=== design 1 ===
Fig. 1: design 1, sequential cells coloured by netlist name
(4 px per um) Other sequential cells in the stronger grey, the rest of the logic in the fainter grey.
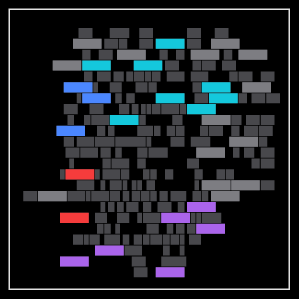

**config.mk**
```make
export PLATFORM = sky130hd
export DESIGN_NAME = serial_rx_controller_flat
export DESIGN_NICKNAME = d
export VERILOG_FILES = /design/src/rtl/serial_rx_controller_if.sv /design/src/rtl/serial_rx_controller.sv /design/src/flat_wrapper.sv
export SDC_FILE = /design/constraint.sdc
export NUM_CORES = 1
export LEC_CHECK = 0
export CAP_MARGIN = 15
export CORE_MARGIN = 2
export CORE_UTILIZATION = 40
export CTS_BUF_LIST = sky130_fd_sc_hd__clkbuf_8
export DETAILED_ROUTE_END_ITERATION = 8
export PLACE_DENSITY = 0.68
export SKIP_CTS_REPAIR_TIMING = 1
export SYNTH_ARGS = -nofsm -noshare
export SYNTH_HDL_FRONTEND = slang
export SYNTH_SLANG_ARGS = --single-unit
```
**constraint.sdc**
```tcl
create_clock -name clk -period 3.73 [get_ports clk]
set_input_delay 0.746 -clock clk [delete_from_list [all_inputs] [get_ports clk]]
set_output_delay 0.746 -clock clk [all_outputs]
set_load 0.01 [all_outputs]
```
**src/rtl/serial_rx_controller_if.sv**
```systemverilog
// -----------------------------------------------------------------------------
// serial_rx_controller_if
// Word-delivery bundle between the serial receive controller and the game
// move decoder.
//   rx_data   : received word, LSB received first        (controller -> consumer)
//   rx_valid  : rx_data holds an unconsumed word          (controller -> consumer)
//   rx_ready  : consumer accepts rx_data this cycle        (consumer -> controller)
//   frame_err : one-cycle pulse, stop bit was invalid      (controller -> consumer)
//   overrun   : sticky, a good frame was dropped           (controller -> consumer)
//   clr_err   : clears the sticky overrun flag             (consumer -> controller)
//   busy      : receiver is inside a frame                 (controller -> consumer)
// -----------------------------------------------------------------------------
interface serial_rx_controller_if #(
   parameter int DATA_W = 8
);
   logic [DATA_W-1:0] rx_data;
   logic              rx_valid;
   logic              rx_ready;
   logic              frame_err;
   logic              overrun;
   logic              clr_err;
   logic              busy;

   modport master (
      output rx_data,
      output rx_valid,
      output frame_err,
      output overrun,
      output busy,
      input  rx_ready,
      input  clr_err
   );

   modport slave (
      input  rx_data,
      input  rx_valid,
      input  frame_err,
      input  overrun,
      input  busy,
      output rx_ready,
      output clr_err
   );
endinterface

```
**src/rtl/serial_rx_controller.sv**
```systemverilog
// -----------------------------------------------------------------------------
// serial_rx_controller
// Receive sequencer for the inter-board serial link. An oversample counter
// confirms the start bit at mid-bit, samples every data bit at mid-bit,
// checks the stop bit and assembles a parallel word, which is handed to the
// game move decoder over a registered valid/ready handshake.
// Line format: idle 0, start bit 1, DATA_W data bits LSB first, stop bit 0.
// Ports:
//   clk         : major clock
//   rst         : synchronous, active-low reset
//   sample_tick : oversample enable, bit timing advances only on ticks
//   rx          : serial line, already synchronized to clk
//   bus         : word delivery / status bundle (master side)
// -----------------------------------------------------------------------------
module serial_rx_controller #(
   parameter int OS     = 16,
   parameter int DATA_W = 8,
   parameter int CNT_W  = 6
) (
   input  logic                   clk,
   input  logic                   rst,
   input  logic                   sample_tick,
   input  logic                   rx,
   serial_rx_controller_if.master bus
);

   localparam int IDX_W = (DATA_W > 1) ? $clog2(DATA_W) : 1;

   localparam logic [CNT_W-1:0] CNT_ZERO = {CNT_W{1'b0}};
   localparam logic [CNT_W-1:0] CNT_ONE  = CNT_W'(1);
   localparam logic [CNT_W-1:0] CNT_HALF = CNT_W'(OS / 2 - 1);
   localparam logic [CNT_W-1:0] CNT_LAST = CNT_W'(OS - 1);
   localparam logic [IDX_W-1:0] IDX_ZERO = {IDX_W{1'b0}};
   localparam logic [IDX_W-1:0] IDX_ONE  = IDX_W'(1);
   localparam logic [IDX_W-1:0] IDX_LAST = IDX_W'(DATA_W - 1);

   typedef enum logic [1:0] {
      IDLE  = 2'd0,
      START = 2'd1,
      DATA  = 2'd2,
      STOP  = 2'd3
   } state_t;

   state_t            state_r, state_next_s;
   logic [CNT_W-1:0]  cnt_r, cnt_next_s;
   logic [IDX_W-1:0]  idx_r, idx_next_s;
   logic [DATA_W-1:0] shift_r, shift_next_s;
   logic              good_set_s, bad_set_s;

   // Stop-sample outcome, held one cycle so delivery/error land on the next edge
   logic              good_pend_r, bad_pend_r;

   logic [DATA_W-1:0] rx_data_r;
   logic              rx_valid_r, frame_err_r, overrun_r, busy_r;
   logic              load_s, ovr_set_s;
   logic              rx_valid_next_s, overrun_next_s;

   // Bit-timing FSM register and receive datapath registers
   always_ff @(posedge clk) begin
      if (!rst) begin
         state_r     <= IDLE;
         cnt_r       <= CNT_ZERO;
         idx_r       <= IDX_ZERO;
         shift_r     <= {DATA_W{1'b0}};
         good_pend_r <= 1'b0;
         bad_pend_r  <= 1'b0;
         busy_r      <= 1'b0;
      end else begin
         state_r     <= state_next_s;
         cnt_r       <= cnt_next_s;
         idx_r       <= idx_next_s;
         shift_r     <= shift_next_s;
         good_pend_r <= good_set_s;
         bad_pend_r  <= bad_set_s;
         busy_r      <= (state_next_s != IDLE);
      end
   end

   // Next-state and datapath updates; nothing moves between sample ticks
   always_comb begin
      state_next_s = state_r;
      cnt_next_s   = cnt_r;
      idx_next_s   = idx_r;
      shift_next_s = shift_r;
      good_set_s   = 1'b0;
      bad_set_s    = 1'b0;
      if (sample_tick) begin
         case (state_r)
            IDLE: begin
               if (rx) begin
                  state_next_s = START;
                  cnt_next_s   = CNT_ZERO;
               end else begin
                  state_next_s = IDLE;
               end
            end
            START: begin
               if (cnt_r == CNT_HALF) begin
                  cnt_next_s = CNT_ZERO;
                  idx_next_s = IDX_ZERO;
                  // A start bit that is gone by mid-bit was a glitch, not an error
                  if (rx) begin
                     state_next_s = DATA;
                  end else begin
                     state_next_s = IDLE;
                  end
               end else begin
                  cnt_next_s = cnt_r + CNT_ONE;
               end
            end
            DATA: begin
               if (cnt_r == CNT_LAST) begin
                  shift_next_s[idx_r] = rx;
                  cnt_next_s          = CNT_ZERO;
                  if (idx_r == IDX_LAST) begin
                     state_next_s = STOP;
                     idx_next_s   = IDX_ZERO;
                  end else begin
                     idx_next_s = idx_r + IDX_ONE;
                  end
               end else begin
                  cnt_next_s = cnt_r + CNT_ONE;
               end
            end
            STOP: begin
               if (cnt_r == CNT_LAST) begin
                  state_next_s = IDLE;
                  cnt_next_s   = CNT_ZERO;
                  good_set_s   = ~rx;
                  bad_set_s    = rx;
               end else begin
                  cnt_next_s = cnt_r + CNT_ONE;
               end
            end
            default: begin
               state_next_s = IDLE;
               cnt_next_s   = CNT_ZERO;
               idx_next_s   = IDX_ZERO;
            end
         endcase
      end else begin
         state_next_s = state_r;
      end
   end

   // Delivery decision: a simultaneous consume frees the slot for the new word
   always_comb begin
      load_s          = good_pend_r & (~rx_valid_r | bus.rx_ready);
      ovr_set_s       = good_pend_r & rx_valid_r & ~bus.rx_ready;
      rx_valid_next_s = rx_valid_r;
      overrun_next_s  = overrun_r;
      if (load_s) begin
         rx_valid_next_s = 1'b1;
      end else if (rx_valid_r && bus.rx_ready) begin
         rx_valid_next_s = 1'b0;
      end else begin
         rx_valid_next_s = rx_valid_r;
      end
      // A new overrun wins over a same-cycle clear
      if (ovr_set_s) begin
         overrun_next_s = 1'b1;
      end else if (bus.clr_err) begin
         overrun_next_s = 1'b0;
      end else begin
         overrun_next_s = overrun_r;
      end
   end

   // Handshake and status registers, updated every clk cycle
   always_ff @(posedge clk) begin
      if (!rst) begin
         rx_data_r   <= {DATA_W{1'b0}};
         rx_valid_r  <= 1'b0;
         frame_err_r <= 1'b0;
         overrun_r   <= 1'b0;
      end else begin
         if (load_s) begin
            rx_data_r <= shift_r;
         end else begin
            rx_data_r <= rx_data_r;
         end
         rx_valid_r  <= rx_valid_next_s;
         frame_err_r <= bad_pend_r;
         overrun_r   <= overrun_next_s;
      end
   end

   assign bus.rx_data   = rx_data_r;
   assign bus.rx_valid  = rx_valid_r;
   assign bus.frame_err = frame_err_r;
   assign bus.overrun   = overrun_r;
   assign bus.busy      = busy_r;

endmodule
```
**src/flat_wrapper.sv**
```systemverilog
// flat-port wrapper written by rule: the top's interface ports become plain ports
module serial_rx_controller_flat 
#(
   parameter int OS     = 16,
   parameter int DATA_W = 8,
   parameter int CNT_W  = 6
)
  (clk, rst, sample_tick, rx, bus_rx_data, bus_rx_valid, bus_frame_err, bus_overrun, bus_busy, bus_rx_ready, bus_clr_err);
  serial_rx_controller_if #(.DATA_W(DATA_W)) bus_i ();
  input  logic clk;
  input  logic rst;
  input  logic sample_tick;
  input  logic rx;
  output wire logic [$bits(bus_i.rx_data)-1:0] bus_rx_data;
  output wire logic [$bits(bus_i.rx_valid)-1:0] bus_rx_valid;
  output wire logic [$bits(bus_i.frame_err)-1:0] bus_frame_err;
  output wire logic [$bits(bus_i.overrun)-1:0] bus_overrun;
  output wire logic [$bits(bus_i.busy)-1:0] bus_busy;
  input wire logic [$bits(bus_i.rx_ready)-1:0] bus_rx_ready;
  input wire logic [$bits(bus_i.clr_err)-1:0] bus_clr_err;
  assign bus_rx_data = bus_i.rx_data;
  assign bus_rx_valid = bus_i.rx_valid;
  assign bus_frame_err = bus_i.frame_err;
  assign bus_overrun = bus_i.overrun;
  assign bus_busy = bus_i.busy;
  assign bus_i.rx_ready = bus_rx_ready;
  assign bus_i.clr_err = bus_clr_err;
  serial_rx_controller #(.OS(OS), .DATA_W(DATA_W), .CNT_W(CNT_W)) u_core (.clk(clk), .rst(rst), .sample_tick(sample_tick), .rx(rx), .bus(bus_i));
endmodule
```
=== design 2 ===
[config.mk]
export PLATFORM = sky130hd
export DESIGN_NAME = sum_sseg_driver
export DESIGN_NICKNAME = d
export VERILOG_FILES = /design/src/rtl/sum_sseg_driver.sv
export SDC_FILE = /design/constraint.sdc
export NUM_CORES = 1
export LEC_CHECK = 0
export ABC_AREA = 0
export CAP_MARGIN = 20
export CORE_MARGIN = 5
export CORE_UTILIZATION = 40
export CTS_BUF_LIST = sky130_fd_sc_hd__clkbuf_8
export DETAILED_ROUTE_END_ITERATION = 16
export PLACE_DENSITY = 0.73
export REMOVE_ABC_BUFFERS = 1
export SYNTH_ARGS = -nofsm -noshare
export SYNTH_HDL_FRONTEND = slang
export SYNTH_SLANG_ARGS = --single-unit
[constraint.sdc]
create_clock -name clk -period 2.82 [get_ports clk]
set_clock_uncertainty 0.05 [all_clocks]
set_input_delay 0.282 -clock clk [delete_from_list [all_inputs] [get_ports clk]]
set_output_delay 0.282 -clock clk [all_outputs]
set_load 0.005 [all_outputs]
[src/rtl/sum_sseg_driver.sv]
// Multiplexed 4-digit seven-segment driver for a captured adder result (hex),
// with per-slot anti-ghosting blank, optional leading-zero blanking and carry LED.
module sum_sseg_driver #(
    parameter int N           = 8,
    parameter int REFRESH_DIV = 100000,
    parameter int BLANK       = 16
) (
    input  logic         clk,
    input  logic         rst,
    input  logic         load,
    input  logic [N-1:0] sum,
    input  logic         c_out,
    input  logic         lzb_en,
    output logic [3:0]   an,
    output logic [6:0]   seg,
    output logic         dp,
    output logic         ovf_led
);

    localparam int CW = (REFRESH_DIV > 1) ? $clog2(REFRESH_DIV) : 1;

    logic [15:0]   value_q, value_d;
    logic          cy_q, cy_d;
    logic [CW-1:0] cnt_q, cnt_d;
    logic [1:0]    sel_q, sel_d;
    logic [3:0]    an_q, an_d;
    logic [6:0]    seg_q, seg_d;
    logic          dp_q, dp_d;
    logic          ovf_q;

    logic          wrap;
    logic          slot_blank;
    logic          lz_blank;
    logic [15:0]   shifted;

    function automatic logic [6:0] hex7(input logic [3:0] nib);
        case (nib)
            4'h0: hex7 = 7'h40;
            4'h1: hex7 = 7'h79;
            4'h2: hex7 = 7'h24;
            4'h3: hex7 = 7'h30;
            4'h4: hex7 = 7'h19;
            4'h5: hex7 = 7'h12;
            4'h6: hex7 = 7'h02;
            4'h7: hex7 = 7'h78;
            4'h8: hex7 = 7'h00;
            4'h9: hex7 = 7'h10;
            4'hA: hex7 = 7'h08;
            4'hB: hex7 = 7'h03;
            4'hC: hex7 = 7'h46;
            4'hD: hex7 = 7'h21;
            4'hE: hex7 = 7'h06;
            default: hex7 = 7'h0E;
        endcase
    endfunction

    always_comb begin
        value_d = value_q;
        cy_d    = cy_q;
        if (load) begin
            value_d = 16'(sum);
            cy_d    = c_out;
        end

        wrap  = (cnt_q == CW'(REFRESH_DIV - 1));
        cnt_d = wrap ? '0 : cnt_q + CW'(1);
        sel_d = wrap ? sel_q + 2'd1 : sel_q;

        // The active nibble and everything above it sit in shifted; all-zero means a leading zero.
        shifted    = value_q >> {sel_q, 2'b00};
        lz_blank   = lzb_en && (sel_q != 2'd0) && (shifted == 16'd0);
        slot_blank = (cnt_q < CW'(BLANK));

        an_d  = 4'b1111;
        seg_d = 7'h7F;
        dp_d  = 1'b1;
        if (!slot_blank && !lz_blank) begin
            an_d  = ~(4'b0001 << sel_q);
            seg_d = hex7(shifted[3:0]);
            dp_d  = !((sel_q == 2'd0) && cy_q);
        end
    end

    always_ff @(posedge clk or posedge rst) begin
        if (rst) begin
            value_q <= '0;
            cy_q    <= 1'b0;
            cnt_q   <= '0;
            sel_q   <= 2'd0;
            an_q    <= 4'b1111;
            seg_q   <= 7'h7F;
            dp_q    <= 1'b1;
            ovf_q   <= 1'b0;
        end else begin
            value_q <= value_d;
            cy_q    <= cy_d;
            cnt_q   <= cnt_d;
            sel_q   <= sel_d;
            an_q    <= an_d;
            seg_q   <= seg_d;
            dp_q    <= dp_d;
            ovf_q   <= cy_q;
        end
    end

    assign an      = an_q;
    assign seg     = seg_q;
    assign dp      = dp_q;
    assign ovf_led = ovf_q;

endmodule

=== design 3 ===
--- src/rtl/imem_loader_if.sv ---
// Byte-stream input and instruction-memory write port of the image loader.
// slave  : loader side (consumes bytes, drives the memory write port)
// master : host/memory side
interface imem_loader_if;
  logic        in_valid;
  logic [7:0]  in_data;
  logic        in_ready;
  logic        mem_we;
  logic [31:0] mem_addr;
  logic [31:0] mem_wdata;

  modport slave (
    input  in_valid, in_data,
    output in_ready, mem_we, mem_addr, mem_wdata
  );

  modport master (
    output in_valid, in_data,
    input  in_ready, mem_we, mem_addr, mem_wdata
  );
endinterface

--- src/rtl/imem_loader.sv ---
// Instruction-memory image loader: receives a length-prefixed, MSB-first byte
// stream and writes it word by word into the instruction memory, holding the
// CPU in reset until the image is completely and correctly loaded.
// Optional feature macro: IMEM_LOADER_CHECKSUM_EN (trailing 32-bit sum check).
//
// state  | meaning
// IDLE   | after reset, waiting for start
// LEN    | collecting the 4-byte word count
// DATA   | collecting data words, one write per completed word
// SUM    | collecting the 4-byte checksum (checksum build only)
// DONE   | image loaded, CPU released
// ERR    | load rejected, CPU held
module imem_loader #(
  parameter int ADDR_W = 16
) (
  input  logic            clk,
  input  logic            rst,
  input  logic            start,
  imem_loader_if.slave    bus,
  output logic            cpu_hold,
  output logic            done,
  output logic            error,
  output logic [ADDR_W:0] words_loaded
);

  typedef enum logic [2:0] {S_IDLE, S_LEN, S_DATA, S_SUM, S_DONE, S_ERR} state_t;

  localparam logic [32:0] MAX_WORDS = 33'd1 << ADDR_W;

`ifdef IMEM_LOADER_CHECKSUM_EN
  localparam state_t S_TAIL = S_SUM;
  logic [31:0] sum;
`else
  localparam state_t S_TAIL = S_DONE;
`endif

  state_t          state, state_nxt;
  logic [23:0]     acc;
  logic [1:0]      bcnt;
  logic [ADDR_W:0] n_words;
  logic [ADDR_W:0] wl_inc;
  logic [31:0]     word;
  logic            accept, last_byte, start_ok, len_zero, len_big, last_word;

  // The word completing with the byte on the bus this cycle.
  assign word      = {acc, bus.in_data};
  assign accept    = bus.in_valid && bus.in_ready;
  assign last_byte = accept && (bcnt == 2'd3);
  assign start_ok  = start && ((state == S_IDLE) || (state == S_DONE) || (state == S_ERR));
  assign len_zero  = (word == 32'd0);
  assign len_big   = ({1'b0, word} > MAX_WORDS);
  assign wl_inc    = words_loaded + {{ADDR_W{1'b0}}, 1'b1};
  assign last_word = (wl_inc == n_words);

  // State register.
  always_ff @(posedge clk) begin
    if (rst) state <= S_IDLE;
    else     state <= state_nxt;
  end

  // Next-state decode.
  always_comb begin
    state_nxt = state;
    case (state)
      S_IDLE, S_DONE, S_ERR: if (start) state_nxt = S_LEN;
      S_LEN: begin
        if (last_byte) begin
          if (len_zero)     state_nxt = S_TAIL;
          else if (len_big) state_nxt = S_ERR;
          else              state_nxt = S_DATA;
        end
      end
      S_DATA: if (last_byte && last_word) state_nxt = S_TAIL;
`ifdef IMEM_LOADER_CHECKSUM_EN
      S_SUM: if (last_byte) state_nxt = (word == sum) ? S_DONE : S_ERR;
`endif
      default: state_nxt = S_IDLE;
    endcase
  end

  // State-decoded outputs; the CPU runs only once an image is accepted.
  always_comb begin
    bus.in_ready = (state == S_LEN) || (state == S_DATA) || (state == S_SUM);
    done         = (state == S_DONE);
    error        = (state == S_ERR);
    cpu_hold     = (state != S_DONE);
  end

  // Byte assembly, length latch and the registered one-cycle memory write.
  always_ff @(posedge clk) begin
    if (rst) begin
      acc           <= '0;
      bcnt          <= '0;
      n_words       <= '0;
      words_loaded  <= '0;
      bus.mem_we    <= 1'b0;
      bus.mem_addr  <= '0;
      bus.mem_wdata <= '0;
`ifdef IMEM_LOADER_CHECKSUM_EN
      sum           <= '0;
`endif
    end else begin
      bus.mem_we <= 1'b0;
      if (start_ok) begin
        bcnt         <= '0;
        words_loaded <= '0;
`ifdef IMEM_LOADER_CHECKSUM_EN
        sum          <= '0;
`endif
      end else if (accept) begin
        acc  <= word[23:0];
        bcnt <= bcnt + 2'd1;
        if (bcnt == 2'd3) begin
          // Only meaningful when the length passes the range check.
          if (state == S_LEN) n_words <= word[ADDR_W:0];
          if (state == S_DATA) begin
            bus.mem_we    <= 1'b1;
            bus.mem_wdata <= word;
            bus.mem_addr  <= {{(32-ADDR_W){1'b0}}, words_loaded[ADDR_W-1:0]};
            words_loaded  <= wl_inc;
`ifdef IMEM_LOADER_CHECKSUM_EN
            sum           <= sum + word;
`endif
          end
        end
      end
    end
  end

endmodule
--- src/flat_wrapper.sv ---
// flat-port wrapper written by rule: the top's interface ports become plain ports
module imem_loader_flat 
#(
  parameter int ADDR_W = 16
)
  (clk, rst, start, cpu_hold, done, error, words_loaded, bus_in_valid, bus_in_data, bus_in_ready, bus_mem_we, bus_mem_addr, bus_mem_wdata);
  imem_loader_if bus_i ();
  input  logic clk;
  input  logic rst;
  input  logic start;
  output logic cpu_hold;
  output logic done;
  output logic error;
  output logic [ADDR_W:0] words_loaded;
  input wire logic [$bits(bus_i.in_valid)-1:0] bus_in_valid;
  input wire logic [$bits(bus_i.in_data)-1:0] bus_in_data;
  output wire logic [$bits(bus_i.in_ready)-1:0] bus_in_ready;
  output wire logic [$bits(bus_i.mem_we)-1:0] bus_mem_we;
  output wire logic [$bits(bus_i.mem_addr)-1:0] bus_mem_addr;
  output wire logic [$bits(bus_i.mem_wdata)-1:0] bus_mem_wdata;
  assign bus_i.in_valid = bus_in_valid;
  assign bus_i.in_data = bus_in_data;
  assign bus_in_ready = bus_i.in_ready;
  assign bus_mem_we = bus_i.mem_we;
  assign bus_mem_addr = bus_i.mem_addr;
  assign bus_mem_wdata = bus_i.mem_wdata;
  imem_loader #(.ADDR_W(ADDR_W)) u_core (.clk(clk), .rst(rst), .start(start), .bus(bus_i), .cpu_hold(cpu_hold), .done(done), .error(error), .words_loaded(words_loaded));
endmodule
--- config.mk ---
export PLATFORM = sky130hd
export DESIGN_NAME = imem_loader_flat
export DESIGN_NICKNAME = d
export VERILOG_FILES = /design/src/rtl/imem_loader_if.sv /design/src/rtl/imem_loader.sv /design/src/flat_wrapper.sv
export SDC_FILE = /design/constraint.sdc
export NUM_CORES = 1
export LEC_CHECK = 0
export ABC_AREA = 0
export CORE_UTILIZATION = 51
export DETAILED_ROUTE_END_ITERATION = 16
export GPL_TIMING_DRIVEN = 0
export HOLD_SLACK_MARGIN = 0.06
export MAX_ROUTING_LAYER = met4
export PLACE_DENSITY = 0.81
export SKIP_CTS_REPAIR_TIMING = 1
export SYNTH_ARGS = -nofsm -noshare
export SYNTH_HDL_FRONTEND = slang
export SYNTH_SLANG_ARGS = --single-unit
--- constraint.sdc ---
create_clock -name clk -period 2.9 [get_ports clk]
set_input_delay 0.58 -clock clk [delete_from_list [all_inputs] [get_ports clk]]
set_output_delay 0.58 -clock clk [all_outputs]
set_load 0.05 [all_outputs]
=== design 4 ===
===== src/rtl/ysyx_041461_pipe_ctrl_pkg.sv =====
// Shared definitions for the pipeline sequencer.
//   - FSM state encodings (RUN / MDU_WAIT / LSU_WAIT)
//   - default LSU watchdog limit
//   - packed bundles for the register enables and valid_fromCD bits
package ysyx_041461_pipe_ctrl_pkg;

  typedef enum logic [1:0] {
    ysyx_041461_PCTRL_RUN      = 2'd0,
    ysyx_041461_PCTRL_MDU_WAIT = 2'd1,
    ysyx_041461_PCTRL_LSU_WAIT = 2'd2
  } pctrl_state_e;

  localparam int ysyx_041461_PCTRL_LSU_TIMEOUT = 1024;

  // Enables for PC and the four pipeline registers.
  typedef struct packed {
    logic pc;
    logic id;
    logic exe;
    logic mem;
    logic wb;
  } pctrl_en_t;

  // valid_fromCD for the four pipeline registers (0 = bubble).
  typedef struct packed {
    logic id;
    logic exe;
    logic mem;
    logic wb;
  } pctrl_vld_t;

endpackage


===== src/rtl/ysyx_041461_pipe_ctrl_hazard_detect.sv =====
// Load-use comparator: flags an ID instruction that reads the destination of
// a load currently in EXE. x0 is never a hazard.
//   in : id_valid, id_rs1/2, id_use_rs1/2, exe_valid, exe_rd, exe_is_load
//   out: load_use
module ysyx_041461_hazard_detect (
  input  logic       id_valid,
  input  logic [4:0] id_rs1,
  input  logic [4:0] id_rs2,
  input  logic       id_use_rs1,
  input  logic       id_use_rs2,
  input  logic       exe_valid,
  input  logic [4:0] exe_rd,
  input  logic       exe_is_load,
  output logic       load_use
);

  logic hit1, hit2;

  assign hit1     = id_use_rs1 && (id_rs1 == exe_rd);
  assign hit2     = id_use_rs2 && (id_rs2 == exe_rd);
  assign load_use = exe_valid && exe_is_load && (exe_rd != 5'd0) && id_valid && (hit1 || hit2);

endmodule


===== src/rtl/ysyx_041461_pipe_ctrl.sv =====
// Central pipeline sequencer for the 5-stage core. Drives PC / IF-ID / ID-EXE /
// EXE-MEM / MEM-WB enables and valid_fromCD, sequences MDU and LSU handshakes,
// and flushes on WB redirects. Registered FSM state; everything else is
// combinational from state and inputs.
//   in : clk, rst (async, active-high), ID/EXE/MEM/WB status, mdu_done, lsu_ack
//   out: pc_enable, *reg_enable, *reg_valid_fromCD, mdu_start, mdu_kill,
//        lsu_req, lsu_timeout (sticky), ctrl_state (debug)
// Optional: YSYX_041461_STALL_CNT_EN adds 64-bit stall/load-use counters.
module ysyx_041461_pipe_ctrl
  import ysyx_041461_pipe_ctrl_pkg::*;
#(
  parameter int LSU_TIMEOUT = ysyx_041461_PCTRL_LSU_TIMEOUT,
  parameter int TO_W        = 11
) (
  input  logic       clk,
  input  logic       rst,
  input  logic       id_valid,
  input  logic [4:0] id_rs1,
  input  logic [4:0] id_rs2,
  input  logic       id_use_rs1,
  input  logic       id_use_rs2,
  input  logic       exe_valid,
  input  logic [4:0] exe_rd,
  input  logic       exe_is_load,
  input  logic       exe_is_mdu,
  input  logic       exe_branch_taken,
  input  logic       mdu_done,
  input  logic       mem_valid,
  input  logic       mem_access,
  input  logic       lsu_ack,
  input  logic       wb_trap,
  output logic       pc_enable,
  output logic       IDreg_enable,
  output logic       EXEreg_enable,
  output logic       MEMreg_enable,
  output logic       WBreg_enable,
  output logic       IDreg_valid_fromCD,
  output logic       EXEreg_valid_fromCD,
  output logic       MEMreg_valid_fromCD,
  output logic       WBreg_valid_fromCD,
  output logic       mdu_start,
  output logic       mdu_kill,
  output logic       lsu_req,
  output logic       lsu_timeout,
  output logic [1:0] ctrl_state
`ifdef YSYX_041461_STALL_CNT_EN
  ,
  output logic [63:0] stall_lsu_cnt,
  output logic [63:0] stall_mdu_cnt,
  output logic [63:0] load_use_cnt
`endif
);

  pctrl_state_e state, state_nxt;
  pctrl_en_t    en;
  pctrl_vld_t   vld;
  logic         load_use, lu_bubble;
  logic         start_c, kill_c, req_c;
  logic [TO_W-1:0] wd, wd_inc;

  ysyx_041461_hazard_detect u_hazard (
    .id_valid    (id_valid),
    .id_rs1      (id_rs1),
    .id_rs2      (id_rs2),
    .id_use_rs1  (id_use_rs1),
    .id_use_rs2  (id_use_rs2),
    .exe_valid   (exe_valid),
    .exe_rd      (exe_rd),
    .exe_is_load (exe_is_load),
    .load_use    (load_use)
  );

  always_comb begin
    state_nxt = state;
    en        = '1;
    vld       = '1;
    start_c   = 1'b0;
    kill_c    = 1'b0;
    req_c     = 1'b0;
    lu_bubble = 1'b0;
    unique case (state)
      ysyx_041461_PCTRL_RUN: begin
        if (wb_trap) begin
          vld = '0;
        end else if (mem_valid && mem_access) begin
          // Freeze everything up to MEM; WB drains and then sees bubbles.
          en        = '{pc: 1'b0, id: 1'b0, exe: 1'b0, mem: 1'b0, wb: 1'b1};
          vld.wb    = 1'b0;
          req_c     = 1'b1;
          state_nxt = ysyx_041461_PCTRL_LSU_WAIT;
        end else if (exe_valid && exe_is_mdu) begin
          en        = '{pc: 1'b0, id: 1'b0, exe: 1'b0, mem: 1'b1, wb: 1'b1};
          vld.mem   = 1'b0;
          start_c   = 1'b1;
          state_nxt = ysyx_041461_PCTRL_MDU_WAIT;
        end else if (exe_valid && exe_branch_taken) begin
          vld.id  = 1'b0;
          vld.exe = 1'b0;
        end else if (load_use) begin
          // Single bubble: next cycle the load has left EXE and the hazard clears.
          en.pc     = 1'b0;
          en.id     = 1'b0;
          vld.exe   = 1'b0;
          lu_bubble = 1'b1;
        end
      end
      ysyx_041461_PCTRL_MDU_WAIT: begin
        if (wb_trap) begin
          vld       = '0;
          kill_c    = 1'b1;
          state_nxt = ysyx_041461_PCTRL_RUN;
        end else if (mdu_done) begin
          state_nxt = ysyx_041461_PCTRL_RUN;
        end else begin
          en      = '{pc: 1'b0, id: 1'b0, exe: 1'b0, mem: 1'b1, wb: 1'b1};
          vld.mem = 1'b0;
        end
      end
      ysyx_041461_PCTRL_LSU_WAIT: begin
        // wb_trap cannot occur here: WB only ever holds a bubble in this state.
        req_c = 1'b1;
        if (lsu_ack) begin
          if (exe_valid && exe_is_mdu) begin
            en        = '{pc: 1'b0, id: 1'b0, exe: 1'b0, mem: 1'b1, wb: 1'b1};
            vld.mem   = 1'b0;
            start_c   = 1'b1;
            state_nxt = ysyx_041461_PCTRL_MDU_WAIT;
          end else begin
            state_nxt = ysyx_041461_PCTRL_RUN;
          end
        end else begin
          en     = '{pc: 1'b0, id: 1'b0, exe: 1'b0, mem: 1'b0, wb: 1'b1};
          vld.wb = 1'b0;
        end
      end
      default: state_nxt = ysyx_041461_PCTRL_RUN;
    endcase
    // Reset overrides combinationally so strobes drop without waiting for a clock.
    if (rst) begin
      en        = '1;
      vld       = '0;
      start_c   = 1'b0;
      kill_c    = 1'b0;
      req_c     = 1'b0;
      lu_bubble = 1'b0;
    end
  end

  assign wd_inc = (wd == {TO_W{1'b1}}) ? wd : wd + 1'b1;

  always_ff @(posedge clk or posedge rst) begin
    if (rst) begin
      state       <= ysyx_041461_PCTRL_RUN;
      wd          <= '0;
      lsu_timeout <= 1'b0;
    end else begin
      state <= state_nxt;
      if (state == ysyx_041461_PCTRL_LSU_WAIT && !lsu_ack) begin
        wd <= wd_inc;
        if (wd_inc == TO_W'(LSU_TIMEOUT)) lsu_timeout <= 1'b1;
      end else begin
        wd <= '0;
      end
    end
  end

`ifdef YSYX_041461_STALL_CNT_EN
  always_ff @(posedge clk or posedge rst) begin
    if (rst) begin
      stall_lsu_cnt <= '0;
      stall_mdu_cnt <= '0;
      load_use_cnt  <= '0;
    end else begin
      if (state == ysyx_041461_PCTRL_LSU_WAIT) stall_lsu_cnt <= stall_lsu_cnt + 64'd1;
      if (state == ysyx_041461_PCTRL_MDU_WAIT) stall_mdu_cnt <= stall_mdu_cnt + 64'd1;
      if (lu_bubble)                           load_use_cnt  <= load_use_cnt + 64'd1;
    end
  end
`endif

  assign pc_enable           = en.pc;
  assign IDreg_enable        = en.id;
  assign EXEreg_enable       = en.exe;
  assign MEMreg_enable       = en.mem;
  assign WBreg_enable        = en.wb;
  assign IDreg_valid_fromCD  = vld.id;
  assign EXEreg_valid_fromCD = vld.exe;
  assign MEMreg_valid_fromCD = vld.mem;
  assign WBreg_valid_fromCD  = vld.wb;
  assign mdu_start           = start_c;
  assign mdu_kill            = kill_c;
  assign lsu_req             = req_c;
  assign ctrl_state          = state;

endmodule

===== config.mk =====
export PLATFORM = sky130hd
export DESIGN_NAME = ysyx_041461_pipe_ctrl
export DESIGN_NICKNAME = d
export VERILOG_FILES = /design/src/rtl/ysyx_041461_pipe_ctrl_pkg.sv /design/src/rtl/ysyx_041461_pipe_ctrl_hazard_detect.sv /design/src/rtl/ysyx_041461_pipe_ctrl.sv
export SDC_FILE = /design/constraint.sdc
export NUM_CORES = 1
export LEC_CHECK = 0
export CORE_MARGIN = 2
export CORE_UTILIZATION = 41
export CTS_BUF_LIST = sky130_fd_sc_hd__clkbuf_2
export DETAILED_ROUTE_END_ITERATION = 6
export PLACE_DENSITY = 0.8
export SETUP_SLACK_MARGIN = 0.2
export SKIP_LAST_GASP = 1
export SYNTH_ARGS = -nofsm -noshare
export SYNTH_HDL_FRONTEND = slang
export SYNTH_SLANG_ARGS = --single-unit

===== constraint.sdc =====
create_clock -name clk -period 3.77 [get_ports clk]
set_clock_uncertainty 0.15 [all_clocks]
set_input_delay 0.754 -clock clk [delete_from_list [all_inputs] [get_ports clk]]
set_output_delay 0.754 -clock clk [all_outputs]
set_load 0.02 [all_outputs]

Fig. 2: design 4, routed metal, one colour a layer
(6 px per um)
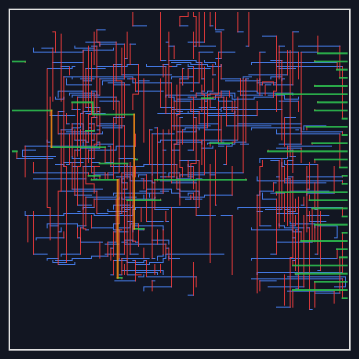
[metal 4] orange | wire length: 41.5 um
[metal 3] green | wire length: 220 um
[metal 1] blue | wire length: 1,250 um
[metal 2] red | wire length: 1,430 um
drt total wl: 2940 um
Via Count: 1,183
drt wl/cell: 14.2 um

==> out/qor.txt, design 4 <==
Status: complete, no violations
Vias in the first global route: 1,126
Final Power: 0.000346 W
Placed Cells: 203
Antenna violations before repair: 0
Synth top cells by count: nor2_1 (15), dfrtp_1 (14), nand2_1 (14)
WP depth: 7
Comb area: 722 um^2
CTS resizes: 3
Internal reg-to-reg setup slack: 1.94 ns
Critical Path Fanout Max: 3
RR Startpoint: wd[0]
Clock power share: 0.218
GRT overflow: 0
Fin crit period: 3.46 ns
Largest net degree at the start of global routing: 14
[design 4: worst min-delay path by stage]
| stage | startpoint | to | slack, ns | cells after the start |
|---|---|---|---|---|
| floorplan | wd[6] | wd[6] | 0.34 | 1 |
| global placement | lsu_timeout | lsu_timeout | 0.31 | 1 |
| detailed placement | lsu_timeout | lsu_timeout | 0.32 | 1 |
| CTS | lsu_timeout | lsu_timeout | 0.35 | 1 |
| global route | lsu_timeout | lsu_timeout | 0.38 | 1 |
| finish | lsu_timeout | lsu_timeout | 0.35 | 1 |
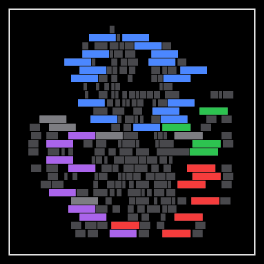
Fig. 3. Sequential cells coloured by netlist name (design 2).
(3 px per um) Other sequential cells in the stronger grey, the rest of the logic in the fainter grey.
[cnt_q] blue | sequential cells: 17
[seg] red | sequential cells: 7 | where: bottom right
[an] green | sequential cells: 4 | where: right middle
[value_q] purple | sequential cells: 8

==> out/qor.txt, design 2 <==
Status: complete, no violations
Top class by area: sequential cells
Placed Area: 2380 um^2
Setup TNS: 0 ns
TritonCTS Sinks: 41
Combinational power share: 0.128
Mux cell area share: 0.0689
Fillers: 492
Row cnt: 26
Chip area: 6610 um^2
Fmax: 0.429 GHz
RePlAce Congestion: 0.801
Die H: 81.3 um
CP arrival: 2.49 ns
CTS hold repair buffers: 0
Buffer share of cell area: 0.116
==> design 2: worst paths after layout <==
path | to | slack (ns) | cells after the start
worst max-delay path | seg[0] | 0.49 | 9
worst max register to register | seg[0] | 0.49 | 9
min in group clk | ovf_led | 0.40 | 0
max in group asynchronous | seg[5] | 2.00 | 3
worst min-delay path | cnt_q[6] | 0.36 | 3
worst min register to register | ovf_led | 0.40 | 0
==> design 2: sequential cells by signal (all words and copies together), names as in the netlist <==
register / cells
cy_q: 1
dp: 1
sel_q: 2
an: 4
seg: 7
value_q: 8
ovf_led: 1
cnt_q: 17
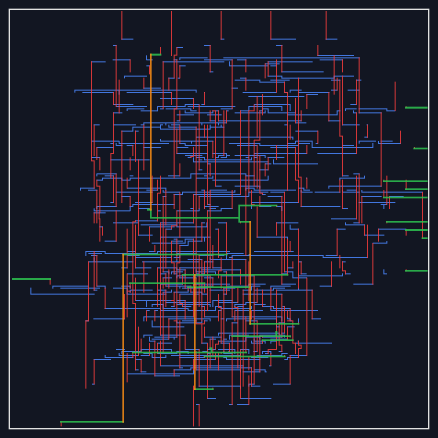
Fig. 4. Routed metal, one colour a layer (design 1).
(6 px per um)
[metal 1] blue | wire length: 1,590 um
[metal 3] green | wire length: 200 um
[metal 4] orange | wire length: 89.8 um
[metal 2] red | wire length: 1,390 um

## Picture notes: Fig. 1
[u_core.cnt_r] purple | sequential cells: 6
[u_core.shift_r] cyan | sequential cells: 8
[u_core.idx_r] blue | sequential cells: 3
[u_core.state_r] red | sequential cells: 2
not coloured: 14

==> out/qor.txt, design 1 <==
Status: complete, no violations
Layout area overhead: 15.5%
Die H: 69.7 um
Post-synthesis cell type count: 43
Skew final: 0.00414 ns
Slowest cell on the critical path: clkdlybuf4s50_1
Clk latency of the worst-skew pair: 0.29 ns
Seq area share: 0.332
Synth Area in Compound Gates: 0.125
Inverters: 4
PwrDens: 333 nW/um^2
Met3 GRT Util: 0.0363
GR Util met2: 0.212
Internal: 0.000503 W
Max layer used: met4
Drt pass-1 iters: 4
WP depth: 6
Comb area leader: simple AND/OR/NAND/NOR gates
DRC Markers: 0
Layout clock buffers: 5
Crit start category: input port
Root Driver: clkbuf_8
-- design 1: synth_stat cells (2+ instances only) --
master,count
dfxtp_1,33
nor2b_1,16
mux2i_1,15
nand2_1,12
ha_1,8
nand3_1,8
o21ai_1,8
clkbuf_1,7
nand2b_1,6
nor2_1,6
a21boi_1,5
and3_1,4
inv_1,4
nand4_1,4
nor3_1,4
buf_2,3
nand4b_1,3
nor4_2,3
o21ai_0,3
a211o_1,2
a21oi_1,2
a32oi_1,2
nand3b_1,2
nand4bb_1,2
nor4_1,2
o22ai_1,2
or2_1,2
Fig. 5: design 3, routed metal, one colour a layer
(4 px per um)
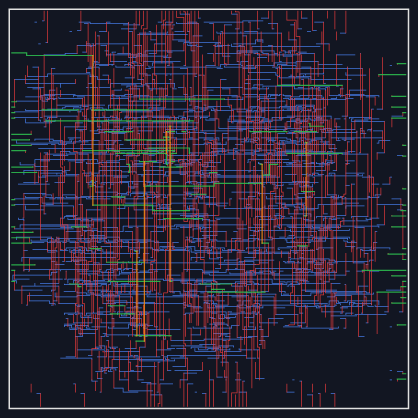
[metal 4] orange | wire length: 186 um
[metal 3] green | wire length: 535 um
[metal 1] blue | wire length: 5,290 um
[metal 2] red | wire length: 6,110 um

==> out/qor.txt, design 3 <==
Max layer used: met4
Placed Cells: 843
Status: complete, no violations
Slowest cell on the critical path: or4_4
Share of layout cells above drive strength 1: 0.0712
DRC Markers: 0
DRT met1 WL: 5290 um
Drt pass-1 iters: 5
Via Count: 4,487
Reg2reg path depth: 7
Leak Pwr: 2.06 nW
Worst-path cell chain: ha_1 -> nand4_4 -> or4_4 -> a2111oi_4 -> nand4b_1 -> nor4_2 -> o21ai_1
Placed Area: 5870 um^2
Internal: 0.00200 W
Top class by area: logic gates
Final Power: 0.00266 W
TritonCTS Sinks: 112
Number of cells in Yosys stat: 618
Root Driver: clkbuf_8
Final Cycle Share: 0.935
Core Area: 9240 um^2
GRT Util Overall: 0.260
Most numerous logic cell after layout: nand2_1
Most Used Layer, Global Route: met2
Antenna violations before repair: 0
Inverters: 4
==> design 3: logic make-up after synthesis <==
logic type	Yosys count	share of synthesized area
simple gates	280	0.253
compound gates	119	0.139
flops	112	0.463
buf+inv	64	0.0662
xor+xnor	37	0.0669
mux	3	0.00620
fa+ha+maj	2	0.00517
other cells	1	0.000774
==> design 3: registers in the layout (all words and copies together) (netlist names) <==
name and cells:
u_core.state 3, u_core.words_loaded 17, u_core.bcnt 2, u_core.acc 24, u_core.bus.mem_addr 16, u_core.n_words 17
u_core.bus.mem_wdata 32, u_core.bus.mem_we 1

==> screenshots <==
The clock network.
(a)
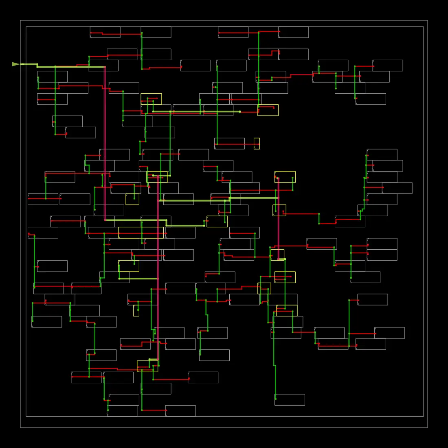
(b)
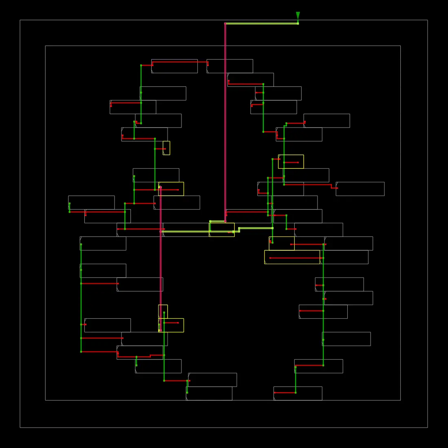
(c)
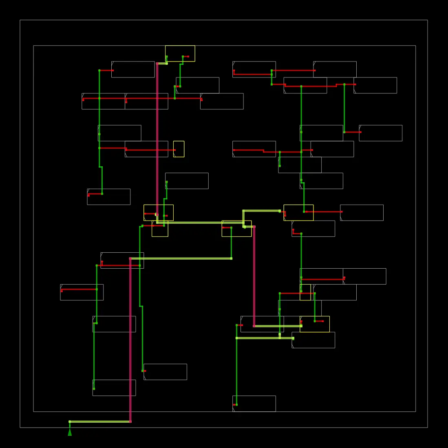
(d)
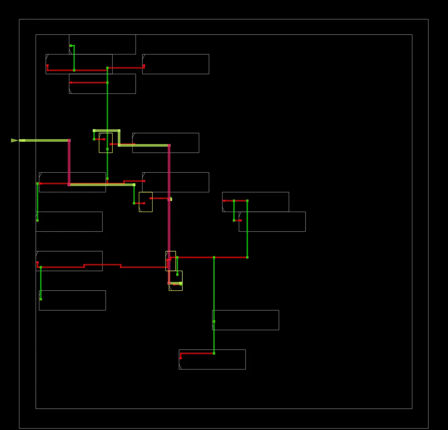
| picture | from |
|---|---|
| (c) | design 1 |
| (a) | design 3 |
| (b) | design 2 |
| (d) | design 4 |
- most clock buffers: (a)
- most sequential cells: (a)


=== design 5 ===
Fig. 6: design 5, logic cells by family
(6 px per um)
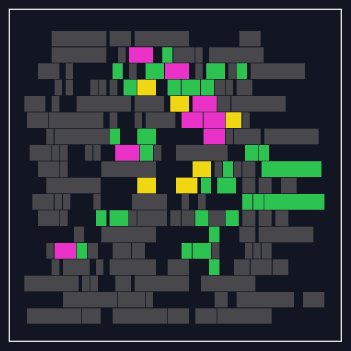

$ cat src/rtl/uart_pkg.sv
// uart_pkg -- shared definitions for the UART transmit path.
//   tx_state_e      : frame sequencer state encoding
//   OVS_DEFAULT     : default oversample ticks per serial bit
//   OVS_MIN/OVS_MAX : legal oversample range (tick counter is 4 bits)
//   STOP_BITS_MIN/MAX : legal stop-bit counts
package uart_pkg;

    typedef enum logic [2:0] {
        S_IDLE   = 3'd0,
        S_START  = 3'd1,
        S_DATA   = 3'd2,
        S_PARITY = 3'd3,
        S_STOP   = 3'd4
    } tx_state_e;

    localparam int OVS_DEFAULT   = 16;
    localparam int OVS_MIN       = 2;
    localparam int OVS_MAX       = 16;
    localparam int STOP_BITS_MIN = 1;
    localparam int STOP_BITS_MAX = 2;

endpackage

$ cat src/rtl/uart_tx_sequencer.sv
// uart_tx_sequencer -- serialises one byte per frame onto txd:
//   start(0), 7 or 8 data bits LSB first, optional parity, STOP_BITS stop(1).
// Each bit lasts OVS baud_en ticks. txd is registered and idles high.
//
// Build option: define UART_TX_PARITY_EN to compile in the parity state and
// parity generation. Without it parity_en/odd_n_even are accepted but ignored.
//
// Ports:
//   clk, rst      clock, asynchronous active-high reset
//   baud_en       one-clk oversample tick
//   tx_data       byte to send (bit 7 dropped when bit8=0)
//   tx_valid      tx_data valid; held by the source until accepted
//   tx_ready      sequencer idle and able to accept
//   bit8          1 = 8 data bits, 0 = 7 data bits
//   parity_en     append a parity bit
//   odd_n_even    1 = odd parity, 0 = even parity
//   txd           serial output
//   tx_busy       frame in progress
module uart_tx_sequencer
    import uart_pkg::*;
#(
    parameter int OVS       = OVS_DEFAULT,
    parameter int STOP_BITS = 1
) (
    input  logic       clk,
    input  logic       rst,
    input  logic       baud_en,
    input  logic [7:0] tx_data,
    input  logic       tx_valid,
    output logic       tx_ready,
    input  logic       bit8,
    input  logic       parity_en,
    input  logic       odd_n_even,
    output logic       txd,
    output logic       tx_busy
);

    localparam logic [3:0] TICK_LAST = 4'(OVS - 1);
    localparam logic       STOP_LAST = 1'(STOP_BITS - 1);

    tx_state_e   state, state_d;
    logic [3:0]  tick, tick_d;
    logic [2:0]  bit_idx, bit_idx_d;
    logic        stop_idx, stop_idx_d;
    logic [7:0]  data_q, data_d;
    logic        bit8_q, bit8_d;
    logic        txd_d, ready_d, busy_d;

    logic accept, bit_end, last_data, last_stop;

`ifdef UART_TX_PARITY_EN
    logic par_en_q, par_en_d;
    logic odd_q, odd_d;
    logic parity_bit;

    // Parity covers only the bits actually sent.
    assign parity_bit = (^(data_q & (bit8_q ? 8'hFF : 8'h7F))) ^ odd_q;
`else
    logic unused_parity_inputs;
    assign unused_parity_inputs = parity_en ^ odd_n_even;
`endif

    assign accept    = (state == S_IDLE) && tx_valid && tx_ready;
    // A bit ends on its OVS-th tick; the FSM advances on that same edge.
    assign bit_end   = baud_en && (tick == TICK_LAST);
    assign last_data = (bit_idx == (bit8_q ? 3'd7 : 3'd6));
    assign last_stop = (stop_idx == STOP_LAST);

    // State register (all sequential state lives here)
    always_ff @(posedge clk or posedge rst) begin
        if (rst) begin
            state    <= S_IDLE;
            tick     <= '0;
            bit_idx  <= '0;
            stop_idx <= 1'b0;
            data_q   <= '0;
            bit8_q   <= 1'b0;
            txd      <= 1'b1;
            tx_ready <= 1'b0;
            tx_busy  <= 1'b0;
`ifdef UART_TX_PARITY_EN
            par_en_q <= 1'b0;
            odd_q    <= 1'b0;
`endif
        end else begin
            state    <= state_d;
            tick     <= tick_d;
            bit_idx  <= bit_idx_d;
            stop_idx <= stop_idx_d;
            data_q   <= data_d;
            bit8_q   <= bit8_d;
            txd      <= txd_d;
            tx_ready <= ready_d;
            tx_busy  <= busy_d;
`ifdef UART_TX_PARITY_EN
            par_en_q <= par_en_d;
            odd_q    <= odd_d;
`endif
        end
    end

    // Next-state logic
    always_comb begin
        state_d    = state;
        tick_d     = tick;
        bit_idx_d  = bit_idx;
        stop_idx_d = stop_idx;
        data_d     = data_q;
        bit8_d     = bit8_q;
`ifdef UART_TX_PARITY_EN
        par_en_d   = par_en_q;
        odd_d      = odd_q;
`endif

        // Tick counter: cleared on accept, held in idle, wraps at bit end.
        if (accept)
            tick_d = '0;
        else if (state != S_IDLE && baud_en)
            tick_d = bit_end ? 4'd0 : tick + 4'd1;

        case (state)
            S_IDLE: begin
                if (accept) begin
                    state_d    = S_START;
                    data_d     = tx_data;
                    bit8_d     = bit8;
                    bit_idx_d  = '0;
                    stop_idx_d = 1'b0;
`ifdef UART_TX_PARITY_EN
                    par_en_d   = parity_en;
                    odd_d      = odd_n_even;
`endif
                end
            end
            S_START: begin
                if (bit_end) begin
                    state_d   = S_DATA;
                    bit_idx_d = '0;
                end
            end
            S_DATA: begin
                if (bit_end) begin
                    if (last_data) begin
`ifdef UART_TX_PARITY_EN
                        state_d = par_en_q ? S_PARITY : S_STOP;
`else
                        state_d = S_STOP;
`endif
                        stop_idx_d = 1'b0;
                    end else begin
                        bit_idx_d = bit_idx + 3'd1;
                    end
                end
            end
`ifdef UART_TX_PARITY_EN
            S_PARITY: begin
                if (bit_end) begin
                    state_d    = S_STOP;
                    stop_idx_d = 1'b0;
                end
            end
`endif
            S_STOP: begin
                if (bit_end) begin
                    if (last_stop)
                        state_d = S_IDLE;
                    else
                        stop_idx_d = 1'b1;
                end
            end
            default: state_d = S_IDLE;
        endcase
    end

    // Output logic: registered outputs take the level of the state being
    // entered, so txd changes on the same edge as the state.
    always_comb begin
        ready_d = (state_d == S_IDLE);
        busy_d  = (state_d != S_IDLE);
        txd_d   = 1'b1;
        case (state_d)
            S_START:  txd_d = 1'b0;
            S_DATA:   txd_d = data_q[bit_idx_d];
`ifdef UART_TX_PARITY_EN
            S_PARITY: txd_d = parity_bit;
`endif
            default:  txd_d = 1'b1;
        endcase
    end

endmodule

$ cat config.mk
export PLATFORM = sky130hd
export DESIGN_NAME = uart_tx_sequencer
export DESIGN_NICKNAME = d
export VERILOG_FILES = /design/src/rtl/uart_pkg.sv /design/src/rtl/uart_tx_sequencer.sv
export SDC_FILE = /design/constraint.sdc
export NUM_CORES = 1
export LEC_CHECK = 0
export CORE_MARGIN = 2
export CORE_UTILIZATION = 50
export CTS_BUF_LIST = sky130_fd_sc_hd__clkbuf_8 sky130_fd_sc_hd__clkbuf_16
export CTS_CLUSTER_SIZE = 12
export DETAILED_ROUTE_END_ITERATION = 8
export GPL_TIMING_DRIVEN = 0
export HOLD_SLACK_MARGIN = 0.03
export MAX_ROUTING_LAYER = met4
export PLACE_DENSITY_LB_ADDON = 0.05
export SETUP_SLACK_MARGIN = 0.05
export SLEW_MARGIN = 5
export SYNTH_ARGS = -nofsm -noshare
export SYNTH_HDL_FRONTEND = slang
export SYNTH_SLANG_ARGS = --single-unit
$ cat constraint.sdc
create_clock -name clk -period 3 [get_ports clk]
set_input_delay 0.9 -clock clk [delete_from_list [all_inputs] [get_ports clk]]
set_output_delay 0.9 -clock clk [all_outputs]
set_load 0.05 [all_outputs]
=== design 6 ===
**src/rtl/fp_mul_issue.sv**
```systemverilog
// Issue/sequencing stage in front of a combinational binary64 multiplier: operand FIFO,
// settle-window timing, result capture with special-case flags. Optional macro: FP_SPECIAL_OVERRIDE_EN.
module fp_mul_issue #(
    parameter int FIFO_DEPTH    = 4,
    parameter int SETTLE_CYCLES = 1
) (
    input  logic                          clk,
    input  logic                          rst,
    input  logic                          in_valid,
    output logic                          in_ready,
    input  logic [63:0]                   in_a,
    input  logic [63:0]                   in_b,
    output logic [63:0]                   mul_a,
    output logic [63:0]                   mul_b,
    input  logic [63:0]                   mul_result,
    output logic                          out_valid,
    input  logic                          out_ready,
    output logic [63:0]                   out_result,
    output logic [3:0]                    out_flags,
    output logic                          busy,
    output logic [$clog2(FIFO_DEPTH):0]   fifo_count
);

    localparam int PW  = $clog2(FIFO_DEPTH);
    localparam int CNW = PW + 1;
    localparam int SW  = $clog2(SETTLE_CYCLES + 1);

    typedef enum logic [1:0] {IDLE, ISSUE, HOLD} state_t;

    state_t        state, state_next;
    logic [63:0]   mem_a [FIFO_DEPTH];
    logic [63:0]   mem_b [FIFO_DEPTH];
    logic [PW-1:0] wr_ptr, rd_ptr;
    logic [SW-1:0] counter;
    logic          push, pop, capture, fifo_empty;

    assign in_ready   = (fifo_count != CNW'(FIFO_DEPTH));
    assign fifo_empty = (fifo_count == '0);
    assign push       = in_valid && in_ready;
    assign busy       = (state != IDLE) || !fifo_empty;

    always_comb begin
        state_next = state;
        pop        = 1'b0;
        capture    = 1'b0;
        case (state)
            IDLE: begin
                if (!fifo_empty) begin
                    pop        = 1'b1;
                    state_next = ISSUE;
                end
            end
            ISSUE: begin
                if (counter == SW'(1)) begin
                    capture    = 1'b1;
                    state_next = HOLD;
                end
            end
            HOLD: begin
                if (out_ready) begin
                    state_next = IDLE;
                    // back-to-back issue straight from the handshake cycle
                    if (!fifo_empty) begin
                        pop        = 1'b1;
                        state_next = ISSUE;
                    end
                end
            end
            default: state_next = IDLE;
        endcase
    end

    // Operand classification of the issued pair
    logic [10:0] exp_a, exp_b;
    logic [51:0] frac_a, frac_b;
    logic        a_nan, b_nan, a_inf, b_inf, a_zero, b_zero, a_sub, b_sub;
    logic        f_invalid, f_inf, f_zero, f_sub;
    logic [63:0] result_sel;

    assign exp_a  = mul_a[62:52];
    assign exp_b  = mul_b[62:52];
    assign frac_a = mul_a[51:0];
    assign frac_b = mul_b[51:0];
    assign a_nan  = (exp_a == 11'h7FF) && (frac_a != '0);
    assign b_nan  = (exp_b == 11'h7FF) && (frac_b != '0);
    assign a_inf  = (exp_a == 11'h7FF) && (frac_a == '0);
    assign b_inf  = (exp_b == 11'h7FF) && (frac_b == '0);
    assign a_zero = (exp_a == 11'h000) && (frac_a == '0);
    assign b_zero = (exp_b == 11'h000) && (frac_b == '0);
    assign a_sub  = (exp_a == 11'h000) && (frac_a != '0);
    assign b_sub  = (exp_b == 11'h000) && (frac_b != '0);

    assign f_invalid = a_nan || b_nan || (a_zero && b_inf) || (a_inf && b_zero);
    assign f_inf     = (a_inf || b_inf) && !f_invalid;
    assign f_zero    = (a_zero || b_zero) && !f_invalid;
    assign f_sub     = a_sub || b_sub;

`ifdef FP_SPECIAL_OVERRIDE_EN
    logic sign_p;
    assign sign_p = mul_a[63] ^ mul_b[63];
    always_comb begin
        result_sel = mul_result;
        if (f_invalid)   result_sel = 64'h7FF8_0000_0000_0000;
        else if (f_inf)  result_sel = {sign_p, 11'h7FF, 52'h0};
        else if (f_zero) result_sel = {sign_p, 63'h0};
    end
`else
    assign result_sel = mul_result;
`endif

    // Storage array carries no reset; only pointers/count define occupancy
    always_ff @(posedge clk) begin
        if (push) begin
            mem_a[wr_ptr] <= in_a;
            mem_b[wr_ptr] <= in_b;
        end
    end

    always_ff @(posedge clk) begin
        if (rst) begin
            state      <= IDLE;
            wr_ptr     <= '0;
            rd_ptr     <= '0;
            fifo_count <= '0;
            counter    <= '0;
            mul_a      <= '0;
            mul_b      <= '0;
            out_valid  <= 1'b0;
            out_result <= '0;
            out_flags  <= '0;
        end else begin
            state <= state_next;
            if (push) wr_ptr <= wr_ptr + PW'(1);
            case ({push, pop})
                2'b10:   fifo_count <= fifo_count + CNW'(1);
                2'b01:   fifo_count <= fifo_count - CNW'(1);
                default: fifo_count <= fifo_count;
            endcase
            if (pop) begin
                mul_a   <= mem_a[rd_ptr];
                mul_b   <= mem_b[rd_ptr];
                rd_ptr  <= rd_ptr + PW'(1);
                counter <= SW'(SETTLE_CYCLES);
            end else if (state == ISSUE) begin
                counter <= counter - SW'(1);
            end
            if (capture) begin
                out_result <= result_sel;
                out_flags  <= {f_invalid, f_inf, f_zero, f_sub};
                out_valid  <= 1'b1;
            end else if (state == HOLD && out_ready) begin
                out_valid  <= 1'b0;
            end
        end
    end

endmodule

```
**config.mk**
```make
export PLATFORM = sky130hd
export DESIGN_NAME = fp_mul_issue
export DESIGN_NICKNAME = d
export VERILOG_FILES = /design/src/rtl/fp_mul_issue.sv
export SDC_FILE = /design/constraint.sdc
export NUM_CORES = 1
export LEC_CHECK = 0
export CAP_MARGIN = 20
export CORE_AREA = 2 2 259 210
export CTS_BUF_LIST = sky130_fd_sc_hd__clkbuf_8
export CTS_CLUSTER_SIZE = 16
export DETAILED_ROUTE_END_ITERATION = 12
export DIE_AREA = 0 0 261 212
export PLACE_DENSITY_LB_ADDON = 0.25
export REMOVE_ABC_BUFFERS = 1
export SETUP_SLACK_MARGIN = 0.4
export SLEW_MARGIN = 20
export SYNTH_ARGS = -nofsm -noshare
export SYNTH_HDL_FRONTEND = slang
export SYNTH_SLANG_ARGS = --single-unit
```
**constraint.sdc**
```tcl
create_clock -name clk -period 5.2 [get_ports clk]
set_input_delay 1.56 -clock clk [delete_from_list [all_inputs] [get_ports clk]]
set_output_delay 1.56 -clock clk [all_outputs]
set_load 0.01 [all_outputs]
```
=== design 7 ===
## config.mk

```make
export PLATFORM = sky130hd
export DESIGN_NAME = instr_fetch
export DESIGN_NICKNAME = d
export VERILOG_FILES = /design/src/rtl/instr_fetch_pkg.sv /design/src/rtl/instr_fetch_fifo.sv /design/src/rtl/instr_fetch.sv
export SDC_FILE = /design/constraint.sdc
export NUM_CORES = 1
export LEC_CHECK = 0
export CAP_MARGIN = 20
export CORE_MARGIN = 1.5
export CORE_UTILIZATION = 26
export DETAILED_ROUTE_END_ITERATION = 16
export PLACE_DENSITY_LB_ADDON = 0.15
export SKIP_CTS_REPAIR_TIMING = 1
export SYNTH_ARGS = -nofsm -noshare
export SYNTH_HDL_FRONTEND = slang
export SYNTH_SLANG_ARGS = --single-unit
```

## constraint.sdc

```tcl
create_clock -name clk -period 7.25 [get_ports clk]
set_input_delay 1.45 -clock clk [delete_from_list [all_inputs] [get_ports clk]]
set_output_delay 1.45 -clock clk [all_outputs]
set_load 0.05 [all_outputs]
```

## src/rtl/instr_fetch_pkg.sv

```systemverilog
// Fetch-path constants shared with the instruction pointer and decoder.
// Optional feature macro used by this slice: FETCH_BYPASS_EN.
package instr_fetch_pkg;

  localparam int IF_ADDR_WIDTH     = 8;
  localparam int IF_DATA_WIDTH     = 128;
  localparam int IMEM_READ_LATENCY = 2;
  localparam int IF_FIFO_DEPTH     = 4;

  // Width of a counter that must hold the values 0..depth inclusive.
  function automatic int countWidth(input int depth);
    return $clog2(depth) + 1;
  endfunction

endpackage

```

## src/rtl/instr_fetch_fifo.sv

```systemverilog
// Synchronous instruction buffer with push/pop/clear, occupancy count and
// a registered head word; storage is reset so the head reads zero after reset.
module instr_fetch_fifo
  import instr_fetch_pkg::*;
#(
  parameter int AW    = IF_ADDR_WIDTH,
  parameter int DW    = IF_DATA_WIDTH,
  parameter int DEPTH = IF_FIFO_DEPTH,
  localparam int PW   = $clog2(DEPTH),
  localparam int CW   = countWidth(DEPTH)
) (
  input  logic          clk,
  input  logic          reset,
  input  logic          clear,
  input  logic          push,
  input  logic [AW-1:0] push_addr,
  input  logic [DW-1:0] push_data,
  input  logic          pop,
  output logic [AW-1:0] head_addr,
  output logic [DW-1:0] head_data,
  output logic          head_valid,
  output logic [CW-1:0] count
);

  logic [AW-1:0] r_addrMem [DEPTH];
  logic [DW-1:0] r_dataMem [DEPTH];
  logic [PW-1:0] r_rdPtr;
  logic [PW-1:0] r_wrPtr;
  logic [CW-1:0] r_count;
  logic          w_full;
  logic          w_doPop;

  assign w_full     = (r_count == CW'(DEPTH));
  assign w_doPop    = pop && (r_count != '0);
  assign head_valid = (r_count != '0);
  assign head_addr  = r_addrMem[r_rdPtr];
  assign head_data  = r_dataMem[r_rdPtr];
  assign count      = r_count;

  // Clear wins over a same-cycle push or pop: everything buffered is stale.
  always_ff @(posedge clk) begin
    if (reset) begin
      r_rdPtr <= '0;
      r_wrPtr <= '0;
      r_count <= '0;
      for (int i = 0; i < DEPTH; i++) begin
        r_addrMem[i] <= '0;
        r_dataMem[i] <= '0;
      end
    end else if (clear) begin
      r_rdPtr <= '0;
      r_wrPtr <= '0;
      r_count <= '0;
    end else begin
      if (push) begin
        r_addrMem[r_wrPtr] <= push_addr;
        r_dataMem[r_wrPtr] <= push_data;
        r_wrPtr            <= r_wrPtr + 1'b1;
      end
      if (w_doPop) begin
        r_rdPtr <= r_rdPtr + 1'b1;
      end
      case ({push, w_doPop})
        2'b10:   r_count <= r_count + 1'b1;
        2'b01:   r_count <= r_count - 1'b1;
        default: r_count <= r_count;
      endcase
    end
  end

  // Upstream credits make a push into a full buffer impossible.
  always_ff @(posedge clk) begin
    if (!reset && !clear && push) begin
      assert (!w_full);
    end
  end

endmodule

```

## src/rtl/instr_fetch.sv

```systemverilog
// Fetch stage: credit-gated reads of instruction memory, in-flight tracking and
// buffered delivery to the decoder. Define FETCH_BYPASS_EN for same-cycle bypass.
module instr_fetch
  import instr_fetch_pkg::*;
#(
  parameter int ADDR_WIDTH       = IF_ADDR_WIDTH,
  parameter int DATA_WIDTH       = IF_DATA_WIDTH,
  parameter int MEM_READ_LATENCY = IMEM_READ_LATENCY,
  parameter int FIFO_DEPTH       = IF_FIFO_DEPTH,
  localparam int CW              = countWidth(FIFO_DEPTH),
  localparam int OW              = CW + 1
) (
  input  logic                  clk,
  input  logic                  reset,
  input  logic [ADDR_WIDTH-1:0] ptr_in,
  output logic                  ptr_enable,
  input  logic                  jump_en,
  output logic [ADDR_WIDTH-1:0] mem_addr,
  output logic                  mem_ren,
  input  logic [DATA_WIDTH-1:0] mem_data,
  output logic [DATA_WIDTH-1:0] instr_data,
  output logic [ADDR_WIDTH-1:0] instr_addr,
  output logic                  instr_valid,
  input  logic                  instr_ready
);

  localparam int L = MEM_READ_LATENCY;

  logic [L-1:0]          r_pipeValid;
  logic [ADDR_WIDTH-1:0] r_pipeAddr [L];
  logic [CW-1:0]         w_fifoCount;
  logic [CW-1:0]         w_inflight;
  logic [OW-1:0]         w_occupancy;
  logic                  w_issue;
  logic                  w_arrive;
  logic                  w_fifoValid;
  logic                  w_fifoPush;
  logic                  w_fifoPop;
  logic [ADDR_WIDTH-1:0] w_headAddr;
  logic [DATA_WIDTH-1:0] w_headData;

  always_comb begin
    w_inflight = '0;
    for (int i = 0; i < L; i++) begin
      w_inflight = w_inflight + CW'(r_pipeValid[i]);
    end
  end

  // A jump discards all outstanding work, so the whole buffer is credit again.
  assign w_occupancy = jump_en ? '0 : (OW'(w_fifoCount) + OW'(w_inflight));
  assign w_issue     = !reset && (w_occupancy < OW'(FIFO_DEPTH));
  assign ptr_enable  = w_issue;
  assign mem_ren     = w_issue;
  assign mem_addr    = ptr_in;

  // Tail stage lines up with mem_data; a flush kills every older read.
  always_ff @(posedge clk) begin
    if (reset) begin
      r_pipeValid <= '0;
    end else begin
      r_pipeValid[0] <= w_issue;
      for (int i = 1; i < L; i++) begin
        r_pipeValid[i] <= r_pipeValid[i-1] && !jump_en;
      end
    end
    r_pipeAddr[0] <= ptr_in;
    for (int i = 1; i < L; i++) begin
      r_pipeAddr[i] <= r_pipeAddr[i-1];
    end
  end

  assign w_arrive = r_pipeValid[L-1] && !jump_en && !reset;

  always_comb begin
    instr_valid = w_fifoValid;
    instr_addr  = w_headAddr;
    instr_data  = w_headData;
    w_fifoPush  = w_arrive;
`ifdef FETCH_BYPASS_EN
    if (w_arrive && !w_fifoValid) begin
      instr_valid = 1'b1;
      instr_addr  = r_pipeAddr[L-1];
      instr_data  = mem_data;
      w_fifoPush  = !instr_ready;
    end
`endif
    w_fifoPop = w_fifoValid && instr_ready;
  end

  instr_fetch_fifo #(
    .AW    (ADDR_WIDTH),
    .DW    (DATA_WIDTH),
    .DEPTH (FIFO_DEPTH)
  ) u_fifo (
    .clk        (clk),
    .reset      (reset),
    .clear      (jump_en),
    .push       (w_fifoPush),
    .push_addr  (r_pipeAddr[L-1]),
    .push_data  (mem_data),
    .pop        (w_fifoPop),
    .head_addr  (w_headAddr),
    .head_data  (w_headData),
    .head_valid (w_fifoValid),
    .count      (w_fifoCount)
  );

endmodule

```

=== design 8 ===
File: src/rtl/itch_message_framer.sv
// Length-prefixed ITCH message framer: classifies the header type, frames the message with SOP/EOP, drops bad ones.
// One output register stage (1-cycle latency); in_ready = !out_valid || out_ready, outputs held while stalled.
module itch_message_framer #(
  parameter int                       DATA_W     = 64,
  parameter int                       NUM_TYPES  = 5,
  parameter logic [NUM_TYPES*8-1:0]   TYPE_CODES = {8'h44, 8'h43, 8'h45, 8'h46, 8'h41},
  parameter int                       MAX_LEN    = 64,
  parameter int                       CNT_W      = 16
) (
  input  logic                 clk,
  input  logic                 rst,
  input  logic                 in_valid,
  output logic                 in_ready,
  input  logic [DATA_W-1:0]    in_data,
  output logic                 out_valid,
  input  logic                 out_ready,
  output logic [DATA_W-1:0]    out_data,
  output logic                 out_sop,
  output logic                 out_eop,
  output logic [NUM_TYPES-1:0] out_start,
  output logic [7:0]           out_type,
  output logic [15:0]          out_length,
  output logic                 err_unknown,
  output logic                 err_length,
  output logic [CNT_W-1:0]     msg_cnt,
  output logic [CNT_W-1:0]     drop_cnt
);

  localparam int BYTES = DATA_W / 8;

  typedef enum logic [1:0] {HDR, BODY, DROP} state_t;

  state_t                 state, nextState;
  logic [16:0]            remaining, nextRemaining;
  logic                   accept;
  logic [15:0]            hdrLen;
  logic [7:0]             hdrType;
  logic [16:0]            hdrBeats;
  logic                   lenBad;
  logic                   typeHit;
  logic [NUM_TYPES-1:0]   typeOneHot;
  logic                   load, loadSop, loadEop;
  logic [NUM_TYPES-1:0]   loadStart;
  logic                   setUnknown, setLength;

  assign in_ready = !out_valid || out_ready;
  assign accept   = in_valid && in_ready;

  // Length is big-endian in bytes 0..1 and excludes the 2-byte length field itself.
  assign hdrLen   = {in_data[7:0], in_data[15:8]};
  assign hdrType  = in_data[23:16];
  assign hdrBeats = ({1'b0, hdrLen} + 17'd2 + 17'(BYTES - 1)) / 17'(BYTES);
  assign lenBad   = (hdrLen == 16'd0) || ({1'b0, hdrLen} > 17'(MAX_LEN));

  // Scan from the top so the lowest matching channel is the one left standing.
  always_comb begin
    typeHit    = 1'b0;
    typeOneHot = '0;
    for (int i = NUM_TYPES - 1; i >= 0; i--) begin
      if (TYPE_CODES[8*i +: 8] == hdrType) begin
        typeHit       = 1'b1;
        typeOneHot    = '0;
        typeOneHot[i] = 1'b1;
      end
    end
  end

  always_comb begin
    nextState     = state;
    nextRemaining = remaining;
    load          = 1'b0;
    loadSop       = 1'b0;
    loadEop       = 1'b0;
    loadStart     = '0;
    setUnknown    = 1'b0;
    setLength     = 1'b0;
    if (accept) begin
      unique case (state)
        HDR: begin
          if (lenBad) begin
            setLength = 1'b1;
          end else if (!typeHit) begin
            setUnknown = 1'b1;
            if (hdrBeats > 17'd1) begin
              nextState     = DROP;
              nextRemaining = hdrBeats - 17'd1;
            end
          end else begin
            load      = 1'b1;
            loadSop   = 1'b1;
            loadStart = typeOneHot;
            if (hdrBeats == 17'd1) begin
              loadEop = 1'b1;
            end else begin
              nextState     = BODY;
              nextRemaining = hdrBeats - 17'd1;
            end
          end
        end
        BODY: begin
          load          = 1'b1;
          nextRemaining = remaining - 17'd1;
          if (remaining == 17'd1) begin
            loadEop   = 1'b1;
            nextState = HDR;
          end
        end
        DROP: begin
          nextRemaining = remaining - 17'd1;
          if (remaining == 17'd1) nextState = HDR;
        end
        default: nextState = HDR;
      endcase
    end
  end

  always_ff @(posedge clk or negedge rst) begin
    if (!rst) begin
      state     <= HDR;
      remaining <= '0;
    end else begin
      state     <= nextState;
      remaining <= nextRemaining;
    end
  end

  always_ff @(posedge clk or negedge rst) begin
    if (!rst) begin
      out_valid   <= 1'b0;
      out_data    <= '0;
      out_sop     <= 1'b0;
      out_eop     <= 1'b0;
      out_start   <= '0;
      out_type    <= '0;
      out_length  <= '0;
      err_unknown <= 1'b0;
      err_length  <= 1'b0;
      msg_cnt     <= '0;
      drop_cnt    <= '0;
    end else begin
      err_unknown <= setUnknown;
      err_length  <= setLength;
      if (load) begin
        out_valid <= 1'b1;
        out_data  <= in_data;
        out_sop   <= loadSop;
        out_eop   <= loadEop;
        out_start <= loadStart;
        if (loadSop) begin
          out_type   <= hdrType;
          out_length <= hdrLen;
        end
      end else if (out_ready) begin
        // Type/length stay latched; only the per-beat framing flags are cleared.
        out_valid <= 1'b0;
        out_sop   <= 1'b0;
        out_eop   <= 1'b0;
        out_start <= '0;
      end
      if (load && loadEop && (msg_cnt != '1)) msg_cnt <= msg_cnt + 1'b1;
      if ((setUnknown || setLength) && (drop_cnt != '1)) drop_cnt <= drop_cnt + 1'b1;
    end
  end

endmodule

File: config.mk
export PLATFORM = sky130hd
export DESIGN_NAME = itch_message_framer
export DESIGN_NICKNAME = d
export VERILOG_FILES = /design/src/rtl/itch_message_framer.sv
export SDC_FILE = /design/constraint.sdc
export NUM_CORES = 1
export LEC_CHECK = 0
export ABC_AREA = 1
export ABC_CLOCK_PERIOD_IN_PS = 5510
export CORE_UTILIZATION = 38
export DETAILED_ROUTE_END_ITERATION = 6
export PLACE_DENSITY_LB_ADDON = 0.2
export SLEW_MARGIN = 20
export SYNTH_ARGS = -nofsm -noshare
export SYNTH_HDL_FRONTEND = slang
export SYNTH_SLANG_ARGS = --single-unit
File: constraint.sdc
create_clock -name clk -period 5.51 [get_ports clk]
set_clock_uncertainty 0.1 [all_clocks]
set_input_delay 1.653 -clock clk [delete_from_list [all_inputs] [get_ports clk]]
set_output_delay 1.653 -clock clk [all_outputs]
set_load 0.02 [all_outputs]
Fig. 7: design 5, wires at chosen ports, followed through buffers
(8 px per um)
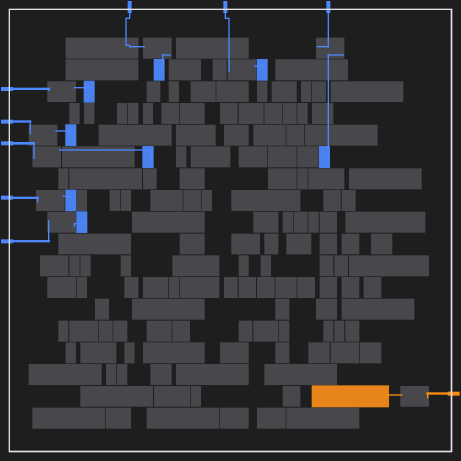
[txd] orange | bits: 1 | direction: output | edge: right | end cells: 1 | wire: 4.90 um
[tx_data] blue | bits: 8 | direction: input | edge: 5 left, 3 top | end cells: 8 | wire: 85.1 um

Fig. 8: design 5, routed metal, one colour a layer
(6 px per um)
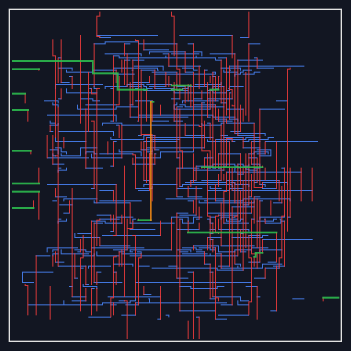
[metal 1] blue | wire length: 1,250 um
[metal 3] green | wire length: 89.4 um
[metal 4] orange | wire length: 19.7 um
[metal 2] red | wire length: 1,280 um
GRT Util Overall: 0.208
drt total wl: 2630 um
Via Count: 1,085
drt wl/cell: 14.2 um

Notes on Fig. 6 above:
[AND-OR and OR-AND gates] yellow | cells: 6 | most used: o31a_1 | where: middle
[inverting AOI/OAI gates] green | cells: 30 | most used: a21oi_1
[multiplexers] magenta | cells: 8 | most used: mux2i_1

==> out/qor.txt, design 5 <==
Reg2reg path depth: 9
Fin crit period: 2.66 ns
Root Driver: clkbuf_8
CTS tree: yes
Comb area leader: AND-OR/OR-AND gates
Tool warning count: 28
RSZ-0062 raised after global routing: no
Internal: 0.000707 W
Max layer used: met4
CTS buffer count: 3
Placed Area: 1490 um^2
Chip area: 3030 um^2
Status: complete, no violations
Hold_sp: data_q[6]
Combinational power share: 0.411
Synth Instances: 134
Ys flops: 22
Drt pass-1 iters: 6
Comb pwr: 0.000479 W
Reg power frac: 0.428
R2r endpoint: txd
Clk pwr: 0.000187 W
Pre-Place Util: 0.527
Global routing usage on met1: 0.274
Hpwl dp: 1880 um
Adder Share, Synth: 0.0192
XORs/XNORs by Area: 0.0192
Setup bufs post-CTS: 0
design 5: worst max-delay path, stage by stage:
cell and delay, ns:
clkdlybuf4s50_1 0.46, and3_1 0.17, clkbuf_1 0.18, buf_2 0.22, o41ai_1 0.36, o22ai_1 0.13, mux2i_1 0.14, mux2i_1 0.11
a21oi_1 0.17
design 5: registers in the layout (all words and copies together), names as in the netlist:
register / flops
data_q: 8
tick: 4
bit_idx: 3
state: 3
bit8_q: 1
tx_busy: 1
tx_ready: 1
txd: 1
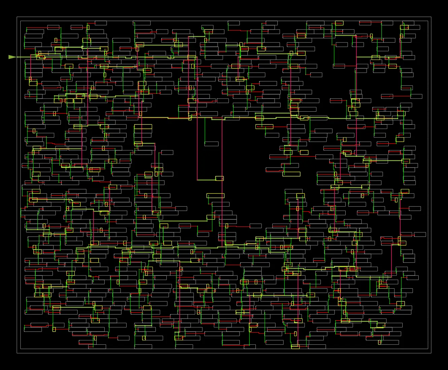
Fig. 9. The clock network (design 6).
TritonCTS Sinks: 719
CTS buffer count: 109
Layout clock buffers: 127
clk latency of the worst-skew pair: 0.70 ns
Seq cells: 719

Fig. 10: design 6, wires at chosen ports, followed through buffers
(2 px per um)
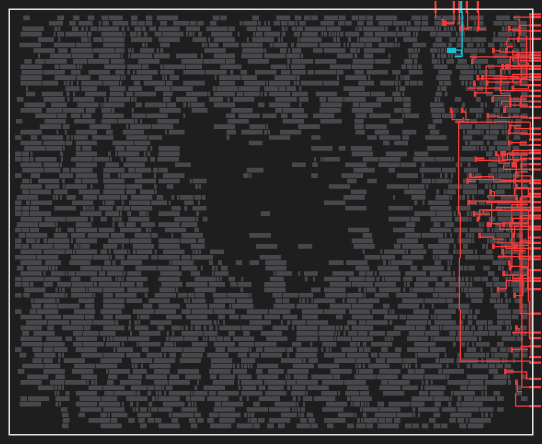
[out_ready] cyan | bits: 1 | direction: input | edge: top | end cells: 2 | wire: 35.9 um
[mul_result] red | bits: 64 | direction: input | edge: 59 right, 5 top | end cells: 64 | wire: 2,060 um

==> out/qor.txt, design 6 <==
Row cnt: 76
Post-synthesis cell type count: 36
Antenna violations before repair: 13
Drt wl/cell: 21.5 um
WS Path Type: flip-flop to primary output
# H-tree levels: 3
Via Count: 15,400
GRT overflow: 0
Layout area overhead: 27.1%
DRC Markers: 0
Final setup viols: 0
Post-synth ARST share: 0
Final hold vios: 0
Reg2reg path depth: 6
Status: complete, no violations
Comb area leader: multiplexers
Peak VDD IR: 0.000491 V
Flip-flops with a built-in enable: 512
Max-area cell share: 0.591
Synth Instances: 1,644
XORs/XNORs by Area: 0.00202
Synth Cell Area: 26,000 um^2
Worst-path cell chain: nor2_1 -> nand2_1 -> clkdlybuf4s50_1
Setup ws final: 1.66 ns
design 6: where the power goes:
| part | total (W) | switching, W | internal (W) |
|---|---|---|---|
| registers | 0.00788 | 0.000680 | 0.00719 |
| clock network | 0.00455 | 0.00212 | 0.00243 |
| logic | 0.00489 | 0.00266 | 0.00223 |
| total | 0.0173 | 0.00546 | 0.0119 |
design 6: state kept, by name, summed over array words and instances (netlist names):
register	count
out_flags	4
out_result	64
mul_a	64
rd_ptr	2
mem_a	256
state	2
out_valid	1
mul_b	64
fifo_count	3
counter	1
wr_ptr	2
mem_b	256
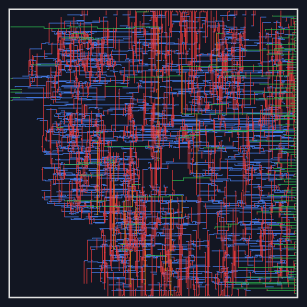
Fig. 11. Routed metal, one colour a layer (design 8).
(2 px per um)
[metal 1] blue | wire length: 9,210 um
[metal 3] green | wire length: 1,440 um
[metal 2] red | wire length: 9,660 um
[metal 4] orange | wire length: 371 um
drt wl/cell: 14.3 um
Via Count: 6,842
GRT Util Overall: 0.210
drt total wl: 20,700 um

==> out/qor.txt, design 8 <==
Slew HR: 0.440
Final instance area: 10,300 um^2
Crit start category: input port
Pre-Place Util: 0.389
Clk latency of the worst-skew pair: 0.41 ns
WP data required: 3.76 ns
Final non-filler cell total: 1,442
Number of cells in Yosys stat: 975
Slowest cell on the critical path: clkdlybuf4s50_1
RePlAce Congestion: 0.895
Worst-path cell chain: clkdlybuf4s50_1 -> inv_1 -> nand2_1 -> clkdlybuf4s50_1
Final hold vios: 0
Drt pass-1 iters: 5
Nets: 1,243
Synth Warn #: 0
TritonCTS Sinks: 149
Setup bufs post-CTS: 0
Buffer share of cell area: 0.196
Top class by area: sequential cells
CTS tree: yes
Vias/cell: 4.74
Placed Area: 9790 um^2
WHS Path Cells: 1
CP Capture Type: primary output
Most Used Layer, Global Route: met2
Layout clock buffers: 20
WS Path Type: input port to primary output
Hpwl dp: 15,700 um
Status: complete, no violations
design 8: where the power goes:
group          internal, W  switching (W)
Combinational     0.000719       0.000974
Clock             0.000623       0.000433
Sequential         0.00140       0.000202
design 8: flip-flops by register name (all words and copies together), names as in the netlist:
signal	flops
state	2
out_sop	1
remaining	17
drop_cnt	16
out_valid	1
out_length	16
err_length	1
out_data	64
err_unknown	1
msg_cnt	16
out_type	8
out_eop	1
out_start	5
design 8: kinds of logic after synthesis:
kind of cell	count (synthesis)
AND/OR/NAND/NOR	566
XOR/XNOR	26
AND-OR/OR-AND	94
flip-flops	149
buffers and inverters	132
adder cells (fa/ha/maj)	8
Fig. 12: design 7, routed metal, one colour a layer
(1 px per um)
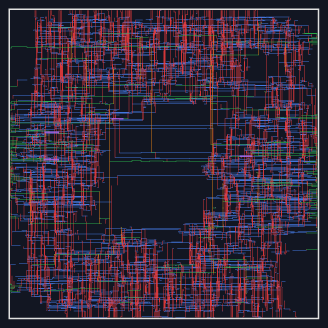
[metal 1] blue | wire length: 28.1 mm
[metal 4] orange | wire length: 1,080 um
[metal 2] red | wire length: 31.1 mm
[metal 5] purple | wire length: 47.8 um
[metal 3] green | wire length: 3,540 um
drt total wl: 63,900 um
Via Count: 12,600
GRT Util Overall: 0.135

Fig. 13: design 7, the clock network
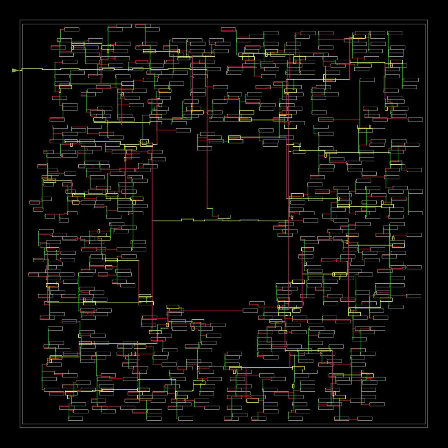
Seq cells: 571
Layout clock buffers: 95

==> out/qor.txt, design 7 <==
Status: complete, no violations
Inverters: 5
First-pass GRT wire length: 93,500 um
Leak Pwr: 10.6 nW
CP Capture Type: primary output
Ys flops: 571
Die W: 308 um
Internal reg-to-reg setup slack: 4.14 ns
Final setup viols: 0
Largest net degree at the start of global routing: 137
Clk slew on worst S/H paths: 0.06 ns
Post-synth top area cell: edfxtp_1
RePlAce Congestion: 0.677
Reg power frac: 0.485
Internal: 0.00599 W
Max-area cell share: 0.677
Post-synthesis cell type count: 29
Clk latency of the worst-skew pair: 0.61 ns
Slew HR: 0.282
Placed Cells: 2,844
Pre-Place Util: 0.263
Worst-path cell chain: buf_12 -> mux4_2 -> clkdlybuf4s50_1
Max layer used: met5
Top class by area: sequential cells
XORs/XNORs by Area: 0.00181
[design 7: power groups by stage]
| stage | Sequential, W | Clock (W) | Combinational, W |
|---|---|---|---|
| 5_1_grt | 0.00377 | 0.00371 | 0.000548 |
| 3_5_place_dp | 0.00383 | 0 | 0.000529 |
| 4_1_cts | 0.00376 | 0.00359 | 0.000532 |
| 3_3_place_gp | 0.00382 | 0 | 0.000530 |
| 6_report | 0.00376 | 0.00347 | 0.000516 |
| 2_1_floorplan | 0.00382 | 0 | 0.000274 |


## Gallery

Wires at chosen ports, followed through buffers.
Plate I
(6 px per um)
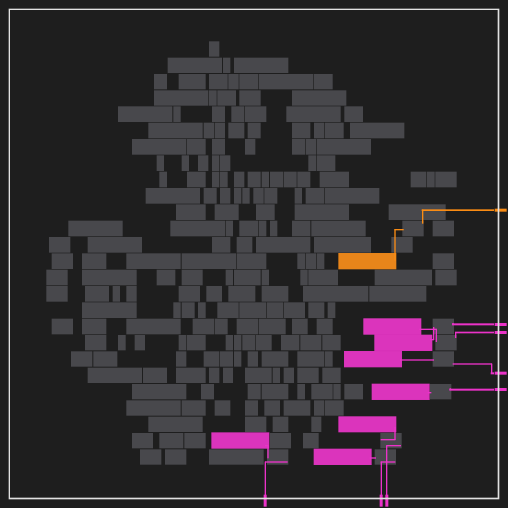
Plate II
(1.5 px per um)
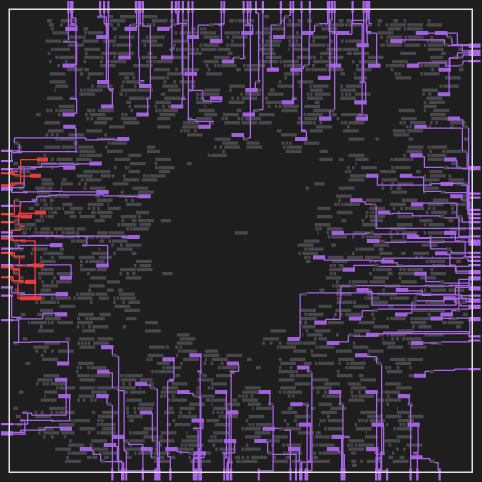
Plate III
(6 px per um)
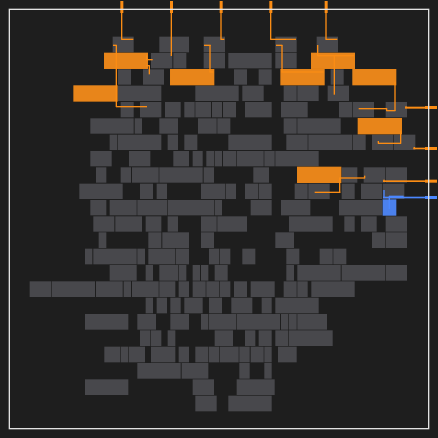
Plate IV
(3 px per um)
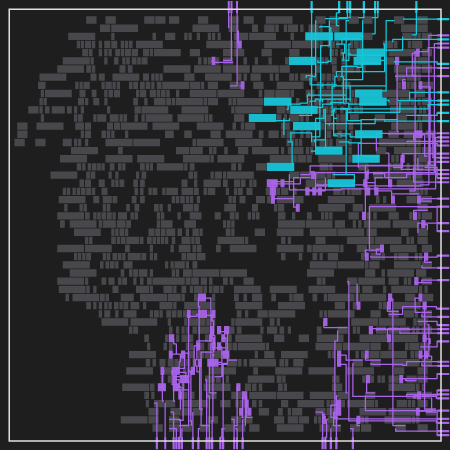
Plate V
(8 px per um)
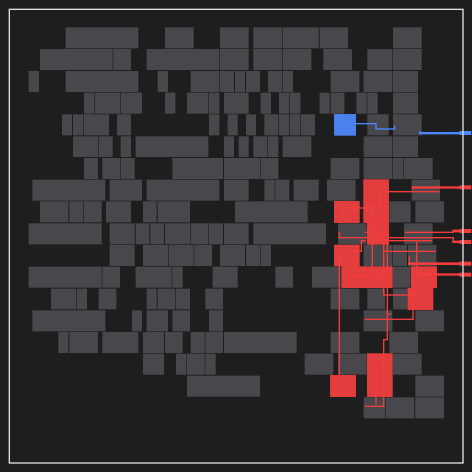
Plate VI
(4 px per um)
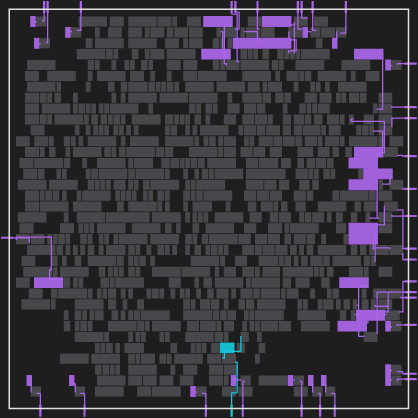
Plate IV is design 8.
Plate VI is design 3.
Plate III is design 1.
Plate I is design 2.
Plate II is design 7.
Plate V is design 4.

Key to Plate II:
[ptr_in] red | bits: 8 | direction: input | edge: left | end cells: 8 | wire: 294 um
[instr_data] purple | bits: 128 | direction: output | edge: 39 right, 37 top, 36 bottom, 16 left | end cells: 128 | wire: 6,650 um


==> screenshots <==
Logic cells by family.
picture 1
(1.5 px per um)
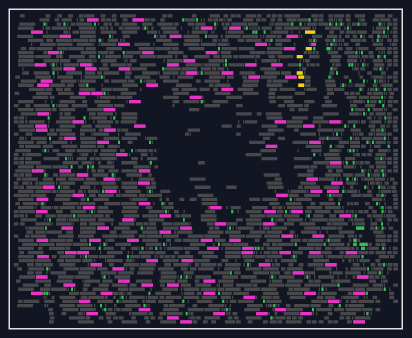
picture 2
(6 px per um)
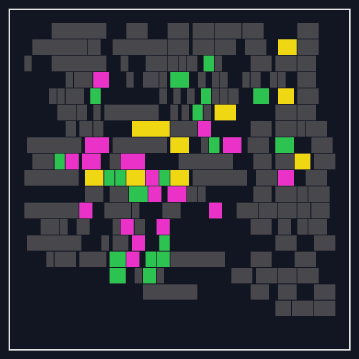
picture 3
(4 px per um)
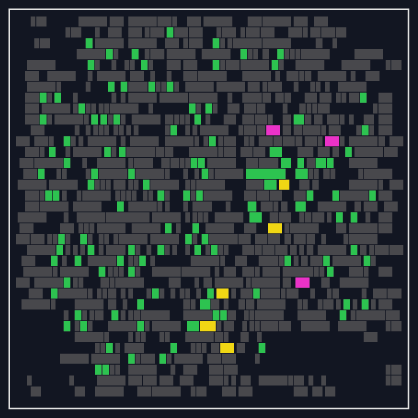
picture 4
(2 px per um)
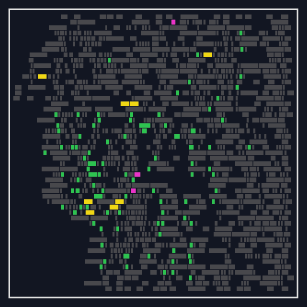
picture 5
(4 px per um)
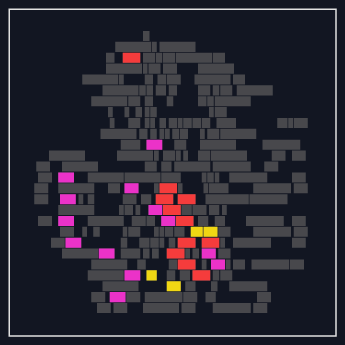
picture 6
(6 px per um)
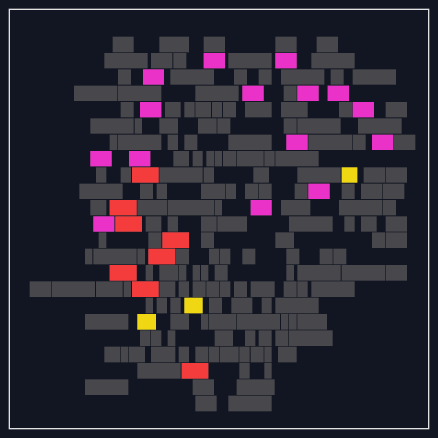
The one with the fewest cells is picture 2.
Picture 1 is design 6.
Picture 5 is design 2.
Picture 6 is design 1.
Picture 3 is design 3.
Picture 4 is design 8.
Picture 2 is design 4.

Power and IR drop assume default switching activity.
